==================== block 1
==> block_1/m1.png <==
Bar = 20 um. Supply wires on this layer in grey.
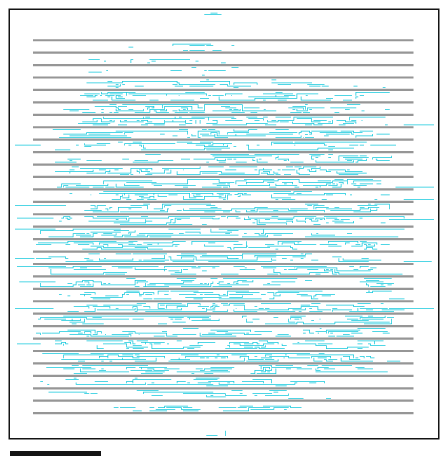
==> block_1/m2.png <==
Cells faint in the background.
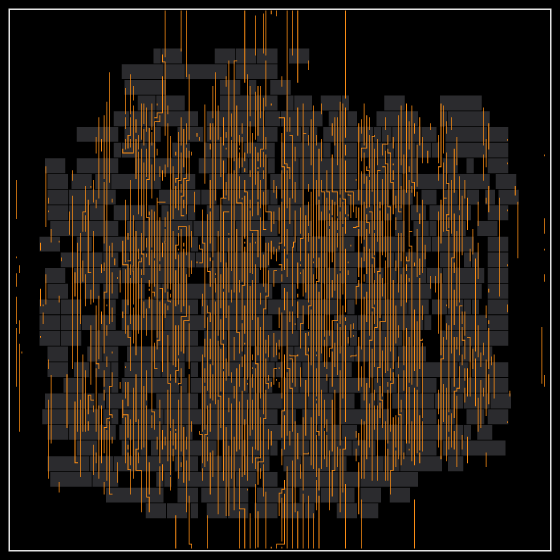
==> block_1/m3.png <==
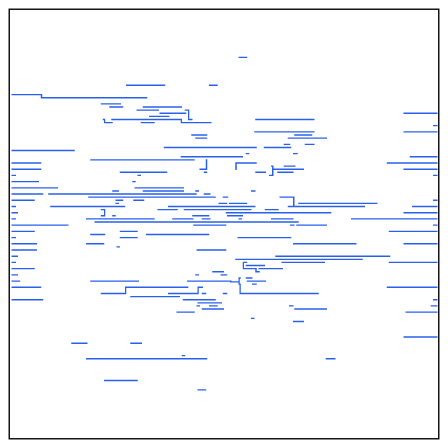
**src/rtl/load_ext_pkg.sv**
```systemverilog
// Shared encodings and helpers for the load-data aligner/extender.
package load_ext_pkg;

  typedef enum logic [1:0] {
    LD_SZ_BYTE = 2'd0,
    LD_SZ_HALF = 2'd1,
    LD_SZ_WORD = 2'd2,
    LD_SZ_RSVD = 2'd3
  } ld_size_t;

  typedef enum logic [1:0] {
    ST_EMPTY = 2'd0,
    ST_ONE   = 2'd1,
    ST_TWO   = 2'd2
  } ld_state_t;

  function automatic int offs_width(input int data_w);
    return $clog2(data_w / 8);
  endfunction

endpackage

```
**src/rtl/load_ext_unit_if.sv**
```systemverilog
// Valid/ready load-path bus between the memory stage and the load aligner.
interface load_ext_unit_if #(
  parameter int DATA_W = 32
);
  localparam int OFFS_W = load_ext_pkg::offs_width(DATA_W);

  logic              in_valid;
  logic              in_ready;
  logic [DATA_W-1:0] in_data;
  logic [OFFS_W-1:0] in_offs;
  logic [1:0]        in_size;
  logic              in_sext;
  logic              out_valid;
  logic              out_ready;
  logic [DATA_W-1:0] out_data;
  logic              out_misalign;

  modport master (
    output in_valid, in_data, in_offs, in_size, in_sext, out_ready,
    input  in_ready, out_valid, out_data, out_misalign
  );

  modport slave (
    input  in_valid, in_data, in_offs, in_size, in_sext, out_ready,
    output in_ready, out_valid, out_data, out_misalign
  );
endinterface

```
**src/rtl/sign_zero_ext.sv**
```systemverilog
// Combinational extender: widens an IN_W-bit lane to OUT_W bits with sign or zero fill.
module sign_zero_ext #(
  parameter int IN_W  = 8,
  parameter int OUT_W = 32
) (
  input  logic [IN_W-1:0]  din,
  input  logic             sext,
  output logic [OUT_W-1:0] dout
);
  generate
    if (OUT_W > IN_W) begin : g_fill
      assign dout = {{(OUT_W - IN_W){sext & din[IN_W-1]}}, din};
    end else begin : g_pass
      assign dout = din[OUT_W-1:0];
    end
  endgenerate
endmodule

```
**src/rtl/load_ext_unit.sv**
```systemverilog
// Registered load aligner/extender with a 2-entry skid buffer on a valid/ready interface.
// Optional LOAD_MISALIGN_CHK_EN flags offsets that are illegal for the access size.
module load_ext_unit
  import load_ext_pkg::*;
#(
  parameter int DATA_W = 32
) (
  input logic           clk,
  input logic           rst,
  load_ext_unit_if.slave bus
);
  localparam int OFFS_W = offs_width(DATA_W);

  ld_state_t         state_reg, state_next;
  logic              in_ready_reg, out_valid_reg;
  logic [DATA_W-1:0] out_data_reg, skid_data_reg;
  logic              load_out, load_skid, skid_to_out;
  logic              in_fire, out_fire;
  ld_size_t          size;
  logic [OFFS_W-1:0] eff_offs;
  logic [DATA_W-1:0] lane, proc_data;
  logic [DATA_W-1:0] ext_lane [3];

  assign size     = ld_size_t'(bus.in_size);
  assign in_fire  = bus.in_valid & in_ready_reg;
  assign out_fire = out_valid_reg & bus.out_ready;

  // Halfword and word accesses are forced onto their natural alignment.
  always_comb begin
    eff_offs = '0;
    case (size)
      LD_SZ_BYTE: eff_offs = bus.in_offs;
      LD_SZ_HALF: eff_offs = {bus.in_offs[OFFS_W-1:1], 1'b0};
      default:    eff_offs = '0;
    endcase
  end

  assign lane = bus.in_data >> {eff_offs, 3'b000};

  genvar gi;
  generate
    for (gi = 0; gi < 3; gi++) begin : g_lane
      sign_zero_ext #(.IN_W(8 << gi), .OUT_W(DATA_W)) u_ext (
        .din  (lane[(8 << gi) - 1:0]),
        .sext (bus.in_sext),
        .dout (ext_lane[gi])
      );
    end
  endgenerate

  always_comb begin
    proc_data = ext_lane[2];
    case (size)
      LD_SZ_BYTE: proc_data = ext_lane[0];
      LD_SZ_HALF: proc_data = ext_lane[1];
      default:    proc_data = ext_lane[2];
    endcase
  end

  always_comb begin
    state_next  = state_reg;
    load_out    = 1'b0;
    load_skid   = 1'b0;
    skid_to_out = 1'b0;
    case (state_reg)
      ST_EMPTY: if (in_fire) begin
        state_next = ST_ONE;
        load_out   = 1'b1;
      end
      ST_ONE: begin
        if (in_fire && !out_fire) begin
          state_next = ST_TWO;
          load_skid  = 1'b1;
        end else if (!in_fire && out_fire) begin
          state_next = ST_EMPTY;
        end else if (in_fire && out_fire) begin
          load_out = 1'b1;
        end
      end
      ST_TWO: if (out_fire) begin
        state_next  = ST_ONE;
        skid_to_out = 1'b1;
      end
      default: state_next = ST_EMPTY;
    endcase
  end

  // Handshake flags are registered from next-state so out_ready never reaches in_ready combinationally.
  always_ff @(posedge clk) begin
    if (rst) begin
      state_reg     <= ST_EMPTY;
      in_ready_reg  <= 1'b1;
      out_valid_reg <= 1'b0;
      out_data_reg  <= '0;
      skid_data_reg <= '0;
    end else begin
      state_reg     <= state_next;
      in_ready_reg  <= (state_next != ST_TWO);
      out_valid_reg <= (state_next != ST_EMPTY);
      if (load_out)    out_data_reg  <= proc_data;
      if (skid_to_out) out_data_reg  <= skid_data_reg;
      if (load_skid)   skid_data_reg <= proc_data;
    end
  end

`ifdef LOAD_MISALIGN_CHK_EN
  logic proc_mis, out_mis_reg, skid_mis_reg;

  always_comb begin
    proc_mis = 1'b0;
    case (size)
      LD_SZ_BYTE: proc_mis = 1'b0;
      LD_SZ_HALF: proc_mis = bus.in_offs[0];
      default:    proc_mis = (bus.in_offs != '0);
    endcase
  end

  always_ff @(posedge clk) begin
    if (rst) begin
      out_mis_reg  <= 1'b0;
      skid_mis_reg <= 1'b0;
    end else begin
      if (load_out)    out_mis_reg  <= proc_mis;
      if (skid_to_out) out_mis_reg  <= skid_mis_reg;
      if (load_skid)   skid_mis_reg <= proc_mis;
    end
  end

  assign bus.out_misalign = out_mis_reg;
`else
  assign bus.out_misalign = 1'b0;
`endif

  assign bus.in_ready  = in_ready_reg;
  assign bus.out_valid = out_valid_reg;
  assign bus.out_data  = out_data_reg;
endmodule

```
**src/flat_wrapper.sv**
```systemverilog
// flat-port wrapper written by rule: the top's interface ports become plain ports
module load_ext_unit_flat import load_ext_pkg::*;
#(
  parameter int DATA_W = 32
)
  (clk, rst, bus_in_valid, bus_in_data, bus_in_offs, bus_in_size, bus_in_sext, bus_out_ready, bus_in_ready, bus_out_valid, bus_out_data, bus_out_misalign);
  load_ext_unit_if #(.DATA_W(DATA_W)) bus_i ();
  input logic clk;
  input logic rst;
  input wire logic [$bits(bus_i.in_valid)-1:0] bus_in_valid;
  input wire logic [$bits(bus_i.in_data)-1:0] bus_in_data;
  input wire logic [$bits(bus_i.in_offs)-1:0] bus_in_offs;
  input wire logic [$bits(bus_i.in_size)-1:0] bus_in_size;
  input wire logic [$bits(bus_i.in_sext)-1:0] bus_in_sext;
  input wire logic [$bits(bus_i.out_ready)-1:0] bus_out_ready;
  output wire logic [$bits(bus_i.in_ready)-1:0] bus_in_ready;
  output wire logic [$bits(bus_i.out_valid)-1:0] bus_out_valid;
  output wire logic [$bits(bus_i.out_data)-1:0] bus_out_data;
  output wire logic [$bits(bus_i.out_misalign)-1:0] bus_out_misalign;
  assign bus_i.in_valid = bus_in_valid;
  assign bus_i.in_data = bus_in_data;
  assign bus_i.in_offs = bus_in_offs;
  assign bus_i.in_size = bus_in_size;
  assign bus_i.in_sext = bus_in_sext;
  assign bus_i.out_ready = bus_out_ready;
  assign bus_in_ready = bus_i.in_ready;
  assign bus_out_valid = bus_i.out_valid;
  assign bus_out_data = bus_i.out_data;
  assign bus_out_misalign = bus_i.out_misalign;
  load_ext_unit #(.DATA_W(DATA_W)) u_core (.clk(clk), .rst(rst), .bus(bus_i));
endmodule
```
**config.mk**
```make
export PLATFORM = sky130hd
export DESIGN_NAME = load_ext_unit_flat
export DESIGN_NICKNAME = d
export VERILOG_FILES = /design/src/rtl/load_ext_pkg.sv /design/src/rtl/load_ext_unit_if.sv /design/src/rtl/sign_zero_ext.sv /design/src/rtl/load_ext_unit.sv /design/src/flat_wrapper.sv
export SDC_FILE = /design/constraint.sdc
export NUM_CORES = 1
export LEC_CHECK = 0
export ABC_CLOCK_PERIOD_IN_PS = 1900
export CORE_MARGIN = 5
export CORE_UTILIZATION = 44
export DETAILED_ROUTE_END_ITERATION = 8
export PLACE_DENSITY = 0.81
export SLEW_MARGIN = 20
export SYNTH_ARGS = -nofsm -noshare
export SYNTH_HDL_FRONTEND = slang
export SYNTH_SLANG_ARGS = --single-unit
```
**constraint.sdc**
```tcl
create_clock -name clk -period 1.9 [get_ports clk]
set_input_delay 0.57 -clock clk [delete_from_list [all_inputs] [get_ports clk]]
set_output_delay 0.57 -clock clk [all_outputs]
set_load 0.005 [all_outputs]
```
==> qor.yml <==
regToRegStartpoint: "u_core.state_reg[0]"
cpPeakStageDelay_ps: 510
outcome: "completed"
maxCapViolCount: 0
ys_seq_share: 0.442
comb_area_um2: 1930
synthAoiAreaFrac: 0.236
synthesis.area_um2: 3080
tightest_slew_ps: 504
critPathLaunchType: "input port"
antenna_cells: 0
grt_use_total: 0.269
layout.cells.non_filler: 569
hold_path.class: "reg -> reg"
dr_wl_met3_mm: 1.09
cts_tree: "done"
p_switching_mw: 1.27
setup_violations: 0
num_vias: 3417
p_comb_mw: 1.24
About block_1/m1.png:
- main direction: horizontal
- longest straight run: 47.8 um
- wire length on this layer: 4400 um
- share of all routed wire: 38%
- nets with wire on the layer: 466

About block_1/m2.png:
- nets with wire on the layer: 465
- wire length on this layer: 5760 um
- share of all routed wire: 49%
- main direction: vertical

About block_1/m3.png:
- wire length on this layer: 1090 um
- share of all routed wire: 9.3%
- main direction: horizontal
- nets with wire on the layer: 118
- longest straight run: 44.4 um

## worst min path at each step
stage | endpoint | cells past startpoint
2_1_floorplan | u_core.bus.out_data[10] | 2
3_3_place_gp | u_core.skid_data_reg[0] | 2
3_5_place_dp | u_core.skid_data_reg[1] | 2
4_1_cts | u_core.skid_data_reg[4] | 2
5_1_grt | u_core.skid_data_reg[2] | 2
6_report | u_core.skid_data_reg[6] | 2
## critical path: cells and delay by family
kind	cells	cell delay, ps
AND/OR/NAND/NOR	1	290
AND-OR/OR-AND	2	360
buffers and inverters	3	890
## through the flow
step                      power [mW]  worst slack, ps
after floorplan                 2.11            -8.01
after global placement          2.59             -911
after detailed placement        2.62             -968
after CTS                       4.03            0.762
after global routing            4.30            -6.13
final                           4.12             37.4
## placed cells by master, fill, tap and decap left out, types with 7 or more instances in the layout
master	Yosys	final
nand2_1	52	50
a211oi_1	24	22
a311oi_1	8	8
mux4_2	7	7
clkdlybuf4s50_1	0	63
a2111oi_4	0	16
a21oi_1	10	9
buf_4	2	52
buf_6	1	9
a22oi_1	8	8
clkbuf_8	0	9
nor2_1	72	71
dfxtp_1	68	65
mux2i_1	9	8

==================== block 2
==> block_2/m1.png <==
Bar = 10 um. Supply wires on this layer in grey.
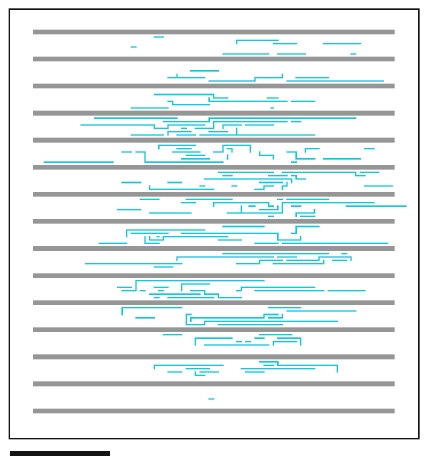
==> block_2/m2.png <==
Cells faint in the background.
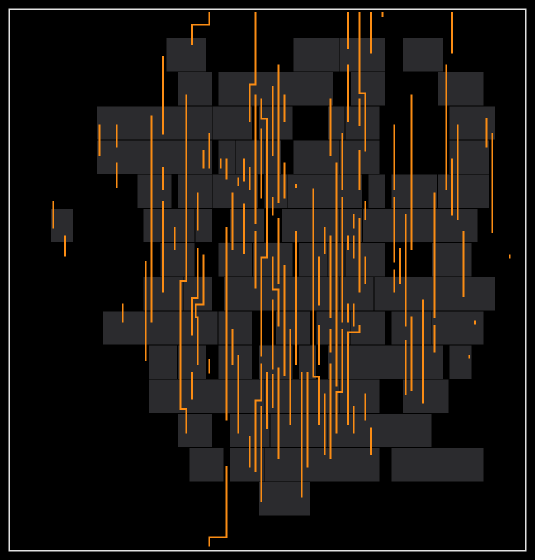
==> block_2/m3.png <==
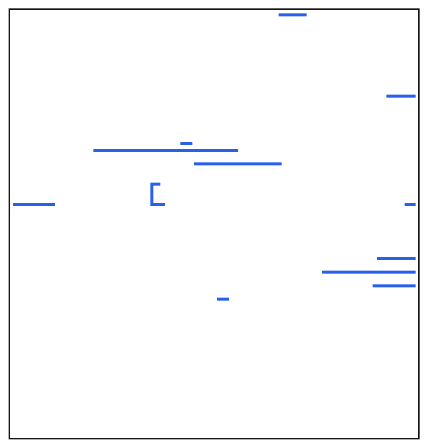
===== config.mk =====
export PLATFORM = sky130hd
export DESIGN_NAME = slot4_loader
export DESIGN_NICKNAME = d
export VERILOG_FILES = /design/src/rtl/slot4_loader.sv
export SDC_FILE = /design/constraint.sdc
export NUM_CORES = 1
export LEC_CHECK = 0
export ABC_CLOCK_PERIOD_IN_PS = 1150
export CAP_MARGIN = 30
export CORE_AREA = 2 2 39 41
export DETAILED_ROUTE_END_ITERATION = 10
export DIE_AREA = 0 0 41 43
export HOLD_SLACK_MARGIN = 0.06
export PLACE_DENSITY = 0.68
export SYNTH_ARGS = -nofsm -noshare
export SYNTH_HDL_FRONTEND = slang
export SYNTH_SLANG_ARGS = --single-unit

===== constraint.sdc =====
create_clock -name clk -period 1.15 [get_ports clk]
set_input_delay 0.1725 -clock clk [delete_from_list [all_inputs] [get_ports clk]]
set_output_delay 0.1725 -clock clk [all_outputs]
set_load 0.01 [all_outputs]

===== src/rtl/slot4_loader.sv =====
// -----------------------------------------------------------------------------
// slot4_loader
//
// Four-slot word assembler. Items of WIDTH bits arrive over a valid/ready
// handshake and are steered into slot 0..3 by an internal 2-bit write pointer
// whose one-hot decode forms the per-slot write enables. Once four items are
// held the assembled word {slot3,slot2,slot1,slot0} is presented over an
// output valid/ready handshake. While the word is pending, acceptance of a new
// item is passed through from out_ready so that a consumed word and the first
// item of the next word can transfer in the same cycle (one item per cycle
// sustained).
//
// Optional build macro: SLOT4_LOADER_FLUSH_EN
//   Adds in_last / out_mask. An item accepted with in_last=1 closes the word
//   early; out_mask flags which slots belong to the current word and slots
//   outside the mask read as zero on out_data.
//
// Ports:
//   clk        rising-edge clock
//   reset      asynchronous active-low reset
//   clear      synchronous clear (pointer, slots, out_valid to 0)
//   in_valid   input item available
//   in_ready   block can accept an item this cycle
//   in_data    input item, WIDTH bits
//   out_valid  assembled word available
//   out_ready  consumer accepts the word this cycle
//   out_data   slot3..slot0 concatenated, slot0 in the LSBs
//   wr_ptr     current write slot index
//   in_last    (flush build) item closes the current word
//   out_mask   (flush build) bit k set when slot k was written for this word
// -----------------------------------------------------------------------------
module slot4_loader #(
    parameter int WIDTH = 1
) (
    input  logic               clk,
    input  logic               reset,
    input  logic               clear,
    input  logic               in_valid,
    output logic               in_ready,
    input  logic [WIDTH-1:0]   in_data,
    output logic               out_valid,
    input  logic               out_ready,
    output logic [4*WIDTH-1:0] out_data,
    output logic [1:0]         wr_ptr
`ifdef SLOT4_LOADER_FLUSH_EN
    ,
    input  logic               in_last,
    output logic [3:0]         out_mask
`endif
);

    typedef enum logic [0:0] {
        ST_FILL = 1'b0,
        ST_FULL = 1'b1
    } state_t;

    state_t           state_r;
    state_t           state_nxt_s;
    logic [1:0]       wr_ptr_r;
    logic [1:0]       wr_ptr_nxt_s;
    logic [WIDTH-1:0] slot_r [4];
    logic [3:0]       slot_we_s;
    logic             in_fire_s;
    logic             out_fire_s;
    logic             in_ready_s;
    logic             out_valid_s;
    logic             last_s;

    // One-hot decode of a slot index into per-slot write enables.
    function automatic logic [3:0] slot_decode(input logic [1:0] idx);
        logic [3:0] onehot;
        case (idx)
            2'd0:    onehot = 4'b0001;
            2'd1:    onehot = 4'b0010;
            2'd2:    onehot = 4'b0100;
            2'd3:    onehot = 4'b1000;
            default: onehot = 4'b0000;
        endcase
        return onehot;
    endfunction

`ifdef SLOT4_LOADER_FLUSH_EN
    logic [3:0] mask_r;
    logic [3:0] mask_nxt_s;
    assign last_s = in_last;
`else
    assign last_s = 1'b0;
`endif

    // Handshake decode. in_ready is held low while reset is asserted so every
    // output sits at zero during reset; clear forces acceptance high because
    // it overrides the handshake that cycle anyway.
    always_comb begin
        out_valid_s = (state_r == ST_FULL);
        in_ready_s  = reset & (clear | (state_r == ST_FILL) | out_ready);
        in_fire_s   = in_valid & in_ready_s;
        out_fire_s  = out_valid_s & out_ready;
    end

    // Next-state, next-pointer and slot write-enable logic.
    always_comb begin
        state_nxt_s  = state_r;
        wr_ptr_nxt_s = wr_ptr_r;
        slot_we_s    = 4'b0000;
        case (state_r)
            ST_FILL: begin
                if (in_fire_s) begin
                    slot_we_s    = slot_decode(wr_ptr_r);
                    wr_ptr_nxt_s = wr_ptr_r + 2'd1;
                    if ((wr_ptr_r == 2'd3) || last_s) begin
                        state_nxt_s  = ST_FULL;
                        wr_ptr_nxt_s = 2'd0;
                    end else begin
                        state_nxt_s  = ST_FILL;
                    end
                end else begin
                    state_nxt_s = ST_FILL;
                end
            end
            ST_FULL: begin
                // in_fire can only happen here together with out_fire, since
                // in_ready follows out_ready while a word is pending.
                if (out_fire_s) begin
                    if (in_fire_s) begin
                        slot_we_s = 4'b0001;
                        if (last_s) begin
                            state_nxt_s  = ST_FULL;
                            wr_ptr_nxt_s = 2'd0;
                        end else begin
                            state_nxt_s  = ST_FILL;
                            wr_ptr_nxt_s = 2'd1;
                        end
                    end else begin
                        state_nxt_s  = ST_FILL;
                        wr_ptr_nxt_s = 2'd0;
                    end
                end else begin
                    state_nxt_s  = ST_FULL;
                    wr_ptr_nxt_s = wr_ptr_r;
                end
            end
            default: begin
                state_nxt_s  = ST_FILL;
                wr_ptr_nxt_s = 2'd0;
            end
        endcase
    end

    // State and write-pointer registers.
    always_ff @(posedge clk or negedge reset) begin
        if (!reset) begin
            state_r  <= ST_FILL;
            wr_ptr_r <= 2'd0;
        end else if (clear) begin
            state_r  <= ST_FILL;
            wr_ptr_r <= 2'd0;
        end else begin
            state_r  <= state_nxt_s;
            wr_ptr_r <= wr_ptr_nxt_s;
        end
    end

    // Slot storage; only the slot selected by the write enable changes.
    always_ff @(posedge clk or negedge reset) begin
        if (!reset) begin
            for (int i = 0; i < 4; i++) begin
                slot_r[i] <= {WIDTH{1'b0}};
            end
        end else if (clear) begin
            for (int i = 0; i < 4; i++) begin
                slot_r[i] <= {WIDTH{1'b0}};
            end
        end else begin
            for (int i = 0; i < 4; i++) begin
                if (slot_we_s[i]) begin
                    slot_r[i] <= in_data;
                end else begin
                    slot_r[i] <= slot_r[i];
                end
            end
        end
    end

`ifdef SLOT4_LOADER_FLUSH_EN
    // Written-slot mask: accumulates while filling, restarts when a word is
    // consumed (seeded with slot 0 if the next word's first item arrives in
    // the same cycle).
    always_comb begin
        mask_nxt_s = mask_r;
        if (state_r == ST_FILL) begin
            mask_nxt_s = mask_r | slot_we_s;
        end else if (out_fire_s) begin
            mask_nxt_s = slot_we_s;
        end else begin
            mask_nxt_s = mask_r;
        end
    end

    // Mask register.
    always_ff @(posedge clk or negedge reset) begin
        if (!reset) begin
            mask_r <= 4'b0000;
        end else if (clear) begin
            mask_r <= 4'b0000;
        end else begin
            mask_r <= mask_nxt_s;
        end
    end

    // Word output with slots outside the current word forced to zero.
    always_comb begin
        out_data = {(4*WIDTH){1'b0}};
        for (int k = 0; k < 4; k++) begin
            out_data[k*WIDTH +: WIDTH] = slot_r[k] & {WIDTH{mask_r[k]}};
        end
    end

    assign out_mask = mask_r;
`else
    // Word output straight from the slot registers.
    always_comb begin
        out_data = {slot_r[3], slot_r[2], slot_r[1], slot_r[0]};
    end
`endif

    assign in_ready  = in_ready_s;
    assign out_valid = out_valid_s;
    assign wr_ptr    = wr_ptr_r;

endmodule


==> qor.yml <==
ys_cells: 42
slew_headroom: 0.826
ys_sh_simple: 0.229
comb_area_um2: 300
die_x_um: 41
synthesis.area_um2: 437
outcome: "finished, violations left"
dp_cells: 78
clk_share: 0.0320
totalWireLength_mm: 1.24
chip_area_um2: 1760
p_clk_mw: 0.236
criticalPathCategory: "reg -> reg"
violations: "setup timing"
numPortBuffers: 13
fin_crit_ps: 1260
avgViaCountPerCell: 5.15
setup_ws_ps: -112
ys.warnings.count: 0
regToRegStartpoint: "wr_ptr[1]"
xor_share: 0
setup_violations: 8
final_util: 0.594
buffers: 31
hold_path_end: "wr_ptr[0]"
cts_made_buffers: 3
routabilityCongestion: 0.772
async_reset_ff_frac: 1.00
## Picture notes: block_2/m1.png
- main direction: horizontal
- wire length on this layer: 589 um

## Picture notes: block_2/m2.png
- share of all routed wire: 47%
- main direction: vertical
- nets with wire on the layer: 75

## Picture notes: block_2/m3.png
- wire length on this layer: 55.1 um
- longest straight run: 14.3 um
- share of all routed wire: 4.4%
- main direction: horizontal
- nets with wire on the layer: 11

## cell usage after synthesis, types with 2 or more instances
master | instances | area share
dfrtp_1 | 7 | 0.40
ha_1 | 4 | 0.11
inv_1 | 3 | 0.026
mux2i_1 | 4 | 0.092
nand2b_1 | 2 | 0.029
nand4b_1 | 4 | 0.080
nor2_1 | 3 | 0.026
## layer usage
metal	global-route usage	vias up	wire length, um	part of all wire
met4	0.120	0	14	0.011
met5	0	-	0	0
met2	0.238	16	580	0.47
met1	0.220	233	589	0.48
met3	0.0314	2	55	0.044
li1	-	218	-	-
## sequential cells by signal, summed over array words and instances (netlist names)
register / count
out_data: 4
wr_ptr: 2
out_valid: 1
## worst max-delay path, stage by stage (launching register included)
cell	delay [ps]
dfrtp_1	390
buf_6	140
ha_4	150
and4bb_1	240
a211oi_1	50
a311oi_1	190
## worst max path at each step
stage          startpoint         to  cells past startpoint
2_1_floorplan   wr_ptr[0]  wr_ptr[0]                      4
3_5_place_dp    out_ready   in_ready                      4
3_3_place_gp    out_ready   in_ready                      4
4_1_cts         wr_ptr[1]  wr_ptr[0]                      5
5_1_grt         wr_ptr[1]  wr_ptr[0]                      5
6_report        wr_ptr[1]  wr_ptr[0]                      5

==================== block 3
==> block_3/m1.png <==
Bar = 50 um. Supply wires on this layer in grey.
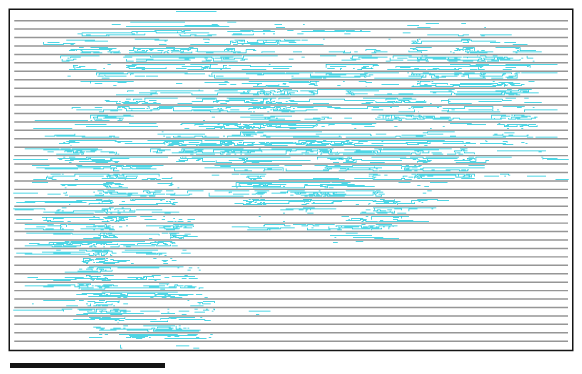
==> block_3/m2.png <==
Cells faint in the background.
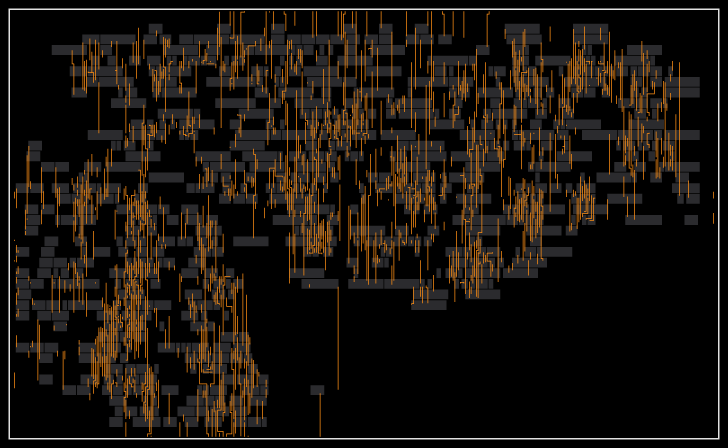
$ cat src/rtl/servo_lock_sequencer.sv
// Lock-acquisition controller for the laser servo chain: gates sweep and PID,
// qualifies lock with a hysteretic threshold, a settle window and loss debounce.
module servo_lock_sequencer #(
   parameter int W               = 16,
   parameter int SETTLE_CYCLES   = 1000,
   parameter int LOSS_DEBOUNCE   = 16,
   parameter int LED_HOLD_CYCLES = 100000000,
   parameter int CNT_W           = 28
) (
   input  logic          clk_in,
   input  logic          rst_in,
   input  logic          enable_in,
   input  logic [W-1:0]  trans_in,
   input  logic [W-1:0]  minval_in,
   input  logic [W-1:0]  hyst_in,
   input  logic          param_update_in,
   output logic          sweep_hold_out,
   output logic          pid_on_out,
   output logic          pid_clear_out,
   output logic          locked_out,
   output logic          notlocked_out,
   output logic          notlocked1s_out,
   output logic [2:0]    state_out,
   output logic [15:0]   relock_count_out
);

   localparam int LW = (LOSS_DEBOUNCE > 1) ? $clog2(LOSS_DEBOUNCE) : 1;

   typedef enum logic [2:0] {
      S_IDLE   = 3'd0,
      S_SWEEP  = 3'd1,
      S_ACQ    = 3'd2,
      S_LOCKED = 3'd3
   } state_t;

   state_t             state_q, state_d;
   logic               below_q, above_q;
   logic               below_d, above_d;
   logic [LW-1:0]      loss_cnt_q, loss_cnt_d;
   logic [CNT_W-1:0]   settle_cnt_q, settle_cnt_d;
   logic [CNT_W-1:0]   led_cnt_q, led_cnt_d;
   logic [15:0]        relock_cnt_q, relock_cnt_d;
   logic               hold_q, hold_d;
   logic               pid_on_q, pid_on_d;
   logic               pid_clear_q, pid_clear_d;
   logic               locked_n_q, locked_n_d;
   logic               notlocked_n_q, notlocked_n_d;
   logic               notlocked1s_n_q, notlocked1s_n_d;

   logic               loss, settle_done, reenter, clear_pulse, lock_evt, entry;
   logic signed [W:0]  acq_thr, trans_ext;

   // Acquire threshold is formed one bit wider so minval + hyst never wraps.
   assign acq_thr   = $signed({minval_in[W-1], minval_in}) + $signed({1'b0, hyst_in});
   assign trans_ext = $signed({trans_in[W-1], trans_in});
   assign below_d   = $signed(trans_in) < $signed(minval_in);
   assign above_d   = trans_ext >= acq_thr;

   assign loss        = below_q && (loss_cnt_q == LW'(LOSS_DEBOUNCE - 1));
   assign settle_done = (settle_cnt_q == CNT_W'(SETTLE_CYCLES - 1));

   always_ff @(posedge clk_in or posedge rst_in) begin
      if (rst_in) begin
         state_q         <= S_IDLE;
         below_q         <= 1'b0;
         above_q         <= 1'b0;
         loss_cnt_q      <= '0;
         settle_cnt_q    <= '0;
         led_cnt_q       <= '0;
         relock_cnt_q    <= '0;
         hold_q          <= 1'b1;
         pid_on_q        <= 1'b0;
         pid_clear_q     <= 1'b0;
         locked_n_q      <= 1'b1;
         notlocked_n_q   <= 1'b1;
         notlocked1s_n_q <= 1'b1;
      end else begin
         state_q         <= state_d;
         below_q         <= below_d;
         above_q         <= above_d;
         loss_cnt_q      <= loss_cnt_d;
         settle_cnt_q    <= settle_cnt_d;
         led_cnt_q       <= led_cnt_d;
         relock_cnt_q    <= relock_cnt_d;
         hold_q          <= hold_d;
         pid_on_q        <= pid_on_d;
         pid_clear_q     <= pid_clear_d;
         locked_n_q      <= locked_n_d;
         notlocked_n_q   <= notlocked_n_d;
         notlocked1s_n_q <= notlocked1s_n_d;
      end
   end

   // Priority: disable > coefficient update > loss > settle done.
   always_comb begin
      state_d     = state_q;
      reenter     = 1'b0;
      clear_pulse = 1'b0;
      lock_evt    = 1'b0;
      if (!enable_in) begin
         state_d = S_IDLE;
      end else begin
         case (state_q)
            S_IDLE: state_d = S_SWEEP;
            S_SWEEP: begin
               if (above_q) begin
                  state_d     = S_ACQ;
                  clear_pulse = 1'b1;
               end
            end
            S_ACQ: begin
               if (param_update_in) begin
                  reenter     = 1'b1;
                  clear_pulse = 1'b1;
               end else if (loss) begin
                  state_d = S_SWEEP;
               end else if (settle_done) begin
                  state_d  = S_LOCKED;
                  lock_evt = 1'b1;
               end
            end
            S_LOCKED: begin
               if (param_update_in) begin
                  state_d     = S_ACQ;
                  clear_pulse = 1'b1;
               end else if (loss) begin
                  state_d = S_SWEEP;
               end
            end
            default: state_d = S_IDLE;
         endcase
      end
      entry = (state_d != state_q) || reenter;
   end

   always_comb begin
      loss_cnt_d   = loss_cnt_q;
      settle_cnt_d = '0;
      led_cnt_d    = '0;
      relock_cnt_d = relock_cnt_q;
      if (entry || !below_q)
         loss_cnt_d = '0;
      else if (loss_cnt_q != LW'(LOSS_DEBOUNCE - 1))
         loss_cnt_d = loss_cnt_q + 1'b1;
      if (!entry && state_q == S_ACQ)
         settle_cnt_d = settle_cnt_q + 1'b1;
      // The LED timer is live only while LOCKED and reloads on every entry.
      if (state_d == S_LOCKED) begin
         if (state_q != S_LOCKED)
            led_cnt_d = CNT_W'(LED_HOLD_CYCLES);
         else if (led_cnt_q != '0)
            led_cnt_d = led_cnt_q - 1'b1;
      end
      if (lock_evt && relock_cnt_q != 16'hFFFF)
         relock_cnt_d = relock_cnt_q + 16'd1;
   end

   always_comb begin
      hold_d          = (state_d != S_SWEEP);
      pid_on_d        = (state_d == S_ACQ) || (state_d == S_LOCKED);
      pid_clear_d     = clear_pulse;
      locked_n_d      = (state_d != S_LOCKED);
      notlocked_n_d   = !((state_d == S_SWEEP) || (state_d == S_ACQ));
      notlocked1s_n_d = !((state_d == S_ACQ) || ((state_d == S_LOCKED) && (led_cnt_d != '0)));
   end

   assign sweep_hold_out   = hold_q;
   assign pid_on_out       = pid_on_q;
   assign pid_clear_out    = pid_clear_q;
   assign locked_out       = locked_n_q;
   assign notlocked_out    = notlocked_n_q;
   assign notlocked1s_out  = notlocked1s_n_q;
   assign state_out        = state_q;
   assign relock_count_out = relock_cnt_q;

endmodule

$ cat config.mk
export PLATFORM = sky130hd
export DESIGN_NAME = servo_lock_sequencer
export DESIGN_NICKNAME = d
export VERILOG_FILES = /design/src/rtl/servo_lock_sequencer.sv
export SDC_FILE = /design/constraint.sdc
export NUM_CORES = 1
export LEC_CHECK = 0
export CAP_MARGIN = 20
export CORE_ASPECT_RATIO = 0.6
export CORE_UTILIZATION = 30
export DETAILED_ROUTE_END_ITERATION = 8
export HOLD_SLACK_MARGIN = 0.05
export PLACE_DENSITY = 0.55
export SYNTH_ARGS = -nofsm -noshare
export SYNTH_HDL_FRONTEND = slang
export SYNTH_SLANG_ARGS = --single-unit
export TNS_END_PERCENT = 100
$ cat constraint.sdc
create_clock -name clk_in -period 4.7 [get_ports clk_in]
set_input_delay 0.705 -clock clk_in [delete_from_list [all_inputs] [get_ports clk_in]]
set_output_delay 0.705 -clock clk_in [all_outputs]
set_load 0.01 [all_outputs]
==> qor.yml <==
outcome: "completed"
setup_ws_ps: 379
hold_buffers: 0
powerDensity_nw_per_um2: 249
fp.dieH_um: 110
reg2regPathDepth: 10
numPortBuffers: 76
chip_area_um2: 19800
cts.sinks: 87
path_clk_slew_ps: 60
tap_cells: 240
topRoutingLayerUsed: "met4"
comb_area_um2: 3420
regToRegStartpoint: "led_cnt_q[0]"
path_buffers: 2
power_mw: 1.78
slew_violations: 0
hold_path.class: "reg -> reg"
Notes on block_3/m1.png above:
- nets with wire on the layer: 754
- share of all routed wire: 55%
- main direction: horizontal
- longest straight run: 44.2 um

Notes on block_3/m2.png above:
- longest straight run: 34.0 um
- share of all routed wire: 39%
- main direction: vertical
- wire length on this layer: 5810 um
- nets with wire on the layer: 688

==> where the power goes <==
group	total (mW)	internal (mW)	switching, mW
combinational	0.319	0.153	0.166
clock	0.686	0.367	0.319
sequential	0.770	0.760	0.0106
total	1.78	1.28	0.495
==> synthesized netlist by cell type, types with 3 or more instances <==
cell type	n	area (um^2)
nor2_1	92	345
dfrtp_1	83	2080
ha_1	53	663
xnor2_1	40	350
xor2_1	36	315
inv_1	32	120
a21oi_1	31	155
nor3_1	31	155
nand2_1	30	113
nand3_1	29	145
o21ai_0	19	95.1
nand4_1	16	100
nor4_1	11	68.8
clkbuf_1	10	37.5
and4_1	9	78.8
nor2b_1	9	56.3
o21a_1	8	60.1
and3_1	6	37.5
o211ai_1	6	45.0
or3_1	6	37.5
or4_1	6	45.0
a31oi_1	5	31.3
and2_1	5	31.3
o31ai_1	5	37.5
a21o_1	4	30.0
dfstp_2	4	105
nand2b_1	4	25.0
or2_2	4	25.0
a211oi_1	3	22.5
buf_2	3	15.0
nor4b_1	3	26.3

==================== block 4
==> block_4/m1.png <==
Bar = 50 um. Supply wires on this layer in grey.
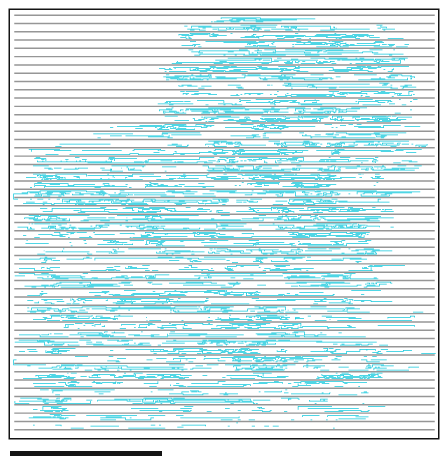
==> block_4/m2.png <==
Cells faint in the background.
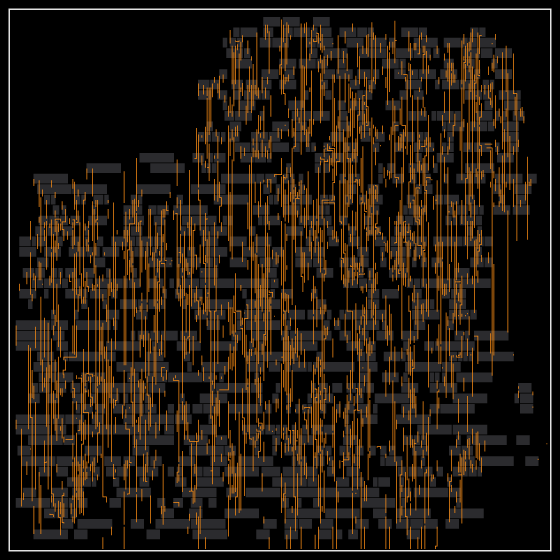
**src/rtl/cw_pkg.sv**
```systemverilog
// Shared types and width helpers for the constant-weight codeword encoder.
// Default M/T match the n=1024, t=38 production configuration.
package cw_pkg;

   localparam int DEF_M = 10;
   localparam int DEF_T = 38;

   typedef enum logic [2:0] {
      ST_IDLE      = 3'd0,
      ST_BEST_D    = 3'd1,
      ST_READ_FLAG = 3'd2,
      ST_READ_IDX  = 3'd3,
      ST_EMIT      = 3'd4,
      ST_FILL      = 3'd5,
      ST_DONE      = 3'd6
   } cw_state_e;

   function automatic int n_width(input int m);
      return m + 32'sd1;
   endfunction

   function automatic int t_width(input int t);
      return $clog2(t + 32'sd1);
   endfunction

   function automatic int u_width(input int m);
      return $clog2(m + 32'sd1);
   endfunction

   function automatic int bits_width(input int m, input int t);
      return $clog2(t * m + 32'sd1);
   endfunction

endpackage

```
**src/rtl/cw_encoder_param_if.sv**
```systemverilog
// Message-bit and codeword streams plus status of one encoder instance.
interface cw_encoder_param_if import cw_pkg::*; #(
   parameter int M = DEF_M,
   parameter int T = DEF_T
);
   logic                          start;
   logic                          msg_bit;
   logic                          msg_valid;
   logic                          msg_ready;
   logic [M-1:0]                  cw_word;
   logic                          cw_valid;
   logic                          cw_ready;
   logic                          busy;
   logic                          done;
   logic [bits_width(M, T)-1:0]   bits_used;

   modport master (
      output start, msg_bit, msg_valid, cw_ready,
      input  msg_ready, cw_word, cw_valid, busy, done, bits_used
   );

   modport slave (
      input  start, msg_bit, msg_valid, cw_ready,
      output msg_ready, cw_word, cw_valid, busy, done, bits_used
   );
endinterface

```
**src/rtl/cw_best_d.sv**
```systemverilog
// Picks u = largest integer with t*2^u <= n - ((t-1)>>1), 0 if none.
// All shifts are compared in parallel; result is registered one cycle after start.
module cw_best_d import cw_pkg::*; #(
   parameter int M = DEF_M,
   parameter int T = DEF_T
) (
   input  logic                   clk,
   input  logic                   rst,
   input  logic                   start,
   input  logic [n_width(M)-1:0]  n,
   input  logic [t_width(T)-1:0]  t,
   output logic [u_width(M)-1:0]  u,
   output logic                   u_valid
);
   localparam int NW = n_width(M);
   localparam int TW = t_width(T);
   localparam int UW = u_width(M);
   localparam int WW = NW + TW;
   localparam logic [TW-1:0] T1 = {{(TW-1){1'b0}}, 1'b1};

   logic [WW-1:0] half_s;
   logic [WW-1:0] rhs_s;
   logic [M:0]    fit_s;
   logic [UW-1:0] u_s;
   logic [UW-1:0] u_r;
   logic          u_valid_r;

   // Parallel shift-compare followed by a highest-set priority encoder
   always_comb begin
      half_s = WW'(t - T1) >> 1;
      if (WW'(n) >= half_s) begin
         rhs_s = WW'(n) - half_s;
      end else begin
         rhs_s = {WW{1'b0}};
      end
      for (int k = 0; k <= M; k++) begin
         fit_s[k] = ((WW'(t) << k) <= rhs_s);
      end
      u_s = {UW{1'b0}};
      for (int k = 0; k <= M; k++) begin
         u_s = fit_s[k] ? UW'(k) : u_s;
      end
   end

   // Result register; u holds its value until the next launch
   always_ff @(posedge clk or posedge rst) begin
      if (rst) begin
         u_r       <= {UW{1'b0}};
         u_valid_r <= 1'b0;
      end else begin
         u_valid_r <= start;
         if (start) begin
            u_r <= u_s;
         end
      end
   end

   assign u       = u_r;
   assign u_valid = u_valid_r;
endmodule

```
**src/rtl/cw_encoder_param.sv**
```systemverilog
// Serial constant-weight encoder: consumes message bits and emits t gap-coded
// one positions of an n = 2^M bit codeword.
module cw_encoder_param import cw_pkg::*; #(
   parameter int M = DEF_M,
   parameter int T = DEF_T
) (
   input  logic               clk,
   input  logic               rst,
   cw_encoder_param_if.slave  bus
);
   localparam int NW = n_width(M);
   localparam int TW = t_width(T);
   localparam int UW = u_width(M);
   localparam int BW = bits_width(M, T);
   localparam int CW = NW + TW;
   localparam logic [NW-1:0] N_INIT = {1'b1, {M{1'b0}}};
   localparam logic [NW-1:0] N1     = {{(NW-1){1'b0}}, 1'b1};
   localparam logic [TW-1:0] T_INIT = TW'(T);
   localparam logic [TW-1:0] T1     = {{(TW-1){1'b0}}, 1'b1};
   localparam logic [UW-1:0] U1     = {{(UW-1){1'b0}}, 1'b1};
   localparam logic [BW-1:0] B1     = {{(BW-1){1'b0}}, 1'b1};
   localparam logic [BW-1:0] BU_MAX = {BW{1'b1}};

   cw_state_e     state_r, state_s;
   logic          pend_r, pend_s;
   logic [NW-1:0] n_r, n_s;
   logic [TW-1:0] t_r, t_s;
   logic [M-1:0]  delta_r, delta_s;
   logic [M-1:0]  idx_r, idx_s;
   logic [UW-1:0] cnt_r, cnt_s;
   logic [BW-1:0] bits_used_r, bits_used_s;
   logic          msg_ready_r, msg_ready_s;
   logic          cw_valid_r, cw_valid_s;
   logic [M-1:0]  cw_word_r, cw_word_s;
   logic          busy_r, busy_s;
   logic          done_r, done_s;

   logic          launch_s;
   logic [UW-1:0] best_u_s;
   logic          best_valid_s;
   logic [NW-1:0] d_s;
   logic          bit_xfer_s;
   logic          word_xfer_s;
   logic          n_le_t_s;

   cw_best_d #(.M(M), .T(T)) u_best_d (
      .clk     (clk),
      .rst     (rst),
      .start   (launch_s),
      .n       (n_r),
      .t       (t_r),
      .u       (best_u_s),
      .u_valid (best_valid_s)
   );

   // Next-state, datapath updates and next values of the registered outputs
   always_comb begin
      state_s     = state_r;
      pend_s      = pend_r;
      n_s         = n_r;
      t_s         = t_r;
      delta_s     = delta_r;
      idx_s       = idx_r;
      cnt_s       = cnt_r;
      bits_used_s = bits_used_r;
      launch_s    = 1'b0;

      bit_xfer_s  = msg_ready_r & bus.msg_valid;
      word_xfer_s = cw_valid_r & bus.cw_ready;
      d_s         = N1 << best_u_s;
      n_le_t_s    = (CW'(n_r) <= CW'(t_r));

      if (bit_xfer_s && (bits_used_r != BU_MAX)) begin
         bits_used_s = bits_used_r + B1;
      end else begin
         bits_used_s = bits_used_r;
      end

      case (state_r)
         ST_IDLE: begin
            if (bus.start) begin
               n_s         = N_INIT;
               t_s         = T_INIT;
               delta_s     = {M{1'b0}};
               bits_used_s = {BW{1'b0}};
               pend_s      = 1'b0;
               state_s     = ST_BEST_D;
            end else begin
               state_s = ST_IDLE;
            end
         end
         ST_BEST_D: begin
            // pend_r marks the second cycle, spent waiting for the registered u
            if (pend_r) begin
               if (best_valid_s) begin
                  pend_s  = 1'b0;
                  state_s = ST_READ_FLAG;
               end else begin
                  state_s = ST_BEST_D;
               end
            end else if (t_r == {TW{1'b0}}) begin
               state_s = ST_DONE;
            end else if (n_le_t_s) begin
               state_s = ST_FILL;
            end else begin
               launch_s = 1'b1;
               pend_s   = 1'b1;
            end
         end
         ST_READ_FLAG: begin
            if (bit_xfer_s) begin
               if (bus.msg_bit) begin
                  delta_s = delta_r + d_s[M-1:0];
                  n_s     = n_r - d_s;
                  state_s = ST_BEST_D;
               end else begin
                  idx_s = {M{1'b0}};
                  cnt_s = {UW{1'b0}};
                  if (best_u_s == {UW{1'b0}}) begin
                     state_s = ST_EMIT;
                  end else begin
                     state_s = ST_READ_IDX;
                  end
               end
            end else begin
               state_s = ST_READ_FLAG;
            end
         end
         ST_READ_IDX: begin
            if (bit_xfer_s) begin
               idx_s = (idx_r << 1) | {{(M-1){1'b0}}, bus.msg_bit};
               cnt_s = cnt_r + U1;
               if (cnt_r == (best_u_s - U1)) begin
                  state_s = ST_EMIT;
               end else begin
                  state_s = ST_READ_IDX;
               end
            end else begin
               state_s = ST_READ_IDX;
            end
         end
         ST_EMIT: begin
            if (word_xfer_s) begin
               n_s     = n_r - ({1'b0, idx_r} + N1);
               t_s     = t_r - T1;
               delta_s = {M{1'b0}};
               state_s = ST_BEST_D;
            end else begin
               state_s = ST_EMIT;
            end
         end
         ST_FILL: begin
            // first fill word carries the pending delta, the rest are zero gaps
            if (word_xfer_s) begin
               t_s     = t_r - T1;
               delta_s = {M{1'b0}};
               if (t_r == T1) begin
                  state_s = ST_DONE;
               end else begin
                  state_s = ST_FILL;
               end
            end else begin
               state_s = ST_FILL;
            end
         end
         ST_DONE: begin
            state_s = ST_IDLE;
         end
         default: begin
            state_s = ST_IDLE;
         end
      endcase

      msg_ready_s = (state_s == ST_READ_FLAG) || (state_s == ST_READ_IDX);
      cw_valid_s  = (state_s == ST_EMIT) || (state_s == ST_FILL);
      busy_s      = (state_s != ST_IDLE);
      done_s      = (state_s == ST_DONE);
      if (state_s == ST_EMIT) begin
         cw_word_s = delta_s + idx_s;
      end else if (state_s == ST_FILL) begin
         cw_word_s = delta_s;
      end else begin
         cw_word_s = {M{1'b0}};
      end
   end

   // State, working registers and registered outputs
   always_ff @(posedge clk or posedge rst) begin
      if (rst) begin
         state_r     <= ST_IDLE;
         pend_r      <= 1'b0;
         n_r         <= N_INIT;
         t_r         <= T_INIT;
         delta_r     <= {M{1'b0}};
         idx_r       <= {M{1'b0}};
         cnt_r       <= {UW{1'b0}};
         bits_used_r <= {BW{1'b0}};
         msg_ready_r <= 1'b0;
         cw_valid_r  <= 1'b0;
         cw_word_r   <= {M{1'b0}};
         busy_r      <= 1'b0;
         done_r      <= 1'b0;
      end else begin
         state_r     <= state_s;
         pend_r      <= pend_s;
         n_r         <= n_s;
         t_r         <= t_s;
         delta_r     <= delta_s;
         idx_r       <= idx_s;
         cnt_r       <= cnt_s;
         bits_used_r <= bits_used_s;
         msg_ready_r <= msg_ready_s;
         cw_valid_r  <= cw_valid_s;
         cw_word_r   <= cw_word_s;
         busy_r      <= busy_s;
         done_r      <= done_s;
      end
   end

   assign bus.msg_ready = msg_ready_r;
   assign bus.cw_valid  = cw_valid_r;
   assign bus.cw_word   = cw_word_r;
   assign bus.busy      = busy_r;
   assign bus.done      = done_r;
   assign bus.bits_used = bits_used_r;
endmodule

```
**src/flat_wrapper.sv**
```systemverilog
// flat-port wrapper written by rule: the top's interface ports become plain ports
module cw_encoder_param_flat import cw_pkg::*;
#(
   parameter int M = DEF_M,
   parameter int T = DEF_T
)
  (clk, rst, bus_start, bus_msg_bit, bus_msg_valid, bus_cw_ready, bus_msg_ready, bus_cw_word, bus_cw_valid, bus_busy, bus_done, bus_bits_used);
  cw_encoder_param_if #(.M(M), .T(T)) bus_i ();
  input  logic clk;
  input  logic rst;
  input wire logic [$bits(bus_i.start)-1:0] bus_start;
  input wire logic [$bits(bus_i.msg_bit)-1:0] bus_msg_bit;
  input wire logic [$bits(bus_i.msg_valid)-1:0] bus_msg_valid;
  input wire logic [$bits(bus_i.cw_ready)-1:0] bus_cw_ready;
  output wire logic [$bits(bus_i.msg_ready)-1:0] bus_msg_ready;
  output wire logic [$bits(bus_i.cw_word)-1:0] bus_cw_word;
  output wire logic [$bits(bus_i.cw_valid)-1:0] bus_cw_valid;
  output wire logic [$bits(bus_i.busy)-1:0] bus_busy;
  output wire logic [$bits(bus_i.done)-1:0] bus_done;
  output wire logic [$bits(bus_i.bits_used)-1:0] bus_bits_used;
  assign bus_i.start = bus_start;
  assign bus_i.msg_bit = bus_msg_bit;
  assign bus_i.msg_valid = bus_msg_valid;
  assign bus_i.cw_ready = bus_cw_ready;
  assign bus_msg_ready = bus_i.msg_ready;
  assign bus_cw_word = bus_i.cw_word;
  assign bus_cw_valid = bus_i.cw_valid;
  assign bus_busy = bus_i.busy;
  assign bus_done = bus_i.done;
  assign bus_bits_used = bus_i.bits_used;
  cw_encoder_param #(.M(M), .T(T)) u_core (.clk(clk), .rst(rst), .bus(bus_i));
endmodule
```
**config.mk**
```make
export PLATFORM = sky130hd
export DESIGN_NAME = cw_encoder_param_flat
export DESIGN_NICKNAME = d
export VERILOG_FILES = /design/src/rtl/cw_pkg.sv /design/src/rtl/cw_encoder_param_if.sv /design/src/rtl/cw_best_d.sv /design/src/rtl/cw_encoder_param.sv /design/src/flat_wrapper.sv
export SDC_FILE = /design/constraint.sdc
export NUM_CORES = 1
export LEC_CHECK = 0
export CAP_MARGIN = 20
export CORE_MARGIN = 1
export CORE_UTILIZATION = 40
export CTS_BUF_LIST = sky130_fd_sc_hd__clkbuf_8
export DETAILED_ROUTE_END_ITERATION = 10
export PLACE_DENSITY = 0.56
export SLEW_MARGIN = 5
export SYNTH_ARGS = -nofsm -noshare
export SYNTH_HDL_FRONTEND = slang
export SYNTH_SLANG_ARGS = --single-unit
```
**constraint.sdc**
```tcl
create_clock -name clk -period 15.65 [get_ports clk]
set_input_delay 2.3475 -clock clk [delete_from_list [all_inputs] [get_ports clk]]
set_output_delay 2.3475 -clock clk [all_outputs]
set_load 0.01 [all_outputs]
```
==> qor.yml <==
design_area_um2: 8370
top_register: "u_core.n_r"
ys.flops: 73
htree_num_levels: 3
async_reset_ff_frac: 1.00
p_comb_frac: 0.712
xor_share: 0.0549
postSynthCellCount: 903
max_freq_ghz: 0.155
hold_ws_ps: 575
synth_top_cell_by_area: "dfrtp_1"
edf_count: 0
ys_cells: 903
crit_path_end_kind: "flop"
cts.sinks: 73
die_x_um: 140
outcome: "completed"
drtPass1Iterations: 5
critPathRequiredTime_ps: 15960
grt_max_degree: 74
criticalPathCategory: "in -> reg"
synth-main-ff-cell: "dfrtp_1"
p_leak_nw: 3.94
tightest_slew_ps: 1070
hold_buffers: 0
post-dp-hpwl_mm: 15.8
grt_util_met1: 0.299
regToRegStartpoint: "u_core.t_r[1]"
core.rowCount: 50
dr_wl_met3_um: 788
largest_reg_flops: 11
num_vias: 6691
power_mw: 1.59
p_int_mw: 0.783
slew_violations: 0
rsz0062_at_grt: "no"
fp_nets: 1039
critPathLaunchType: "input port"
path_buffers: 1
## Picture notes: block_4/m1.png
- nets with wire on the layer: 992
- wire length on this layer: 10300 um
- main direction: horizontal
- share of all routed wire: 50%

## Picture notes: block_4/m2.png
- nets with wire on the layer: 864
- longest straight run: 59.2 um

## layout by cell type (no fill, tap or decap), types with 6 or more instances in the layout
master,Yosys,layout
clkbuf_8,0,10
a21oi_1,68,68
o211ai_1,7,7
or3_1,9,9
xnor2_1,29,29
nor3_1,22,22
inv_1,59,58
o2111ai_1,6,6
dfrtp_1,69,69
a22oi_1,11,11
nor2_1,59,59
nand3_1,22,22
nor2b_1,15,15
o21ai_0,40,40
o21bai_1,14,14
a21o_1,30,30
ha_1,125,125
clkdlybuf4s50_1,0,28
a22o_1,28,28
and3_1,9,9
and4_1,6,6
a211oi_1,10,10
xor2_1,19,19
and2_1,8,8
nand2_1,78,78
nand2b_1,14,14
o21ai_1,8,8
nand4_1,19,19
## power by group through the flow
stage          Clock, mW  Sequential [mW]  Combinational [mW]
2_1_floorplan          0            0.258               0.873
3_3_place_gp           0            0.289                1.11
3_5_place_dp           0            0.289                1.12
4_1_cts            0.178            0.285                1.13
5_1_grt            0.183            0.293                1.28
6_report           0.172            0.286                1.13
## final cells by class
cell class                 instances  area share
clock buffer                      10      0.0164
timing repair buffer              33      0.0377
sequential                        73       0.219
clock inverter                     6      0.0109
tap                              234      0.0350
inverter                          59      0.0266
multi-input combinational        744       0.655

==================== block 5
<file path="src/rtl/serial_divider_pkg.sv">
// Shared state encodings and result constants for the serial divider.
// Constants are sized for the widest supported operand and scaled down by users.
package serial_divider_pkg;

  localparam int DIV_WIDTH = 32;

  typedef enum logic [1:0] {
    DIV_STATE_IDLE = 2'd0,
    DIV_STATE_RUN  = 2'd1,
    DIV_STATE_DONE = 2'd2
  } div_state_t;

  localparam logic [DIV_WIDTH-1:0] DIV_QUOT_BY_ZERO = '1;
  localparam logic [DIV_WIDTH-1:0] DIV_SIGNED_MIN   = 32'h8000_0000;

endpackage

</file>
<file path="src/rtl/serial_divider_div_step.sv">
// One combinational restoring-division iteration: shift in a dividend bit, trial-subtract.
// Zero latency; no flow control.
module div_step #(
  parameter int WIDTH = 32
) (
  input  logic [WIDTH-1:0] rem_in,
  input  logic             dividend_bit,
  input  logic [WIDTH-1:0] divisor,
  output logic [WIDTH-1:0] rem_out,
  output logic             quot_bit
);

  logic [WIDTH:0]   shifted;
  logic [WIDTH-1:0] diff;

  assign shifted  = {rem_in, dividend_bit};
  assign quot_bit = (shifted >= {1'b0, divisor});
  // Partial remainder stays below the divisor, so a successful subtract fits in WIDTH bits.
  assign diff     = shifted[WIDTH-1:0] - divisor;
  assign rem_out  = quot_bit ? diff : shifted[WIDTH-1:0];

endmodule

</file>
<file path="src/rtl/serial_divider.sv">
// Radix-2 restoring divider for DIV/DIVU/REM/REMU: WIDTH+1 busy cycles, 1 for special cases.
// busy stalls the requester combinationally; DIV_CACHE_EN keeps the last result reusable from IDLE.
module serial_divider
  import serial_divider_pkg::*;
#(
  parameter int WIDTH = DIV_WIDTH
) (
  input  logic             clock,
  input  logic             reset,
  input  logic             start,
  input  logic             is_signed,
  input  logic [WIDTH-1:0] a,
  input  logic [WIDTH-1:0] b,
  output logic [WIDTH-1:0] result,
  output logic [WIDTH-1:0] remainder,
  output logic             busy
);

  localparam int CW = (WIDTH > 1) ? $clog2(WIDTH) : 1;
  localparam logic [WIDTH-1:0] QUOT_BY_ZERO = WIDTH'(DIV_QUOT_BY_ZERO >> (DIV_WIDTH - WIDTH));
  localparam logic [WIDTH-1:0] SIGNED_MIN   = WIDTH'(DIV_SIGNED_MIN >> (DIV_WIDTH - WIDTH));

  div_state_t       state_q, state_d;
  logic [WIDTH-1:0] a_q, b_q;
  logic             sgn_q;
  logic [WIDTH-1:0] rem_q, quot_q, dvs_q;
  logic [CW-1:0]    cnt_q;
  logic             neg_quot_q, neg_rem_q;

  logic             tuple_match, hold_ok, new_req, accept, is_special;
  logic [WIDTH-1:0] a_mag, b_mag;
  logic [WIDTH-1:0] rem_nxt, quot_nxt;
  logic             q_bit;

  assign tuple_match = (a == a_q) && (b == b_q) && (is_signed == sgn_q);

`ifdef DIV_CACHE_EN
  logic cache_vld_q;

  assign hold_ok = (state_q == DIV_STATE_DONE) || ((state_q == DIV_STATE_IDLE) && cache_vld_q);

  always_ff @(posedge clock or posedge reset) begin
    if (reset) begin
      cache_vld_q <= 1'b0;
    end else if (state_d == DIV_STATE_DONE) begin
      cache_vld_q <= 1'b1;
    end else if (state_d == DIV_STATE_RUN) begin
      cache_vld_q <= 1'b0;
    end
  end
`else
  assign hold_ok = (state_q == DIV_STATE_DONE);
`endif

  assign new_req    = start && !(tuple_match && hold_ok);
  assign is_special = (b == '0) || (is_signed && (a == SIGNED_MIN) && (b == '1));
  assign a_mag      = (is_signed && a[WIDTH-1]) ? -a : a;
  assign b_mag      = (is_signed && b[WIDTH-1]) ? -b : b;

  div_step #(
    .WIDTH (WIDTH)
  ) u_step (
    .rem_in       (rem_q),
    .dividend_bit (quot_q[WIDTH-1]),
    .divisor      (dvs_q),
    .rem_out      (rem_nxt),
    .quot_bit     (q_bit)
  );

  // The dividend shifts out of the quotient register's top as quotient bits shift in below.
  assign quot_nxt = {quot_q[WIDTH-2:0], q_bit};

  always_ff @(posedge clock or posedge reset) begin
    if (reset) begin
      state_q <= DIV_STATE_IDLE;
    end else begin
      state_q <= state_d;
    end
  end

  always_comb begin
    state_d = state_q;
    accept  = 1'b0;
    busy    = 1'b0;
    unique case (state_q)
      DIV_STATE_IDLE: begin
        if (start) begin
          accept  = new_req;
          busy    = new_req;
          state_d = (new_req && !is_special) ? DIV_STATE_RUN : DIV_STATE_DONE;
        end
      end
      DIV_STATE_RUN: begin
        busy = 1'b1;
        if (cnt_q == '0) begin
          state_d = DIV_STATE_DONE;
        end
      end
      DIV_STATE_DONE: begin
        if (!start) begin
          state_d = DIV_STATE_IDLE;
        end else if (new_req) begin
          accept  = 1'b1;
          busy    = 1'b1;
          state_d = is_special ? DIV_STATE_DONE : DIV_STATE_RUN;
        end
      end
      default: state_d = DIV_STATE_IDLE;
    endcase
    if (reset) begin
      busy = 1'b0;
    end
  end

  always_ff @(posedge clock or posedge reset) begin
    if (reset) begin
      a_q        <= '0;
      b_q        <= '0;
      sgn_q      <= 1'b0;
      rem_q      <= '0;
      quot_q     <= '0;
      dvs_q      <= '0;
      cnt_q      <= '0;
      neg_quot_q <= 1'b0;
      neg_rem_q  <= 1'b0;
      result     <= '0;
      remainder  <= '0;
    end else if (accept) begin
      a_q   <= a;
      b_q   <= b;
      sgn_q <= is_signed;
      if (is_special) begin
        result    <= (b == '0) ? QUOT_BY_ZERO : SIGNED_MIN;
        remainder <= (b == '0) ? a : '0;
      end else begin
        rem_q      <= '0;
        quot_q     <= a_mag;
        dvs_q      <= b_mag;
        cnt_q      <= CW'(WIDTH - 1);
        neg_quot_q <= is_signed && (a[WIDTH-1] ^ b[WIDTH-1]);
        neg_rem_q  <= is_signed && a[WIDTH-1];
      end
    end else if (state_q == DIV_STATE_RUN) begin
      rem_q  <= rem_nxt;
      quot_q <= quot_nxt;
      cnt_q  <= cnt_q - CW'(1);
      if (cnt_q == '0) begin
        result    <= neg_quot_q ? -quot_nxt : quot_nxt;
        remainder <= neg_rem_q ? -rem_nxt : rem_nxt;
      end
    end
  end

endmodule

</file>
<file path="config.mk">
export PLATFORM = sky130hd
export DESIGN_NAME = serial_divider
export DESIGN_NICKNAME = d
export VERILOG_FILES = /design/src/rtl/serial_divider_pkg.sv /design/src/rtl/serial_divider_div_step.sv /design/src/rtl/serial_divider.sv
export SDC_FILE = /design/constraint.sdc
export NUM_CORES = 1
export LEC_CHECK = 0
export CORE_MARGIN = 3
export CORE_UTILIZATION = 64
export DETAILED_ROUTE_END_ITERATION = 12
export PLACE_DENSITY = 0.91
export SETUP_SLACK_MARGIN = 0.05
export SYNTH_ARGS = -nofsm -noshare
export SYNTH_HDL_FRONTEND = slang
export SYNTH_HIERARCHICAL = 1
export SYNTH_SLANG_ARGS = --single-unit
</file>
<file path="constraint.sdc">
create_clock -name clock -period 12.3 [get_ports clock]
set_input_delay 1.845 -clock clock [delete_from_list [all_inputs] [get_ports clock]]
set_output_delay 1.845 -clock clock [all_outputs]
set_load 0.05 [all_outputs]
</file>
==> qor.yml <==
outcome: "completed"
max_freq_ghz: 0.131
design_area_um2: 18100
fillers: 1655
r2r-end: "remainder[17]"
slowest_stage: "nor3_1"
setup_tns_ps: 0
drt-initial-drc-count: 1677
post-dp-hpwl_mm: 33.3
hold_ws_ps: 486
ys.warnings.count: 6
critPathRequiredTime_ps: 10450
dpl_worst_slack_ps: 4740
chip_area_um2: 26800
finClkSkew_ps: 16.6
totalWireLength_mm: 47.4
fp_nets: 1768
path_clk_slew_ps: 60
slew_violations: 0
reg2regPathDepth: 18
slew_headroom: 0.258
ys_seq_share: 0.368
period_used_share: 0.622
edf_count: 0
cts.sinks: 234
grt_pass1_vias: 13100
drtPass1Iterations: 6
cts-resized-gates: 0
cts_max_path_buffers: 3
cts_tree: "done"
powerDensity_nw_per_um2: 347
antenna_found_initial: 1
maxCapViolCount: 0
core.rowCount: 57
synthMuxAreaShare: 0.164
hp-start: "result[2]"
layout-drive-gt1-share: 0.118
htree_num_levels: 1
layout.cells.non_filler: 2051
synthTopCellsByArea: "dfrtp_1 (37%), mux2_2 (7.1%), xor2_1 (6.0%)"
power by group:
group	switching [mW]	internal (mW)
clock network	0.332	0.516
logic	2.34	1.62
registers	0.338	1.16
per-layer routing:
metal | part of all wire | global-route usage | vias up
met2 | 0.46 | 0.558 | 839
met1 | 0.39 | 0.480 | 6504
li1 | - | - | 6000
met5 | 0 | 0 | -
met3 | 0.10 | 0.0661 | 151
met4 | 0.042 | 0.126 | 0
worst max path at each step:
stage | endpoint | slack, ps | cells after the start
after floorplan | a_q[0] | 4040 | 1
after global placement | busy | 4850 | 10
after detailed placement | busy | 4740 | 10
after CTS | busy | 4700 | 10
after global routing | busy | 4480 | 10
final | busy | 4650 | 10
cell type report:
cell class	count	area [um^2]	share of cell area
Sequential cell	234	5860	0.323
Inverter	68	263	0.0145
Timing Repair Buffer	144	1410	0.0778
Clock inverter	12	173	0.00952
Antenna cell	1	2.50	0.000138
Tap cell	324	405	0.0223
Clock buffer	36	759	0.0419
Multi-Input combinational cell	1232	9270	0.511
registers in the layout, summed over array words and instances (netlist names):
signal      count
dvs_q          32
neg_quot_q      1
result         32
b_q            32
quot_q         32
a_q            32
state_q         2
rem_q          32
neg_rem_q       1
remainder      32
cnt_q           5
sgn_q           1
==> block_5/m1.png <==
Bar = 50 um. Supply wires on this layer in grey.
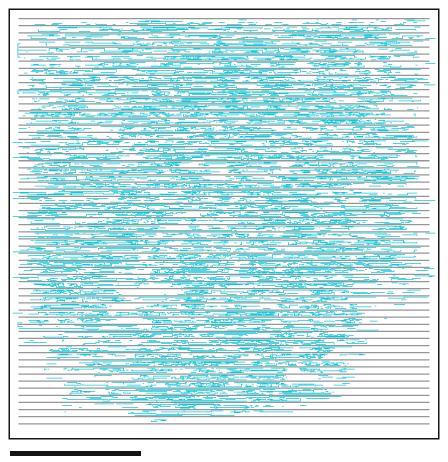
- longest straight run: 73.1 um
- main direction: horizontal
- nets with wire on the layer: 1675


==================== block 6
$ cat src/rtl/idecoder_pipe.sv
// RV32I/M decode stage: combinational decode on the fetch side, results
// written into a small FIFO so the execute side only sees registered data.
module idecoder_pipe #(
   parameter int inst_width      = 32,
   parameter int pc_width        = 32,
   parameter int reg_width       = 5,
   parameter int funct_width     = 5,
   parameter int inst_type_width = 4,
   parameter int depth           = 2,
   parameter int enable_m        = 0
) (
   input  logic                       clk,
   input  logic                       rst,
   input  logic                       flush,
   input  logic                       inst_valid,
   output logic                       inst_ready,
   input  logic [inst_width-1:0]      inst,
   input  logic [pc_width-1:0]        pc,
   output logic                       dec_valid,
   input  logic                       dec_ready,
   output logic [pc_width-1:0]        dec_pc,
   output logic [inst_width-1:0]      imm,
   output logic [inst_type_width-1:0] inst_type,
   output logic [reg_width-1:0]       rd,
   output logic [reg_width-1:0]       rs1,
   output logic [reg_width-1:0]       rs2,
   output logic [funct_width-1:0]     funct,
   output logic                       illegal,
   output logic [31:0]                dec_count
);

   // shared project codes
   localparam logic [inst_type_width-1:0] inst_type_imm    = inst_type_width'(0);
   localparam logic [inst_type_width-1:0] inst_type_reg    = inst_type_width'(1);
   localparam logic [inst_type_width-1:0] inst_type_lui    = inst_type_width'(2);
   localparam logic [inst_type_width-1:0] inst_type_auipc  = inst_type_width'(3);
   localparam logic [inst_type_width-1:0] inst_type_jal    = inst_type_width'(4);
   localparam logic [inst_type_width-1:0] inst_type_jalr   = inst_type_width'(5);
   localparam logic [inst_type_width-1:0] inst_type_branch = inst_type_width'(6);
   localparam logic [inst_type_width-1:0] inst_type_load   = inst_type_width'(7);
   localparam logic [inst_type_width-1:0] inst_type_store  = inst_type_width'(8);
   localparam logic [inst_type_width-1:0] inst_type_fence  = inst_type_width'(9);

   localparam logic [funct_width-1:0] funct_add       = funct_width'(0);
   localparam logic [funct_width-1:0] funct_sub       = funct_width'(1);
   localparam logic [funct_width-1:0] funct_sll       = funct_width'(2);
   localparam logic [funct_width-1:0] funct_slt       = funct_width'(3);
   localparam logic [funct_width-1:0] funct_sltu      = funct_width'(4);
   localparam logic [funct_width-1:0] funct_xor       = funct_width'(5);
   localparam logic [funct_width-1:0] funct_srl       = funct_width'(6);
   localparam logic [funct_width-1:0] funct_sra       = funct_width'(7);
   localparam logic [funct_width-1:0] funct_or        = funct_width'(8);
   localparam logic [funct_width-1:0] funct_and       = funct_width'(9);
   localparam logic [funct_width-1:0] funct_beq       = funct_width'(10);
   localparam logic [funct_width-1:0] funct_bne       = funct_width'(11);
   localparam logic [funct_width-1:0] funct_blt       = funct_width'(12);
   localparam logic [funct_width-1:0] funct_bge       = funct_width'(13);
   localparam logic [funct_width-1:0] funct_bltu      = funct_width'(14);
   localparam logic [funct_width-1:0] funct_bgeu      = funct_width'(15);
   localparam logic [funct_width-1:0] funct_mem_byte  = funct_width'(16);
   localparam logic [funct_width-1:0] funct_mem_hword = funct_width'(17);
   localparam logic [funct_width-1:0] funct_mem_word  = funct_width'(18);
   localparam logic [funct_width-1:0] funct_mem_byteu = funct_width'(19);
   localparam logic [funct_width-1:0] funct_mem_hwordu= funct_width'(20);
   localparam logic [funct_width-1:0] funct_mul       = funct_width'(22);

   localparam int          AW     = $clog2(depth);
   localparam int          PW     = AW + 1;
   localparam int unsigned DEPTHU = depth;
   localparam int          EW     = pc_width + inst_width + inst_type_width
                                    + 3*reg_width + funct_width + 1;

   logic [6:0]                 w_opcode;
   logic [2:0]                 w_funct3;
   logic [6:0]                 w_funct7;
   logic [inst_width-1:0]      w_imm_i, w_imm_s, w_imm_b, w_imm_u, w_imm_j, w_imm_sh;
   logic                       w_ok;
   logic [inst_width-1:0]      w_imm;
   logic [inst_type_width-1:0] w_type;
   logic [reg_width-1:0]       w_rd, w_rs1, w_rs2;
   logic [funct_width-1:0]     w_funct;
   logic                       w_illegal;

   assign w_opcode = inst[6:0];
   assign w_funct3 = inst[14:12];
   assign w_funct7 = inst[31:25];
   assign w_imm_i  = {{(inst_width-12){inst[31]}}, inst[31:20]};
   assign w_imm_s  = {{(inst_width-12){inst[31]}}, inst[31:25], inst[11:7]};
   assign w_imm_b  = {{(inst_width-13){inst[31]}}, inst[31], inst[7], inst[30:25], inst[11:8], 1'b0};
   assign w_imm_u  = {inst[31:12], 12'b0};
   assign w_imm_j  = {{(inst_width-21){inst[31]}}, inst[31], inst[19:12], inst[20], inst[30:21], 1'b0};
   assign w_imm_sh = {{(inst_width-5){1'b0}}, inst[24:20]};

   // decode the incoming word; anything unrecognised collapses to an all-zero illegal entry
   always_comb begin
      w_ok    = 1'b0;
      w_imm   = '0;
      w_type  = '0;
      w_rd    = '0;
      w_rs1   = '0;
      w_rs2   = '0;
      w_funct = funct_add;
      case (w_opcode)
         7'b0110111: begin
            w_ok = 1'b1; w_type = inst_type_lui; w_imm = w_imm_u; w_rd = reg_width'(inst[11:7]);
         end
         7'b0010111: begin
            w_ok = 1'b1; w_type = inst_type_auipc; w_imm = w_imm_u; w_rd = reg_width'(inst[11:7]);
         end
         7'b1101111: begin
            w_ok = 1'b1; w_type = inst_type_jal; w_imm = w_imm_j; w_rd = reg_width'(inst[11:7]);
         end
         7'b1100111: begin
            w_ok = (w_funct3 == 3'd0); w_type = inst_type_jalr; w_imm = w_imm_i;
            w_rd = reg_width'(inst[11:7]); w_rs1 = reg_width'(inst[19:15]);
         end
         7'b1100011: begin
            w_ok = 1'b1; w_type = inst_type_branch; w_imm = w_imm_b;
            w_rs1 = reg_width'(inst[19:15]); w_rs2 = reg_width'(inst[24:20]);
            case (w_funct3)
               3'd0: w_funct = funct_beq;
               3'd1: w_funct = funct_bne;
               3'd4: w_funct = funct_blt;
               3'd5: w_funct = funct_bge;
               3'd6: w_funct = funct_bltu;
               3'd7: w_funct = funct_bgeu;
               default: w_ok = 1'b0;
            endcase
         end
         7'b0000011: begin
            w_ok = 1'b1; w_type = inst_type_load; w_imm = w_imm_i;
            w_rd = reg_width'(inst[11:7]); w_rs1 = reg_width'(inst[19:15]);
            case (w_funct3)
               3'd0: w_funct = funct_mem_byte;
               3'd1: w_funct = funct_mem_hword;
               3'd2: w_funct = funct_mem_word;
               3'd4: w_funct = funct_mem_byteu;
               3'd5: w_funct = funct_mem_hwordu;
               default: w_ok = 1'b0;
            endcase
         end
         7'b0100011: begin
            w_ok = 1'b1; w_type = inst_type_store; w_imm = w_imm_s;
            w_rs1 = reg_width'(inst[19:15]); w_rs2 = reg_width'(inst[24:20]);
            case (w_funct3)
               3'd0: w_funct = funct_mem_byte;
               3'd1: w_funct = funct_mem_hword;
               3'd2: w_funct = funct_mem_word;
               default: w_ok = 1'b0;
            endcase
         end
         7'b0010011: begin
            w_ok = 1'b1; w_type = inst_type_imm; w_imm = w_imm_i;
            w_rd = reg_width'(inst[11:7]); w_rs1 = reg_width'(inst[19:15]);
            case (w_funct3)
               3'd0: w_funct = funct_add;
               3'd2: w_funct = funct_slt;
               3'd3: w_funct = funct_sltu;
               3'd4: w_funct = funct_xor;
               3'd6: w_funct = funct_or;
               3'd7: w_funct = funct_and;
               3'd1: begin
                  w_funct = funct_sll; w_imm = w_imm_sh; w_ok = (w_funct7 == 7'b0000000);
               end
               default: begin
                  w_imm = w_imm_sh;
                  if (w_funct7 == 7'b0000000)      w_funct = funct_srl;
                  else if (w_funct7 == 7'b0100000) w_funct = funct_sra;
                  else                             w_ok = 1'b0;
               end
            endcase
         end
         7'b0110011: begin
            w_type = inst_type_reg;
            w_rd = reg_width'(inst[11:7]); w_rs1 = reg_width'(inst[19:15]); w_rs2 = reg_width'(inst[24:20]);
            if (w_funct7 == 7'b0000000) begin
               w_ok = 1'b1;
               case (w_funct3)
                  3'd0: w_funct = funct_add;
                  3'd1: w_funct = funct_sll;
                  3'd2: w_funct = funct_slt;
                  3'd3: w_funct = funct_sltu;
                  3'd4: w_funct = funct_xor;
                  3'd5: w_funct = funct_srl;
                  3'd6: w_funct = funct_or;
                  default: w_funct = funct_and;
               endcase
            end else if (w_funct7 == 7'b0100000) begin
               if (w_funct3 == 3'd0) begin
                  w_ok = 1'b1; w_funct = funct_sub;
               end else if (w_funct3 == 3'd5) begin
                  w_ok = 1'b1; w_funct = funct_sra;
               end
            end else if (enable_m != 0 && w_funct7 == 7'b0000001) begin
               w_ok = 1'b1; w_funct = funct_mul + funct_width'(w_funct3);
            end
         end
         7'b0001111: begin
            w_ok = (w_funct3 == 3'd0); w_type = inst_type_fence;
         end
         default: w_ok = 1'b0;
      endcase
      if (inst[1:0] != 2'b11) w_ok = 1'b0;
      if (!w_ok) begin
         w_imm = '0; w_type = '0; w_rd = '0; w_rs1 = '0; w_rs2 = '0; w_funct = '0;
      end
      w_illegal = !w_ok;
   end

   logic [EW-1:0] r_mem [depth];
   logic [PW-1:0] r_wr_ptr, r_rd_ptr;
   logic [31:0]   r_count;
   logic          w_full, w_empty, w_push, w_pop;
   logic [EW-1:0] w_wr_entry;

   assign w_empty    = (r_wr_ptr == r_rd_ptr);
   assign w_full     = (r_wr_ptr[AW] != r_rd_ptr[AW]) && (r_wr_ptr[AW-1:0] == r_rd_ptr[AW-1:0]);
   assign inst_ready = !rst && !w_full;
   assign dec_valid  = !rst && !w_empty;
   assign w_push     = inst_valid && inst_ready;
   assign w_pop      = dec_valid && dec_ready;
   assign w_wr_entry = {pc, w_imm, w_type, w_rd, w_rs1, w_rs2, w_funct, w_illegal};
   assign {dec_pc, imm, inst_type, rd, rs1, rs2, funct, illegal} = r_mem[r_rd_ptr[AW-1:0]];
   assign dec_count  = r_count;

   // FIFO pointers, storage and pop counter; reset beats flush beats push/pop
   always_ff @(posedge clk) begin
      if (rst) begin
         r_wr_ptr <= '0;
         r_rd_ptr <= '0;
         r_count  <= '0;
         for (int unsigned i = 0; i < DEPTHU; i++) r_mem[AW'(i)] <= '0;
      end else if (flush) begin
         r_wr_ptr <= '0;
         r_rd_ptr <= '0;
      end else begin
         if (w_push) begin
            r_mem[r_wr_ptr[AW-1:0]] <= w_wr_entry;
            r_wr_ptr <= r_wr_ptr + PW'(1);
         end
         if (w_pop) begin
            r_rd_ptr <= r_rd_ptr + PW'(1);
            r_count  <= r_count + 32'd1;
         end
      end
   end

endmodule

$ cat config.mk
export PLATFORM = sky130hd
export DESIGN_NAME = idecoder_pipe
export DESIGN_NICKNAME = d
export VERILOG_FILES = /design/src/rtl/idecoder_pipe.sv
export SDC_FILE = /design/constraint.sdc
export NUM_CORES = 1
export LEC_CHECK = 0
export CORE_MARGIN = 2
export CORE_UTILIZATION = 45
export CTS_BUF_LIST = sky130_fd_sc_hd__clkbuf_8
export CTS_CLUSTER_SIZE = 20
export DETAILED_ROUTE_END_ITERATION = 10
export PLACE_DENSITY = 0.71
export SLEW_MARGIN = 20
export SYNTH_ARGS = -nofsm -noshare
export SYNTH_HDL_FRONTEND = slang
export SYNTH_SLANG_ARGS = --single-unit
$ cat constraint.sdc
create_clock -name clk -period 6.3 [get_ports clk]
set_input_delay 0.63 -clock clk [delete_from_list [all_inputs] [get_ports clk]]
set_output_delay 0.63 -clock clk [all_outputs]
set_load 0.05 [all_outputs]
==> block_6/m1.png <==
Bar = 50 um. Supply wires on this layer in grey.
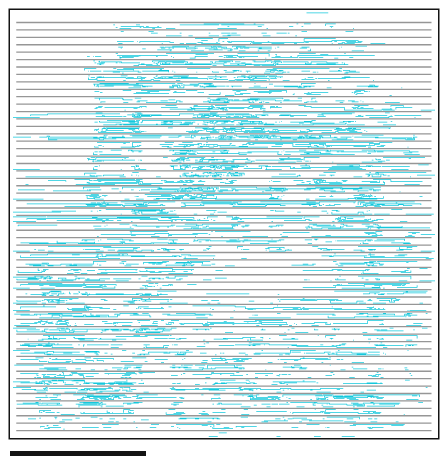
- nets with wire on the layer: 1052
- longest straight run: 48.3 um
- main direction: horizontal
- wire length on this layer: 10800 um
- share of all routed wire: 42%

==> block_6/m2.png <==
Cells faint in the background.
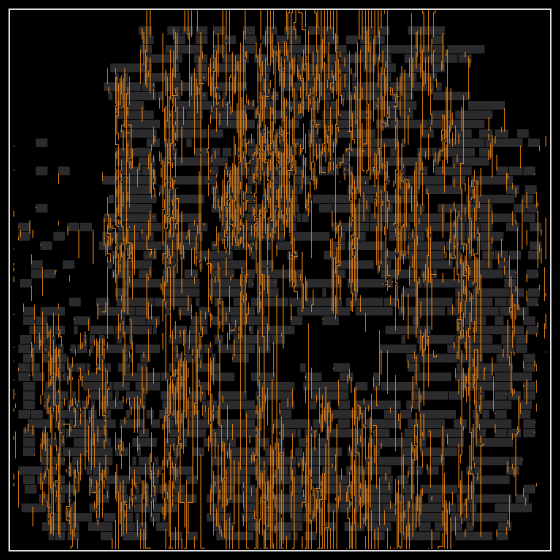
- wire length on this layer: 12200 um
- nets with wire on the layer: 991
- longest straight run: 73.6 um
- main direction: vertical

==> block_6/m3.png <==
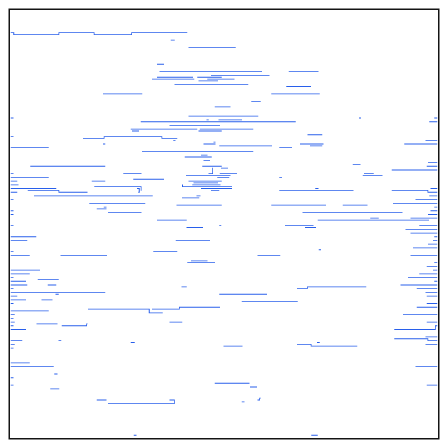
- main direction: horizontal
- share of all routed wire: 7.2%
- nets with wire on the layer: 153
- longest straight run: 56.6 um

==> qor.yml <==
outcome: "completed"
p_seq_frac: 0.499
grt_use_total: 0.204
slew_headroom: 0.278
top_register: "r_mem"
critPathLaunchType: "flop"
critPathRequiredTime_ps: 5670
largest_cell_class: "sequential cells"
num_vias: 7540
buffer_area_frac: 0.150
grt_pass1_wl_mm: 39.3
async_reset_ff_frac: 0
dpl_worst_slack_ps: 1830
layout-drive-gt1-share: 0.180
register_area_um2: 6090
p_comb_frac: 0.121
use_met3: 0.0452
slowest_stage: "dfxtp_4"
ys_sh_simple: 0.200
post-dp-hpwl_mm: 16.2
ys_seq_share: 0.578
grt_overflow_total: 0
ys.flops: 215
max_freq_ghz: 0.266
antenna_found_initial: 0
hold_ws_ps: 506
ys.warnings.count: 0
finalHoldViolations: 0
tightest_slew_ps: 1080
synthToLayoutAreaGrowth_pct: 27.1
crit_chain: "buf_4 -> mux2_2 -> clkdlybuf4s50_1"
ff_count: 215
hold_path.class: "reg -> reg"
routedWlPerCell_um: 18.2
ys_sh_adder: 0.00119
synthAoiAreaFrac: 0.0573
core_area_um2: 22800
final_cell_mix: "clkdlybuf4s50_1 (191), edfxtp_1 (178), mux2_2 (89), nor2_1 (74), and2_1 (71)"
clkLatencyLatePin_ps: 510
## synth_stat cells (4+ instances only)
| cell type | number | area [um^2] |
|---|---|---|
| or2_2 | 5 | 31.3 |
| and4_1 | 4 | 35.0 |
| nor2_4 | 30 | 338 |
| nor4_1 | 11 | 68.8 |
| nand2_1 | 47 | 176 |
| a211oi_1 | 8 | 60.1 |
| and2_1 | 71 | 444 |
| dfxtp_1 | 37 | 741 |
| a21oi_1 | 33 | 165 |
| xor2_1 | 5 | 43.8 |
| inv_1 | 15 | 56.3 |
| a21o_1 | 4 | 30.0 |
| nand2b_1 | 4 | 25.0 |
| o21ai_0 | 11 | 55.1 |
| edfxtp_1 | 178 | 5350 |
| nor3_1 | 63 | 315 |
| xnor2_1 | 31 | 272 |
| a31oi_1 | 4 | 25.0 |
| a22oi_1 | 9 | 67.6 |
| nor2_1 | 74 | 278 |
| nand3_1 | 20 | 100 |
| or3_1 | 9 | 56.3 |
| nor2b_1 | 8 | 50.1 |
| buf_2 | 8 | 40.0 |
| clkbuf_1 | 48 | 180 |
| mux2_2 | 89 | 1000 |
| nand4_1 | 5 | 31.3 |

==================== block 7
==> src/rtl/anton_neopixel_stream_fsm.sv <==
// Self-sequencing NeoPixel serializer.
// Accepts whole pixels over a valid/ready handshake and emits the one-wire
// waveform from internal cycle/bit/channel counters. A latch (reset-low)
// period is inserted at the end of every frame.
//
// Handshake: a pixel is transferred on a rising clk7mhz edge where both
// pixelValid and pixelReady are high. pixelReady never depends on
// pixelValid. A producer may raise pixelValid at any time and must hold
// pixelData/pixelLast stable until the transfer edge.
module anton_neopixel_stream_fsm #(
    parameter int CHANNELS     = 3,
    parameter int PERIOD       = 8,
    parameter int T0H          = 2,
    parameter int T1H          = 5,
    parameter int RESET_CYCLES = 350
) (
    input  logic                  clk7mhz,
    input  logic                  syncReset,
    input  logic [CHANNELS*8-1:0] pixelData,
    input  logic                  pixelValid,
    input  logic                  pixelLast,
    output logic                  pixelReady,
    input  logic                  regCtrlRun,
    input  logic                  regCtrl32bit,
    output logic                  neoData,
    output logic                  busy,
    output logic                  frameDone,
    output logic                  underrun,
    output logic [1:0]            debugState
);

    localparam int WORD_W = CHANNELS * 8;
    localparam int CYC_W  = $clog2(PERIOD);
    localparam int CH_W   = (CHANNELS > 1) ? $clog2(CHANNELS) : 1;
    localparam int LAT_W  = (RESET_CYCLES > 1) ? $clog2(RESET_CYCLES) : 1;

    localparam logic [CYC_W:0] T0H_C = (CYC_W + 1)'(T0H);
    localparam logic [CYC_W:0] T1H_C = (CYC_W + 1)'(T1H);

    typedef enum logic [1:0] {
        IDLE     = 2'd0,
        TRANSMIT = 2'd1,
        LATCH    = 2'd2
    } stateT;

    stateT              state;
    logic [WORD_W-1:0]  shiftWord;
    logic               lastFlag;
    logic               abortFlag;
    logic [CYC_W-1:0]   cycleCnt;
    logic [2:0]         bitCnt;
    logic [CH_W-1:0]    chanCnt;
    logic [LAT_W-1:0]   latchCnt;

    logic               lastCycle;
    logic               lastBit;
    logic               lastChan;
    logic               finalPos;
    logic               transfer;
    logic [WORD_W-1:0]  loadWord;
    logic [CYC_W-1:0]   nextCycle;
    logic [2:0]         nextBitCnt;
    logic [CH_W-1:0]    nextChan;
    logic [CH_W+2:0]    nextIdx;
    logic               nextBitVal;
    logic               nextHigh;

    assign debugState = state;

    // Position decode and handshake: ready in IDLE, or in the very last cycle of a non-final pixel.
    always_comb begin
        lastCycle  = (cycleCnt == CYC_W'(PERIOD - 1));
        lastBit    = (bitCnt == 3'd7);
        lastChan   = (chanCnt == CH_W'(CHANNELS - 1));
        finalPos   = (state == TRANSMIT) && lastCycle && lastBit && lastChan;
        pixelReady = syncReset && regCtrlRun && ((state == IDLE) || (finalPos && !lastFlag));
        underrun   = syncReset && regCtrlRun && !pixelValid && finalPos && !lastFlag;
        transfer   = pixelValid && pixelReady;
    end

    // Word to load: raw bytes, or the packed BBGGGRRR byte expanded to MSB-aligned channels.
    always_comb begin
        loadWord = '0;
        if (regCtrl32bit) begin
            loadWord = pixelData;
        end else begin
            for (int k = 0; k < CHANNELS; k++) begin
                case (k)
                    0:       loadWord[k*8 +: 8] = {pixelData[5:3], 5'b00000};
                    1:       loadWord[k*8 +: 8] = {pixelData[2:0], 5'b00000};
                    2:       loadWord[k*8 +: 8] = {pixelData[7:6], 6'b000000};
                    default: loadWord[k*8 +: 8] = 8'h00;
                endcase
            end
        end
    end

    // Next serial position and the line level it produces (MSB of each channel first).
    always_comb begin
        nextCycle  = lastCycle ? '0 : cycleCnt + 1'b1;
        nextBitCnt = lastCycle ? bitCnt + 3'd1 : bitCnt;
        nextChan   = (lastCycle && lastBit) ? chanCnt + 1'b1 : chanCnt;
        nextIdx    = {nextChan, ~nextBitCnt};
        nextBitVal = shiftWord[nextIdx];
        nextHigh   = ({1'b0, nextCycle} < (nextBitVal ? T1H_C : T0H_C));
    end

    // Frame sequencer: IDLE -> TRANSMIT (pixels back to back) -> LATCH -> IDLE.
    always_ff @(posedge clk7mhz) begin
        if (!syncReset) begin
            state     <= IDLE;
            shiftWord <= '0;
            lastFlag  <= 1'b0;
            abortFlag <= 1'b0;
            cycleCnt  <= '0;
            bitCnt    <= '0;
            chanCnt   <= '0;
            latchCnt  <= '0;
            neoData   <= 1'b0;
            busy      <= 1'b0;
            frameDone <= 1'b0;
        end else begin
            frameDone <= 1'b0;
            case (state)
                IDLE: begin
                    neoData   <= 1'b0;
                    busy      <= 1'b0;
                    abortFlag <= 1'b0;
                    if (transfer) begin
                        shiftWord <= loadWord;
                        lastFlag  <= pixelLast;
                        cycleCnt  <= '0;
                        bitCnt    <= '0;
                        chanCnt   <= '0;
                        // Cycle 0 of any bit is high because T0H >= 1.
                        neoData   <= 1'b1;
                        busy      <= 1'b1;
                        state     <= TRANSMIT;
                    end
                end
                TRANSMIT: begin
                    if (!regCtrlRun) begin
                        state     <= LATCH;
                        abortFlag <= 1'b1;
                        latchCnt  <= '0;
                        neoData   <= 1'b0;
                    end else if (finalPos) begin
                        if (transfer) begin
                            shiftWord <= loadWord;
                            lastFlag  <= pixelLast;
                            cycleCnt  <= '0;
                            bitCnt    <= '0;
                            chanCnt   <= '0;
                            neoData   <= 1'b1;
                        end else begin
                            state     <= LATCH;
                            abortFlag <= 1'b0;
                            latchCnt  <= '0;
                            neoData   <= 1'b0;
                        end
                    end else begin
                        cycleCnt <= nextCycle;
                        bitCnt   <= nextBitCnt;
                        chanCnt  <= nextChan;
                        neoData  <= nextHigh;
                    end
                end
                LATCH: begin
                    neoData <= 1'b0;
                    if (latchCnt == LAT_W'(RESET_CYCLES - 1)) begin
                        state     <= IDLE;
                        busy      <= 1'b0;
                        frameDone <= !abortFlag;
                        latchCnt  <= '0;
                    end else begin
                        latchCnt <= latchCnt + 1'b1;
                    end
                end
                default: begin
                    state   <= IDLE;
                    neoData <= 1'b0;
                    busy    <= 1'b0;
                end
            endcase
        end
    end

endmodule
==> config.mk <==
export PLATFORM = sky130hd
export DESIGN_NAME = anton_neopixel_stream_fsm
export DESIGN_NICKNAME = d
export VERILOG_FILES = /design/src/rtl/anton_neopixel_stream_fsm.sv
export SDC_FILE = /design/constraint.sdc
export NUM_CORES = 1
export LEC_CHECK = 0
export ABC_AREA = 0
export CAP_MARGIN = 20
export CORE_ASPECT_RATIO = 2
export CORE_UTILIZATION = 51
export DETAILED_ROUTE_END_ITERATION = 12
export DONT_BUFFER_PORTS = 1
export GPL_ROUTABILITY_DRIVEN = 0
export PLACE_DENSITY_LB_ADDON = 0.1
export SETUP_SLACK_MARGIN = 0.02
export SLEW_MARGIN = 20
export SYNTH_ARGS = -nofsm -noshare
export SYNTH_HDL_FRONTEND = slang
export SYNTH_SLANG_ARGS = --single-unit
==> constraint.sdc <==
create_clock -name clk7mhz -period 2.9 [get_ports clk7mhz]
set_input_delay 0.58 -clock clk7mhz [delete_from_list [all_inputs] [get_ports clk7mhz]]
set_output_delay 0.58 -clock clk7mhz [all_outputs]
set_load 0.02 [all_outputs]
==> block_7/m1.png <==
Bar = 20 um. Supply wires on this layer in grey.
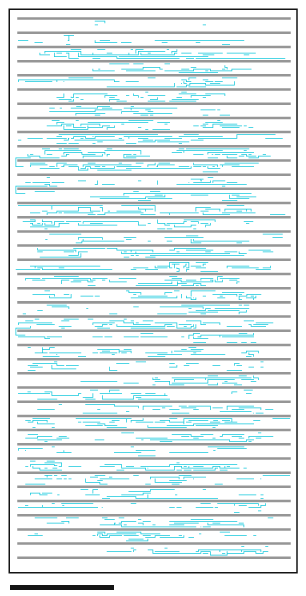
- longest straight run: 24.4 um
- share of all routed wire: 38%

-- registers in the layout (all words and copies together), names as in the netlist --
register,count
frameDone,1
neoData,1
busy,1
bitCnt,3
shiftWord,24
cycleCnt,3
chanCnt,2
abortFlag,1
lastFlag,1
latchCnt,9
debugState,2
-- power groups by stage --
| stage | Combinational (mW) | Sequential [mW] | Clock (mW) |
|---|---|---|---|
| 6_report | 0.109 | 0.696 | 0.591 |
| 5_1_grt | 0.120 | 0.699 | 0.623 |
| 4_1_cts | 0.103 | 0.696 | 0.603 |
| 3_5_place_dp | 0.0991 | 0.711 | 0 |
| 3_3_place_gp | 0.0972 | 0.711 | 0 |
| 2_1_floorplan | 0.0869 | 0.705 | 0 |
-- routing by layer --
layer | part of all wire | global-route usage
met3 | 0.026 | 0.0381
met1 | 0.38 | 0.281
met5 | 0 | 0
met2 | 0.56 | 0.473
met4 | 0.029 | 0.108
-- through the flow --
stage          utilization  std cells  hold slack, ps
6_report             0.599        415             393
5_1_grt              0.599        415             393
4_1_cts              0.588        413             390
3_5_place_dp         0.546        400             428
3_3_place_gp         0.546        400             424
2_1_floorplan            -        337             392
==> qor.yml <==
outcome: "completed"
fp_nets: 376
p_leak_nw: 1.16
fin_crit_ps: 2850
antenna_cells: 0
final_nets: 393
critPathLaunchType: "flop"
htree_num_levels: 2
xor_share: 0.0246
clkPwrFrac: 0.424
largest_cell_class: "combinational gates"
buffer_area_frac: 0.0798
powerDensity_nw_per_um2: 430
top_area_frac: 0.337
critPathRequiredTime_ps: 3100
drt-initial-drc-count: 91
tightest_slew_ps: 451

==================== block 8
`src/rtl/isa_pkg.sv`:
```
// isa_pkg: shared encodings for the ALU control pipeline.
// Instruction field positions, opcode/funct constants, alu_select class
// codes, alu_operation codes (including the M-extension group) and the
// skid-buffer state type.
package isa_pkg;

  // Field geometry
  localparam int INSTR_W    = 32;
  localparam int SEL_W      = 4;
  localparam int ALU_OP_W   = 8;
  localparam int OPCODE_LSB = 0;
  localparam int OPCODE_MSB = 6;
  localparam int FUNCT3_LSB = 12;
  localparam int FUNCT3_MSB = 14;
  localparam int FUNCT7_LSB = 25;
  localparam int FUNCT7_MSB = 31;

  // Opcodes used inside the arithmetic class
  localparam logic [6:0] OPCODE_ALU  = 7'b0110011;
  localparam logic [6:0] OPCODE_ALUI = 7'b0010011;

  // funct7 values
  localparam logic [6:0] F7_BASE   = 7'h00;
  localparam logic [6:0] F7_ALT    = 7'h20;
  localparam logic [6:0] F7_MULDIV = 7'h01;

  // Arithmetic funct3
  localparam logic [2:0] F3_ADD_SUB = 3'b000;
  localparam logic [2:0] F3_SLL     = 3'b001;
  localparam logic [2:0] F3_SLT     = 3'b010;
  localparam logic [2:0] F3_SLTU    = 3'b011;
  localparam logic [2:0] F3_XOR     = 3'b100;
  localparam logic [2:0] F3_SRL_SRA = 3'b101;
  localparam logic [2:0] F3_OR      = 3'b110;
  localparam logic [2:0] F3_AND     = 3'b111;

  // Load / store funct3
  localparam logic [2:0] F3_LB  = 3'b000;
  localparam logic [2:0] F3_LH  = 3'b001;
  localparam logic [2:0] F3_LW  = 3'b010;
  localparam logic [2:0] F3_LBU = 3'b100;
  localparam logic [2:0] F3_LHU = 3'b101;
  localparam logic [2:0] F3_SB  = 3'b000;
  localparam logic [2:0] F3_SH  = 3'b001;
  localparam logic [2:0] F3_SW  = 3'b010;

  // Branch funct3
  localparam logic [2:0] F3_BEQ  = 3'b000;
  localparam logic [2:0] F3_BNE  = 3'b001;
  localparam logic [2:0] F3_BLT  = 3'b100;
  localparam logic [2:0] F3_BGE  = 3'b101;
  localparam logic [2:0] F3_BLTU = 3'b110;
  localparam logic [2:0] F3_BGEU = 3'b111;

  // M-extension funct3
  localparam logic [2:0] F3_MUL    = 3'b000;
  localparam logic [2:0] F3_MULH   = 3'b001;
  localparam logic [2:0] F3_MULHSU = 3'b010;
  localparam logic [2:0] F3_MULHU  = 3'b011;
  localparam logic [2:0] F3_DIV    = 3'b100;
  localparam logic [2:0] F3_DIVU   = 3'b101;
  localparam logic [2:0] F3_REM    = 3'b110;
  localparam logic [2:0] F3_REMU   = 3'b111;

  // alu_select instruction classes; codes 9..15 are undefined
  typedef enum logic [SEL_W-1:0] {
    SEL_NOP    = 4'd0,
    SEL_ARITH  = 4'd1,
    SEL_LOAD   = 4'd2,
    SEL_STORE  = 4'd3,
    SEL_BRANCH = 4'd4,
    SEL_JAL    = 4'd5,
    SEL_JALR   = 4'd6,
    SEL_LUI    = 4'd7,
    SEL_AUIPC  = 4'd8
  } alu_select_e;

  // alu_operation codes
  localparam logic [ALU_OP_W-1:0] OP_NOP    = 8'd0;
  localparam logic [ALU_OP_W-1:0] OP_ADD    = 8'd1;
  localparam logic [ALU_OP_W-1:0] OP_SUB    = 8'd2;
  localparam logic [ALU_OP_W-1:0] OP_SLL    = 8'd3;
  localparam logic [ALU_OP_W-1:0] OP_SLT    = 8'd4;
  localparam logic [ALU_OP_W-1:0] OP_SLTU   = 8'd5;
  localparam logic [ALU_OP_W-1:0] OP_XOR    = 8'd6;
  localparam logic [ALU_OP_W-1:0] OP_SRL    = 8'd7;
  localparam logic [ALU_OP_W-1:0] OP_SRA    = 8'd8;
  localparam logic [ALU_OP_W-1:0] OP_OR     = 8'd9;
  localparam logic [ALU_OP_W-1:0] OP_AND    = 8'd10;
  localparam logic [ALU_OP_W-1:0] OP_LB     = 8'd11;
  localparam logic [ALU_OP_W-1:0] OP_LH     = 8'd12;
  localparam logic [ALU_OP_W-1:0] OP_LW     = 8'd13;
  localparam logic [ALU_OP_W-1:0] OP_LBU    = 8'd14;
  localparam logic [ALU_OP_W-1:0] OP_LHU    = 8'd15;
  localparam logic [ALU_OP_W-1:0] OP_SB     = 8'd16;
  localparam logic [ALU_OP_W-1:0] OP_SH     = 8'd17;
  localparam logic [ALU_OP_W-1:0] OP_SW     = 8'd18;
  localparam logic [ALU_OP_W-1:0] OP_BEQ    = 8'd19;
  localparam logic [ALU_OP_W-1:0] OP_BNE    = 8'd20;
  localparam logic [ALU_OP_W-1:0] OP_BLT    = 8'd21;
  localparam logic [ALU_OP_W-1:0] OP_BGE    = 8'd22;
  localparam logic [ALU_OP_W-1:0] OP_BLTU   = 8'd23;
  localparam logic [ALU_OP_W-1:0] OP_BGEU   = 8'd24;
  localparam logic [ALU_OP_W-1:0] OP_JAL    = 8'd25;
  localparam logic [ALU_OP_W-1:0] OP_JALR   = 8'd26;
  localparam logic [ALU_OP_W-1:0] OP_LUI    = 8'd27;
  localparam logic [ALU_OP_W-1:0] OP_AUIPC  = 8'd28;
  localparam logic [ALU_OP_W-1:0] OP_MUL    = 8'd32;
  localparam logic [ALU_OP_W-1:0] OP_MULH   = 8'd33;
  localparam logic [ALU_OP_W-1:0] OP_MULHSU = 8'd34;
  localparam logic [ALU_OP_W-1:0] OP_MULHU  = 8'd35;
  localparam logic [ALU_OP_W-1:0] OP_DIV    = 8'd36;
  localparam logic [ALU_OP_W-1:0] OP_DIVU   = 8'd37;
  localparam logic [ALU_OP_W-1:0] OP_REM    = 8'd38;
  localparam logic [ALU_OP_W-1:0] OP_REMU   = 8'd39;

  // Output skid buffer occupancy
  typedef enum logic [1:0] {
    SKID_EMPTY = 2'd0,
    SKID_ONE   = 2'd1,
    SKID_FULL  = 2'd2
  } skid_state_e;

endpackage

```
`src/rtl/alu_op_decode.sv`:
```
// alu_op_decode: combinational decode of one lane (instruction + alu_select)
// into an alu_operation code and an illegal flag.
// Optional feature macro: ALU_CONTROL_M_EXT_EN enables funct7=0x01 M ops.
module alu_op_decode
  import isa_pkg::*;
#(
  parameter int OP_W = 8
) (
  input  logic [INSTR_W-1:0] instruction,
  input  logic [SEL_W-1:0]   alu_select,
  input  logic               lane_valid,
  output logic [OP_W-1:0]    alu_operation,
  output logic               illegal
);

  logic [6:0]          opcode;
  logic [2:0]          funct3;
  logic [6:0]          funct7;
  logic [ALU_OP_W-1:0] op_next;
  logic                bad_next;
  logic                unused_fields;

  assign opcode = instruction[OPCODE_MSB:OPCODE_LSB];
  assign funct3 = instruction[FUNCT3_MSB:FUNCT3_LSB];
  assign funct7 = instruction[FUNCT7_MSB:FUNCT7_LSB];
  // Register/immediate fields do not affect the operation code
  assign unused_fields = ^{instruction[FUNCT7_LSB-1:FUNCT3_MSB+1],
                           instruction[FUNCT3_LSB-1:OPCODE_MSB+1]};

  // Class decode; any undecodable encoding collapses to NOP + illegal
  always_comb begin
    op_next  = OP_NOP;
    bad_next = 1'b0;
    case (alu_select)
      SEL_NOP: op_next = OP_NOP;
      SEL_ARITH: begin
        if (opcode == OPCODE_ALU) begin
          case (funct7)
            F7_BASE: begin
              case (funct3)
                F3_ADD_SUB: op_next = OP_ADD;
                F3_SLL:     op_next = OP_SLL;
                F3_SLT:     op_next = OP_SLT;
                F3_SLTU:    op_next = OP_SLTU;
                F3_XOR:     op_next = OP_XOR;
                F3_SRL_SRA: op_next = OP_SRL;
                F3_OR:      op_next = OP_OR;
                default:    op_next = OP_AND;
              endcase
            end
            F7_ALT: begin
              case (funct3)
                F3_ADD_SUB: op_next = OP_SUB;
                F3_SRL_SRA: op_next = OP_SRA;
                default:    bad_next = 1'b1;
              endcase
            end
`ifdef ALU_CONTROL_M_EXT_EN
            F7_MULDIV: begin
              case (funct3)
                F3_MUL:    op_next = OP_MUL;
                F3_MULH:   op_next = OP_MULH;
                F3_MULHSU: op_next = OP_MULHSU;
                F3_MULHU:  op_next = OP_MULHU;
                F3_DIV:    op_next = OP_DIV;
                F3_DIVU:   op_next = OP_DIVU;
                F3_REM:    op_next = OP_REM;
                default:   op_next = OP_REMU;
              endcase
            end
`else
            F7_MULDIV: bad_next = 1'b1;
`endif
            default: bad_next = 1'b1;
          endcase
        end else if (opcode == OPCODE_ALUI) begin
          // Immediate forms: upper bits are immediate except for the shift-right pair
          case (funct3)
            F3_ADD_SUB: op_next = OP_ADD;
            F3_SLL:     op_next = OP_SLL;
            F3_SLT:     op_next = OP_SLT;
            F3_SLTU:    op_next = OP_SLTU;
            F3_XOR:     op_next = OP_XOR;
            F3_SRL_SRA: begin
              if (funct7 == F7_BASE)     op_next  = OP_SRL;
              else if (funct7 == F7_ALT) op_next  = OP_SRA;
              else                       bad_next = 1'b1;
            end
            F3_OR:      op_next = OP_OR;
            default:    op_next = OP_AND;
          endcase
        end else begin
          bad_next = 1'b1;
        end
      end
      SEL_LOAD: begin
        case (funct3)
          F3_LB:   op_next = OP_LB;
          F3_LH:   op_next = OP_LH;
          F3_LW:   op_next = OP_LW;
          F3_LBU:  op_next = OP_LBU;
          F3_LHU:  op_next = OP_LHU;
          default: bad_next = 1'b1;
        endcase
      end
      SEL_STORE: begin
        case (funct3)
          F3_SB:   op_next = OP_SB;
          F3_SH:   op_next = OP_SH;
          F3_SW:   op_next = OP_SW;
          default: bad_next = 1'b1;
        endcase
      end
      SEL_BRANCH: begin
        case (funct3)
          F3_BEQ:  op_next = OP_BEQ;
          F3_BNE:  op_next = OP_BNE;
          F3_BLT:  op_next = OP_BLT;
          F3_BGE:  op_next = OP_BGE;
          F3_BLTU: op_next = OP_BLTU;
          F3_BGEU: op_next = OP_BGEU;
          default: bad_next = 1'b1;
        endcase
      end
      SEL_JAL:   op_next = OP_JAL;
      SEL_JALR:  op_next = OP_JALR;
      SEL_LUI:   op_next = OP_LUI;
      SEL_AUIPC: op_next = OP_AUIPC;
      default:   bad_next = 1'b1;
    endcase

    // Empty lanes never decode and never flag
    if (!lane_valid) begin
      op_next  = OP_NOP;
      bad_next = 1'b0;
    end else if (bad_next) begin
      op_next = OP_NOP;
    end
  end

  assign alu_operation = OP_W'(op_next);
  assign illegal       = bad_next;

endmodule

```
`src/rtl/alu_control_pipe.sv`:
```
// alu_control_pipe: LANES-wide ALU-control decoder behind a 2-entry output
// skid buffer (head drives out_*, skid catches the bundle accepted while the
// head is stalled). One-cycle latency, counts completed output transfers.
// Optional feature macro: ALU_CONTROL_M_EXT_EN (M-extension ops in decode).
module alu_control_pipe
  import isa_pkg::*;
#(
  parameter int LANES = 1,
  parameter int OP_W  = 8
) (
  input  logic                    clk,
  input  logic                    reset,
  input  logic                    flush,
  input  logic                    in_valid,
  output logic                    in_ready,
  input  logic [LANES*INSTR_W-1:0] in_instruction,
  input  logic [LANES*SEL_W-1:0]  in_alu_select,
  input  logic [LANES-1:0]        in_lane_valid,
  output logic                    out_valid,
  input  logic                    out_ready,
  output logic [LANES*OP_W-1:0]   out_alu_operation,
  output logic [LANES-1:0]        out_lane_valid,
  output logic [LANES-1:0]        out_illegal,
  output logic [31:0]             decoded_count
);

  logic [LANES*OP_W-1:0] dec_op;
  logic [LANES-1:0]      dec_ill;

  skid_state_e           state_reg;
  skid_state_e           state_next;
  logic                  in_ready_reg;
  logic                  accept;
  logic                  out_hs;
  logic                  head_load_in;
  logic                  head_load_skid;
  logic                  skid_load;

  logic [LANES*OP_W-1:0] head_op_reg;
  logic [LANES-1:0]      head_lv_reg;
  logic [LANES-1:0]      head_ill_reg;
  logic [LANES*OP_W-1:0] skid_op_reg;
  logic [LANES-1:0]      skid_lv_reg;
  logic [LANES-1:0]      skid_ill_reg;
  logic [31:0]           count_reg;

  genvar gi;
  generate
    for (gi = 0; gi < LANES; gi++) begin : g_lane
      alu_op_decode #(
        .OP_W(OP_W)
      ) u_decode (
        .instruction  (in_instruction[gi*INSTR_W +: INSTR_W]),
        .alu_select   (in_alu_select[gi*SEL_W +: SEL_W]),
        .lane_valid   (in_lane_valid[gi]),
        .alu_operation(dec_op[gi*OP_W +: OP_W]),
        .illegal      (dec_ill[gi])
      );
    end
  endgenerate

  assign accept = in_valid && in_ready_reg;
  assign out_hs = (state_reg != SKID_EMPTY) && out_ready;

  // Skid occupancy register
  always_ff @(posedge clk) begin
    if (reset) state_reg <= SKID_EMPTY;
    else       state_reg <= state_next;
  end

  // Next occupancy and data-movement strobes; flush overrides every event
  always_comb begin
    state_next     = state_reg;
    head_load_in   = 1'b0;
    head_load_skid = 1'b0;
    skid_load      = 1'b0;
    if (flush) begin
      state_next = SKID_EMPTY;
    end else begin
      case (state_reg)
        SKID_EMPTY: begin
          if (accept) begin
            state_next   = SKID_ONE;
            head_load_in = 1'b1;
          end
        end
        SKID_ONE: begin
          if (accept && out_hs) begin
            head_load_in = 1'b1;
          end else if (accept) begin
            state_next = SKID_FULL;
            skid_load  = 1'b1;
          end else if (out_hs) begin
            state_next = SKID_EMPTY;
          end
        end
        SKID_FULL: begin
          if (out_hs) begin
            state_next     = SKID_ONE;
            head_load_skid = 1'b1;
          end
        end
        default: state_next = SKID_EMPTY;
      endcase
    end
  end

  // in_ready is a register so it never depends combinationally on out_ready
  always_ff @(posedge clk) begin
    if (reset) in_ready_reg <= 1'b1;
    else       in_ready_reg <= (state_next != SKID_FULL);
  end

  // Head entry: driven onto out_*, cleared to NOP when emptied by reset/flush
  always_ff @(posedge clk) begin
    if (reset || flush) begin
      head_op_reg  <= '0;
      head_lv_reg  <= '0;
      head_ill_reg <= '0;
    end else if (head_load_in) begin
      head_op_reg  <= dec_op;
      head_lv_reg  <= in_lane_valid;
      head_ill_reg <= dec_ill;
    end else if (head_load_skid) begin
      head_op_reg  <= skid_op_reg;
      head_lv_reg  <= skid_lv_reg;
      head_ill_reg <= skid_ill_reg;
    end
  end

  // Skid entry: holds the second bundle while the head is stalled
  always_ff @(posedge clk) begin
    if (reset) begin
      skid_op_reg  <= '0;
      skid_lv_reg  <= '0;
      skid_ill_reg <= '0;
    end else if (skid_load) begin
      skid_op_reg  <= dec_op;
      skid_lv_reg  <= in_lane_valid;
      skid_ill_reg <= dec_ill;
    end
  end

  // Completed-transfer counter; a handshake coinciding with flush is discarded
  always_ff @(posedge clk) begin
    if (reset)                count_reg <= '0;
    else if (out_hs && !flush) count_reg <= count_reg + 32'd1;
  end

  assign in_ready          = in_ready_reg;
  assign out_valid         = (state_reg != SKID_EMPTY);
  assign out_alu_operation = head_op_reg;
  assign out_lane_valid    = head_lv_reg;
  assign out_illegal       = head_ill_reg;
  assign decoded_count     = count_reg;

endmodule

```
`config.mk`:
```
export PLATFORM = sky130hd
export DESIGN_NAME = alu_control_pipe
export DESIGN_NICKNAME = d
export VERILOG_FILES = /design/src/rtl/isa_pkg.sv /design/src/rtl/alu_op_decode.sv /design/src/rtl/alu_control_pipe.sv
export SDC_FILE = /design/constraint.sdc
export NUM_CORES = 1
export LEC_CHECK = 0
export ABC_AREA = 1
export CAP_MARGIN = 20
export CORE_UTILIZATION = 30
export DETAILED_ROUTE_END_ITERATION = 12
export MAX_ROUTING_LAYER = met4
export PLACE_DENSITY = 0.64
export SLEW_MARGIN = 10
export SYNTH_ARGS = -nofsm -noshare
export SYNTH_HDL_FRONTEND = slang
export SYNTH_SLANG_ARGS = --single-unit
```
`constraint.sdc`:
```
create_clock -name clk -period 1.9 [get_ports clk]
set_input_delay 0.38 -clock clk [delete_from_list [all_inputs] [get_ports clk]]
set_output_delay 0.38 -clock clk [all_outputs]
set_load 0.1 [all_outputs]
```
==> block_8/m1.png <==
Bar = 20 um. Supply wires on this layer in grey.
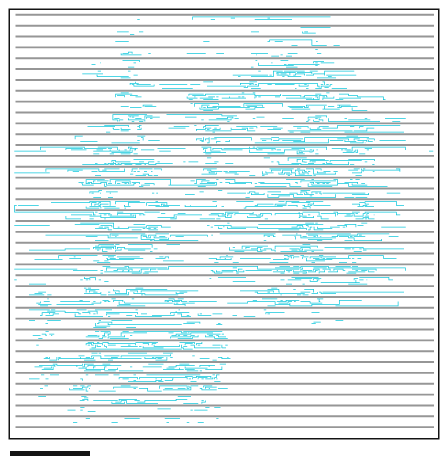
- nets with wire on the layer: 592
- main direction: horizontal
- wire length on this layer: 4010 um
- share of all routed wire: 46%

==> block_8/m2.png <==
Cells faint in the background.
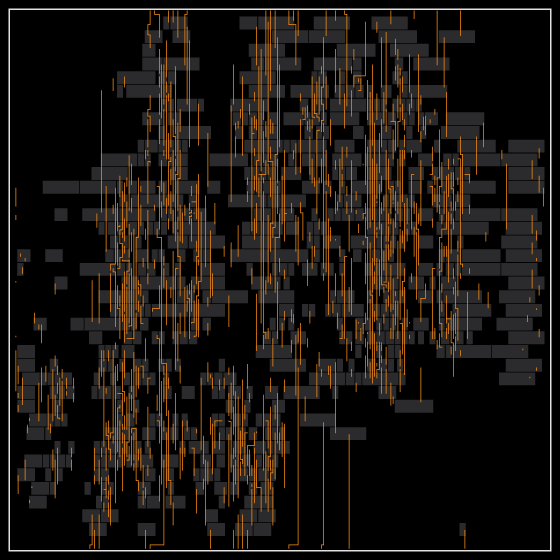
- nets with wire on the layer: 533
- wire length on this layer: 4310 um

==> qor.yml <==
clk_share: 0.0211
grt_overflow_total: 0
warnings: 41
slowest_stage: "clkdlybuf4s50_1"
rsz0062_at_grt: "no"
largest_reg_flops: 32
grt_use_total: 0.165
grt_pass1_wl_mm: 14.9
route.detailed.drc: 0
sh_comb_area: 0.421
synthToLayoutAreaGrowth_pct: 44.2
top_usage_layer: "met2"
cp.arrival_ps: 1920
grt_pass1_vias: 3346
setup_tns_ps: 0
synth.distinct_cells: 37
comb_area_um2: 2020
outcome: "completed"
layout.cells.non_filler: 770
synthesis.area_um2: 3330
final_cell_mix: "nand2_1 (145), nor2_1 (66), inv_1 (60), nand3_1 (51), a21oi_1 (40)"
synthTopCellsByArea: "dfxtp_1 (29%), nand2_1 (16%), nand3_1 (7.7%)"
antenna_cells: 0
ys.warnings.count: 0
fillers: 1093
==> block_8/m3.png <==
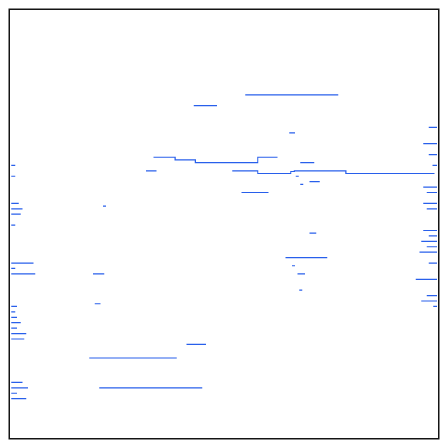
- share of all routed wire: 3.3%
- wire length on this layer: 290 um
- main direction: horizontal
- longest straight run: 25.5 um

power by group:
part	switching, mW	leakage [nW]	internal (mW)
clock network	0.335	0.0542	0.330
logic	0.200	1.49	0.127
registers	0.00625	0.408	1.03
final timing paths:
kind | endpoint | slack [ps] | cells past startpoint
setup / recovery | skid_ill_reg | 170 | 10
hold / removal | skid_lv_reg | 470 | 2
setup reg to reg | decoded_count[29] | 270 | 7
hold reg to reg | skid_lv_reg | 470 | 2
Yosys cell counts, types with 2 or more instances:
cell / n
nor3_2: 11
nand2_2: 6
inv_1: 60
o21ai_0: 22
xor2_1: 10
nor2_1: 66
nor2_4: 3
nand3_1: 51
nand3b_1: 3
a21oi_1: 40
a21oi_2: 3
nand2_4: 2
clkbuf_1: 5
dfxtp_1: 49
nor2_2: 4
xnor2_1: 3
buf_2: 3
nand2_1: 145
o21a_1: 2
inv_2: 13
clkinv_1: 2
nor3_4: 3
nor3_1: 12
buf_4: 3
o21ai_1: 3
cell families after synthesis:
group                    share of synthesized area
AND/OR/NAND/NOR                              0.447
adder cells (fa/ha/maj)                    0.00376
buffers and inverters                        0.102
AND-OR/OR-AND                                0.117
flip-flops                                   0.295
XOR/XNOR                                    0.0342
other                                      0.00113

==================== block 9
**config.mk**
```make
export PLATFORM = sky130hd
export DESIGN_NAME = cc_psr
export DESIGN_NICKNAME = d
export VERILOG_FILES = /design/src/rtl/cc_psr.sv
export SDC_FILE = /design/constraint.sdc
export NUM_CORES = 1
export LEC_CHECK = 0
export ABC_CLOCK_PERIOD_IN_PS = 5000
export CORE_MARGIN = 5
export CORE_UTILIZATION = 45
export CTS_CLUSTER_SIZE = 25
export DETAILED_ROUTE_END_ITERATION = 6
export PLACE_DENSITY_LB_ADDON = 0.08
export SLEW_MARGIN = 0
export SYNTH_ARGS = -nofsm -noshare
export SYNTH_HDL_FRONTEND = slang
export SYNTH_SLANG_ARGS = --single-unit
```
**constraint.sdc**
```tcl
create_clock -name CC_PSR_CLOCK_50 -period 5 [get_ports CC_PSR_CLOCK_50]
set_input_delay 0.5 -clock CC_PSR_CLOCK_50 [delete_from_list [all_inputs] [get_ports CC_PSR_CLOCK_50]]
set_output_delay 0.5 -clock CC_PSR_CLOCK_50 [all_outputs]
set_load 0.01 [all_outputs]
```
**src/rtl/cc_psr.sv**
```systemverilog
// -----------------------------------------------------------------------------
// cc_psr -- processor status register for the micro-datapath.
//
// Sits directly downstream of the ALU. It holds the N/Z/V/C condition flags,
// keeps a one-deep shadow copy for trap/interrupt save and restore, and
// evaluates a 4-bit SPARC Bicc-style branch condition against the flags. The
// taken/not-taken result goes back to the microsequencer one cycle later.
//
// Ports
//   CC_PSR_CLOCK_50          in   system clock, rising-edge active
//   CC_PSR_RESET_InLow       in   asynchronous active-low reset
//   CC_PSR_negative_InLow    in   ALU N flag (active-low)
//   CC_PSR_zero_InLow        in   ALU Z flag (active-low)
//   CC_PSR_overflow_InLow    in   ALU V flag (active-low)
//   CC_PSR_carry_InLow       in   ALU C flag (active-low)
//   CC_PSR_SetCode_In        in   capture the ALU flags at this edge
//   CC_PSR_save_In           in   copy the current flags into the shadow
//   CC_PSR_restore_In        in   load the flags from the shadow
//   CC_PSR_evaluate_In       in   request a condition evaluation
//   CC_PSR_condition_InBus   in   condition select, sampled with evaluate
//   CC_PSR_flags_OutBus      out  stored flags, active-high, {N,Z,V,C}
//   CC_PSR_condTrue_Out      out  registered evaluation result (held)
//   CC_PSR_condValid_Out     out  one-cycle pulse, condTrue valid this cycle
//   CC_PSR_shadowValid_Out   out  shadow holds a saved flag set
//   CC_PSR_restoreErr_Out    out  one-cycle pulse, restore with empty shadow
//
// All outputs come straight from flops; no input reaches an output
// combinationally.
// -----------------------------------------------------------------------------
module cc_psr #(
  parameter int DATAWIDTH_FLAGS = 4,
  parameter int DATAWIDTH_COND  = 4
) (
  input  logic                       CC_PSR_CLOCK_50,
  input  logic                       CC_PSR_RESET_InLow,
  input  logic                       CC_PSR_negative_InLow,
  input  logic                       CC_PSR_zero_InLow,
  input  logic                       CC_PSR_overflow_InLow,
  input  logic                       CC_PSR_carry_InLow,
  input  logic                       CC_PSR_SetCode_In,
  input  logic                       CC_PSR_save_In,
  input  logic                       CC_PSR_restore_In,
  input  logic                       CC_PSR_evaluate_In,
  input  logic [DATAWIDTH_COND-1:0]  CC_PSR_condition_InBus,
  output logic [DATAWIDTH_FLAGS-1:0] CC_PSR_flags_OutBus,
  output logic                       CC_PSR_condTrue_Out,
  output logic                       CC_PSR_condValid_Out,
  output logic                       CC_PSR_shadowValid_Out,
  output logic                       CC_PSR_restoreErr_Out
);

  // Bit positions inside the {N,Z,V,C} flag vector.
  localparam int FLAG_N = 3;
  localparam int FLAG_Z = 2;
  localparam int FLAG_V = 1;
  localparam int FLAG_C = 0;

  // ---------------------------------------------------------------------------
  // Flag capture: the ALU drives its flags active-low; store them active-high.
  // ---------------------------------------------------------------------------
  logic [DATAWIDTH_FLAGS-1:0] aluFlagsLow;
  logic [DATAWIDTH_FLAGS-1:0] captureFlags;

  assign aluFlagsLow = {CC_PSR_negative_InLow, CC_PSR_zero_InLow,
                        CC_PSR_overflow_InLow, CC_PSR_carry_InLow};

  generate
    for (genvar gi = 0; gi < DATAWIDTH_FLAGS; gi++) begin : g_capture
      assign captureFlags[gi] = ~aluFlagsLow[gi];
    end
  endgenerate

  // ---------------------------------------------------------------------------
  // State
  // ---------------------------------------------------------------------------
  logic [DATAWIDTH_FLAGS-1:0] flagsReg;
  logic [DATAWIDTH_FLAGS-1:0] flagsNext;
  logic [DATAWIDTH_FLAGS-1:0] shadowReg;
  logic [DATAWIDTH_FLAGS-1:0] shadowNext;
  logic                       shadowValidReg;
  logic                       shadowValidNext;
  logic                       condTrueReg;
  logic                       condTrueNext;
  logic                       condValidReg;
  logic                       restoreErrReg;
  logic                       restoreErrNext;

  // A restore only takes effect when the shadow actually holds something.
  logic restoreOk;
  assign restoreOk = CC_PSR_restore_In & shadowValidReg;

  // ---------------------------------------------------------------------------
  // Flag and shadow next-state.
  // Restore beats SetCode. Save always captures the pre-update flags, so a
  // save+restore in one cycle with a valid shadow exchanges the two copies.
  // ---------------------------------------------------------------------------
  always_comb begin
    flagsNext       = flagsReg;
    shadowNext      = shadowReg;
    shadowValidNext = shadowValidReg;
    restoreErrNext  = CC_PSR_restore_In & ~shadowValidReg;

    if (restoreOk) begin
      flagsNext = shadowReg;
    end else if (CC_PSR_SetCode_In) begin
      flagsNext = captureFlags;
    end

    if (CC_PSR_save_In) begin
      shadowNext      = flagsReg;
      shadowValidNext = 1'b1;
    end else if (restoreOk) begin
      shadowValidNext = 1'b0;
    end
  end

  // ---------------------------------------------------------------------------
  // Condition evaluation on the forwarded flags (flagsNext), so a same-cycle
  // SetCode or restore is already visible to the branch decision.
  // The low three select bits pick the base test; the top bit inverts it.
  // ---------------------------------------------------------------------------
  logic condBase;
  logic condResult;
  logic fN, fZ, fV, fC;

  assign fN = flagsNext[FLAG_N];
  assign fZ = flagsNext[FLAG_Z];
  assign fV = flagsNext[FLAG_V];
  assign fC = flagsNext[FLAG_C];

  always_comb begin
    condBase = 1'b0;
    unique case (CC_PSR_condition_InBus[2:0])
      3'd0: condBase = 1'b0;              // never / always
      3'd1: condBase = fZ;                // E   / NE
      3'd2: condBase = fZ | (fN ^ fV);    // LE  / G
      3'd3: condBase = fN ^ fV;           // L   / GE
      3'd4: condBase = fC | fZ;           // LEU / GU
      3'd5: condBase = fC;                // CS  / CC
      3'd6: condBase = fN;                // NEG / POS
      3'd7: condBase = fV;                // VS  / VC
      default: condBase = 1'b0;
    endcase
  end

  assign condResult = condBase ^ CC_PSR_condition_InBus[DATAWIDTH_COND-1];

  // condTrue holds its last value between evaluations.
  always_comb begin
    condTrueNext = condTrueReg;
    if (CC_PSR_evaluate_In) begin
      condTrueNext = condResult;
    end
  end

  // ---------------------------------------------------------------------------
  // Registers. Reset clears everything immediately, including an evaluation
  // that was already in flight, so no stale condValid pulse can escape.
  // ---------------------------------------------------------------------------
  always_ff @(posedge CC_PSR_CLOCK_50 or negedge CC_PSR_RESET_InLow) begin
    if (!CC_PSR_RESET_InLow) begin
      flagsReg       <= '0;
      shadowReg      <= '0;
      shadowValidReg <= 1'b0;
      condTrueReg    <= 1'b0;
      condValidReg   <= 1'b0;
      restoreErrReg  <= 1'b0;
    end else begin
      flagsReg       <= flagsNext;
      shadowReg      <= shadowNext;
      shadowValidReg <= shadowValidNext;
      condTrueReg    <= condTrueNext;
      condValidReg   <= CC_PSR_evaluate_In;
      restoreErrReg  <= restoreErrNext;
    end
  end

  assign CC_PSR_flags_OutBus    = flagsReg;
  assign CC_PSR_condTrue_Out    = condTrueReg;
  assign CC_PSR_condValid_Out   = condValidReg;
  assign CC_PSR_shadowValid_Out = shadowValidReg;
  assign CC_PSR_restoreErr_Out  = restoreErrReg;

endmodule

```
==> qor.yml <==
period_used_share: 0.451
async_reset_ff_frac: 1.00
seq_share: 0.330
dr_wl_met3_um: 88
ys_cells: 54
path_clk_slew_ps: 70
layout.cells.non_filler: 93
powerDensity_nw_per_um2: 292
top_area_frac: 0.456
dp_cells: 90
buffer_area_frac: 0.231
antenna_found_initial: 0
grt_max_degree: 13
synth.distinct_cells: 25
antenna_cells: 0
swShare: 0.280
final_cell_mix: "clkdlybuf4s50_1 (21), dfrtp_1 (12), mux2_2 (5), nand2b_1 (4), inv_1 (4)"
synthToLayoutAreaGrowth_pct: 38.2
n_clock_buffer: 3
edf_count: 0
buffers: 21
path_buffers: 1
slew_headroom: 0.641
reg2regPathDepth: 6
warnings: 26
outcome: "completed"
clkPwrFrac: 0.211
htree_num_levels: 1
p_int_mw: 0.191
rsz0062_at_grt: "no"
setup_ws_ps: 2750
sh_comb_area: 0.377
p_seq_frac: 0.467
core.rowCount: 13
ant_nets: 0
avgViaCountPerCell: 5.33
totalWireLength_mm: 1.28
vdd_ir_drop_max_mv: 0.182
grt_pass1_vias: 488
critPathLaunchType: "input port"
wl_met1_um: 551
setup_tns_ps: 0
io_pins: 22
hp-start: "shadowReg[0]"
cts_tree: "done"
-- sequential cells by signal (all words and copies together) (netlist names) --
signal                  cells
CC_PSR_restoreErr_Out       1
CC_PSR_flags_OutBus         4
shadowReg                   4
CC_PSR_condTrue_Out         1
CC_PSR_condValid_Out        1
CC_PSR_shadowValid_Out      1
-- worst register-to-register path, stage by stage (launching register included) --
cell,delay [ps]
dfrtp_1,450
and3b_1,230
a31oi_4,220
xor2_2,220
o31ai_1,110
or4b_1,480
o211ai_1,100
-- cell families (layout without fill, tap and decap cells) --
group / after synthesis / in the layout / share of synthesized area
AOI/OAI and AO/OA: 13 / 13 / 0.205
xor gates and xnor gates: 1 / 1 / 0.0247
and+or+nand+nor: 18 / 18 / 0.190
DFF: 12 / 12 / 0.456
buffers and inverters: 4 / 28 / 0.0228
muxes: 6 / 6 / 0.101
-- power groups by stage --
stage | sequential (mW) | combinational [mW] | clock [mW]
floorplan | 0.128 | 0.0427 | 0
global placement | 0.125 | 0.0860 | 0
detailed placement | 0.126 | 0.0865 | 0
CTS | 0.124 | 0.0870 | 0.0578
global route | 0.127 | 0.0936 | 0.0648
finish | 0.124 | 0.0857 | 0.0560
==> block_9/m1.png <==
Bar = 10 um. Supply wires on this layer in grey.
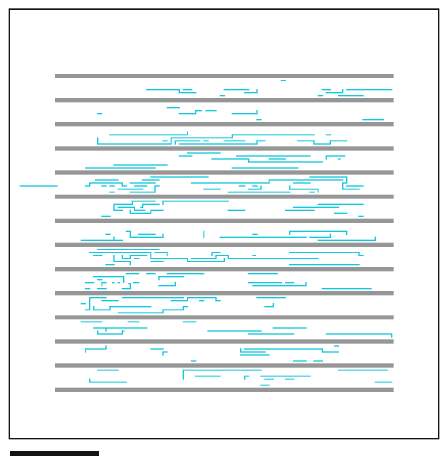
- nets with wire on the layer: 76
- wire length on this layer: 552 um
- main direction: horizontal
- share of all routed wire: 43%
- longest straight run: 10.1 um

==> block_9/m2.png <==
Cells faint in the background.
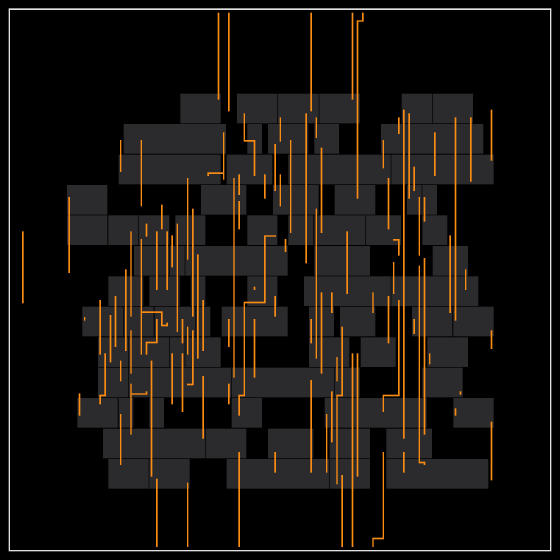
- wire length on this layer: 626 um
- main direction: vertical
- longest straight run: 29.2 um
- share of all routed wire: 49%



==> screenshots <==
Metal 3.
panel A
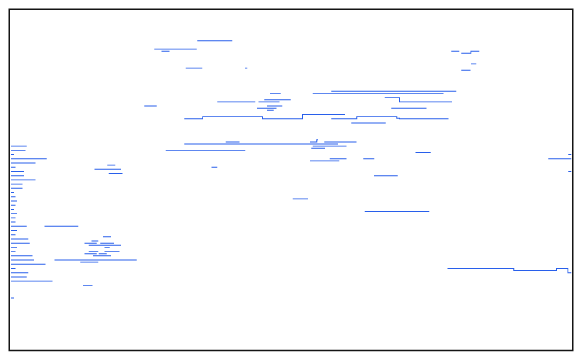
panel B
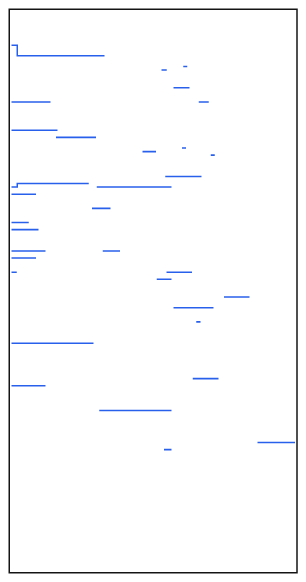
panel C
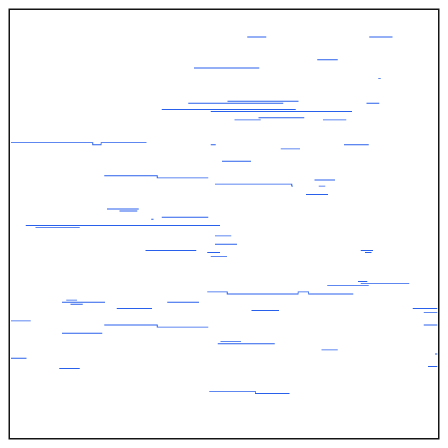
panel D
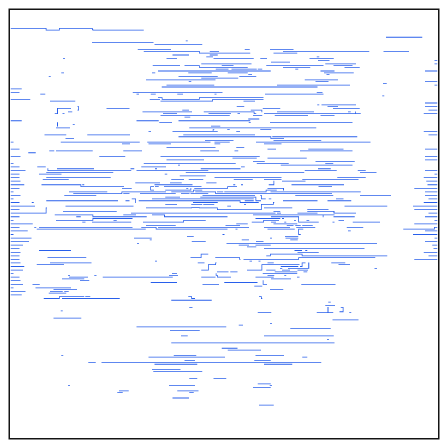
panel E
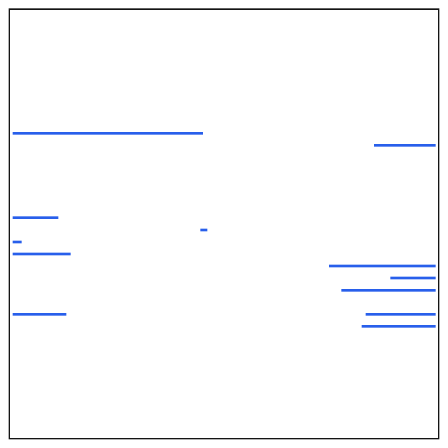
block 3 -> panel A
block 5 -> panel D
block 4 -> panel C
block 7 -> panel B
block 9 -> panel E


==> notes/layouts.md <==
Pictures saved along the way, in no particular order.

Signal metal coverage by tile.
shot_01.png
8 x 9 tiles, from dark blue (low) to red (high), scaled to the fullest tile. Values are wire area over tile area, all layers added.
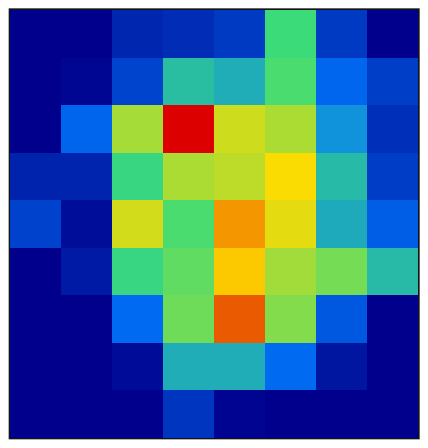
shot_02.png
21 x 21 tiles, from dark blue (low) to red (high), scaled to the fullest tile. Values are wire area over tile area, all layers added.
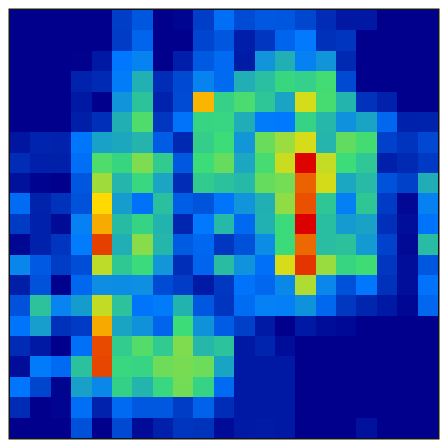
shot_03.png
10 x 10 tiles, from dark blue (low) to red (high), scaled to the fullest tile. Values are wire area over tile area, all layers added.
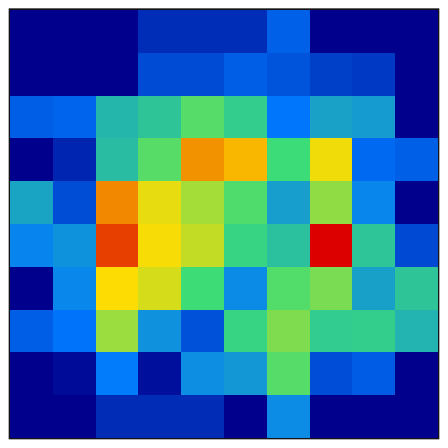
shot_04.png
36 x 22 tiles, from dark blue (low) to red (high), scaled to the fullest tile. Values are wire area over tile area, all layers added.
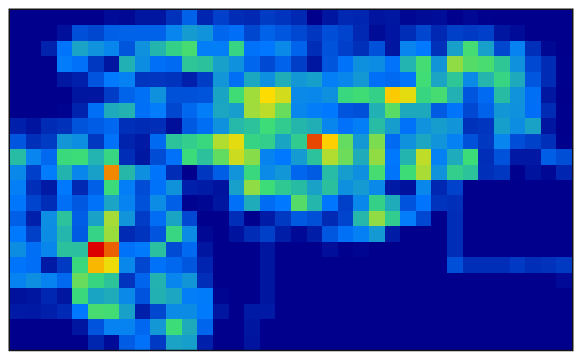
| from | picture |
|---|---|
| block 3 | shot_04.png |
| block 8 | shot_02.png |
| block 2 | shot_01.png |
| block 9 | shot_03.png |

Key to shot_03.png:
- tiles over half the peak: 22%
- fullest tile: 0.30
- mean over tiles: 0.088
- densest ninth of the die: middle
- emptiest ninth of the die: top left
- nearly empty tiles: 22%

Power is estimated from default activity; no workload was simulated.
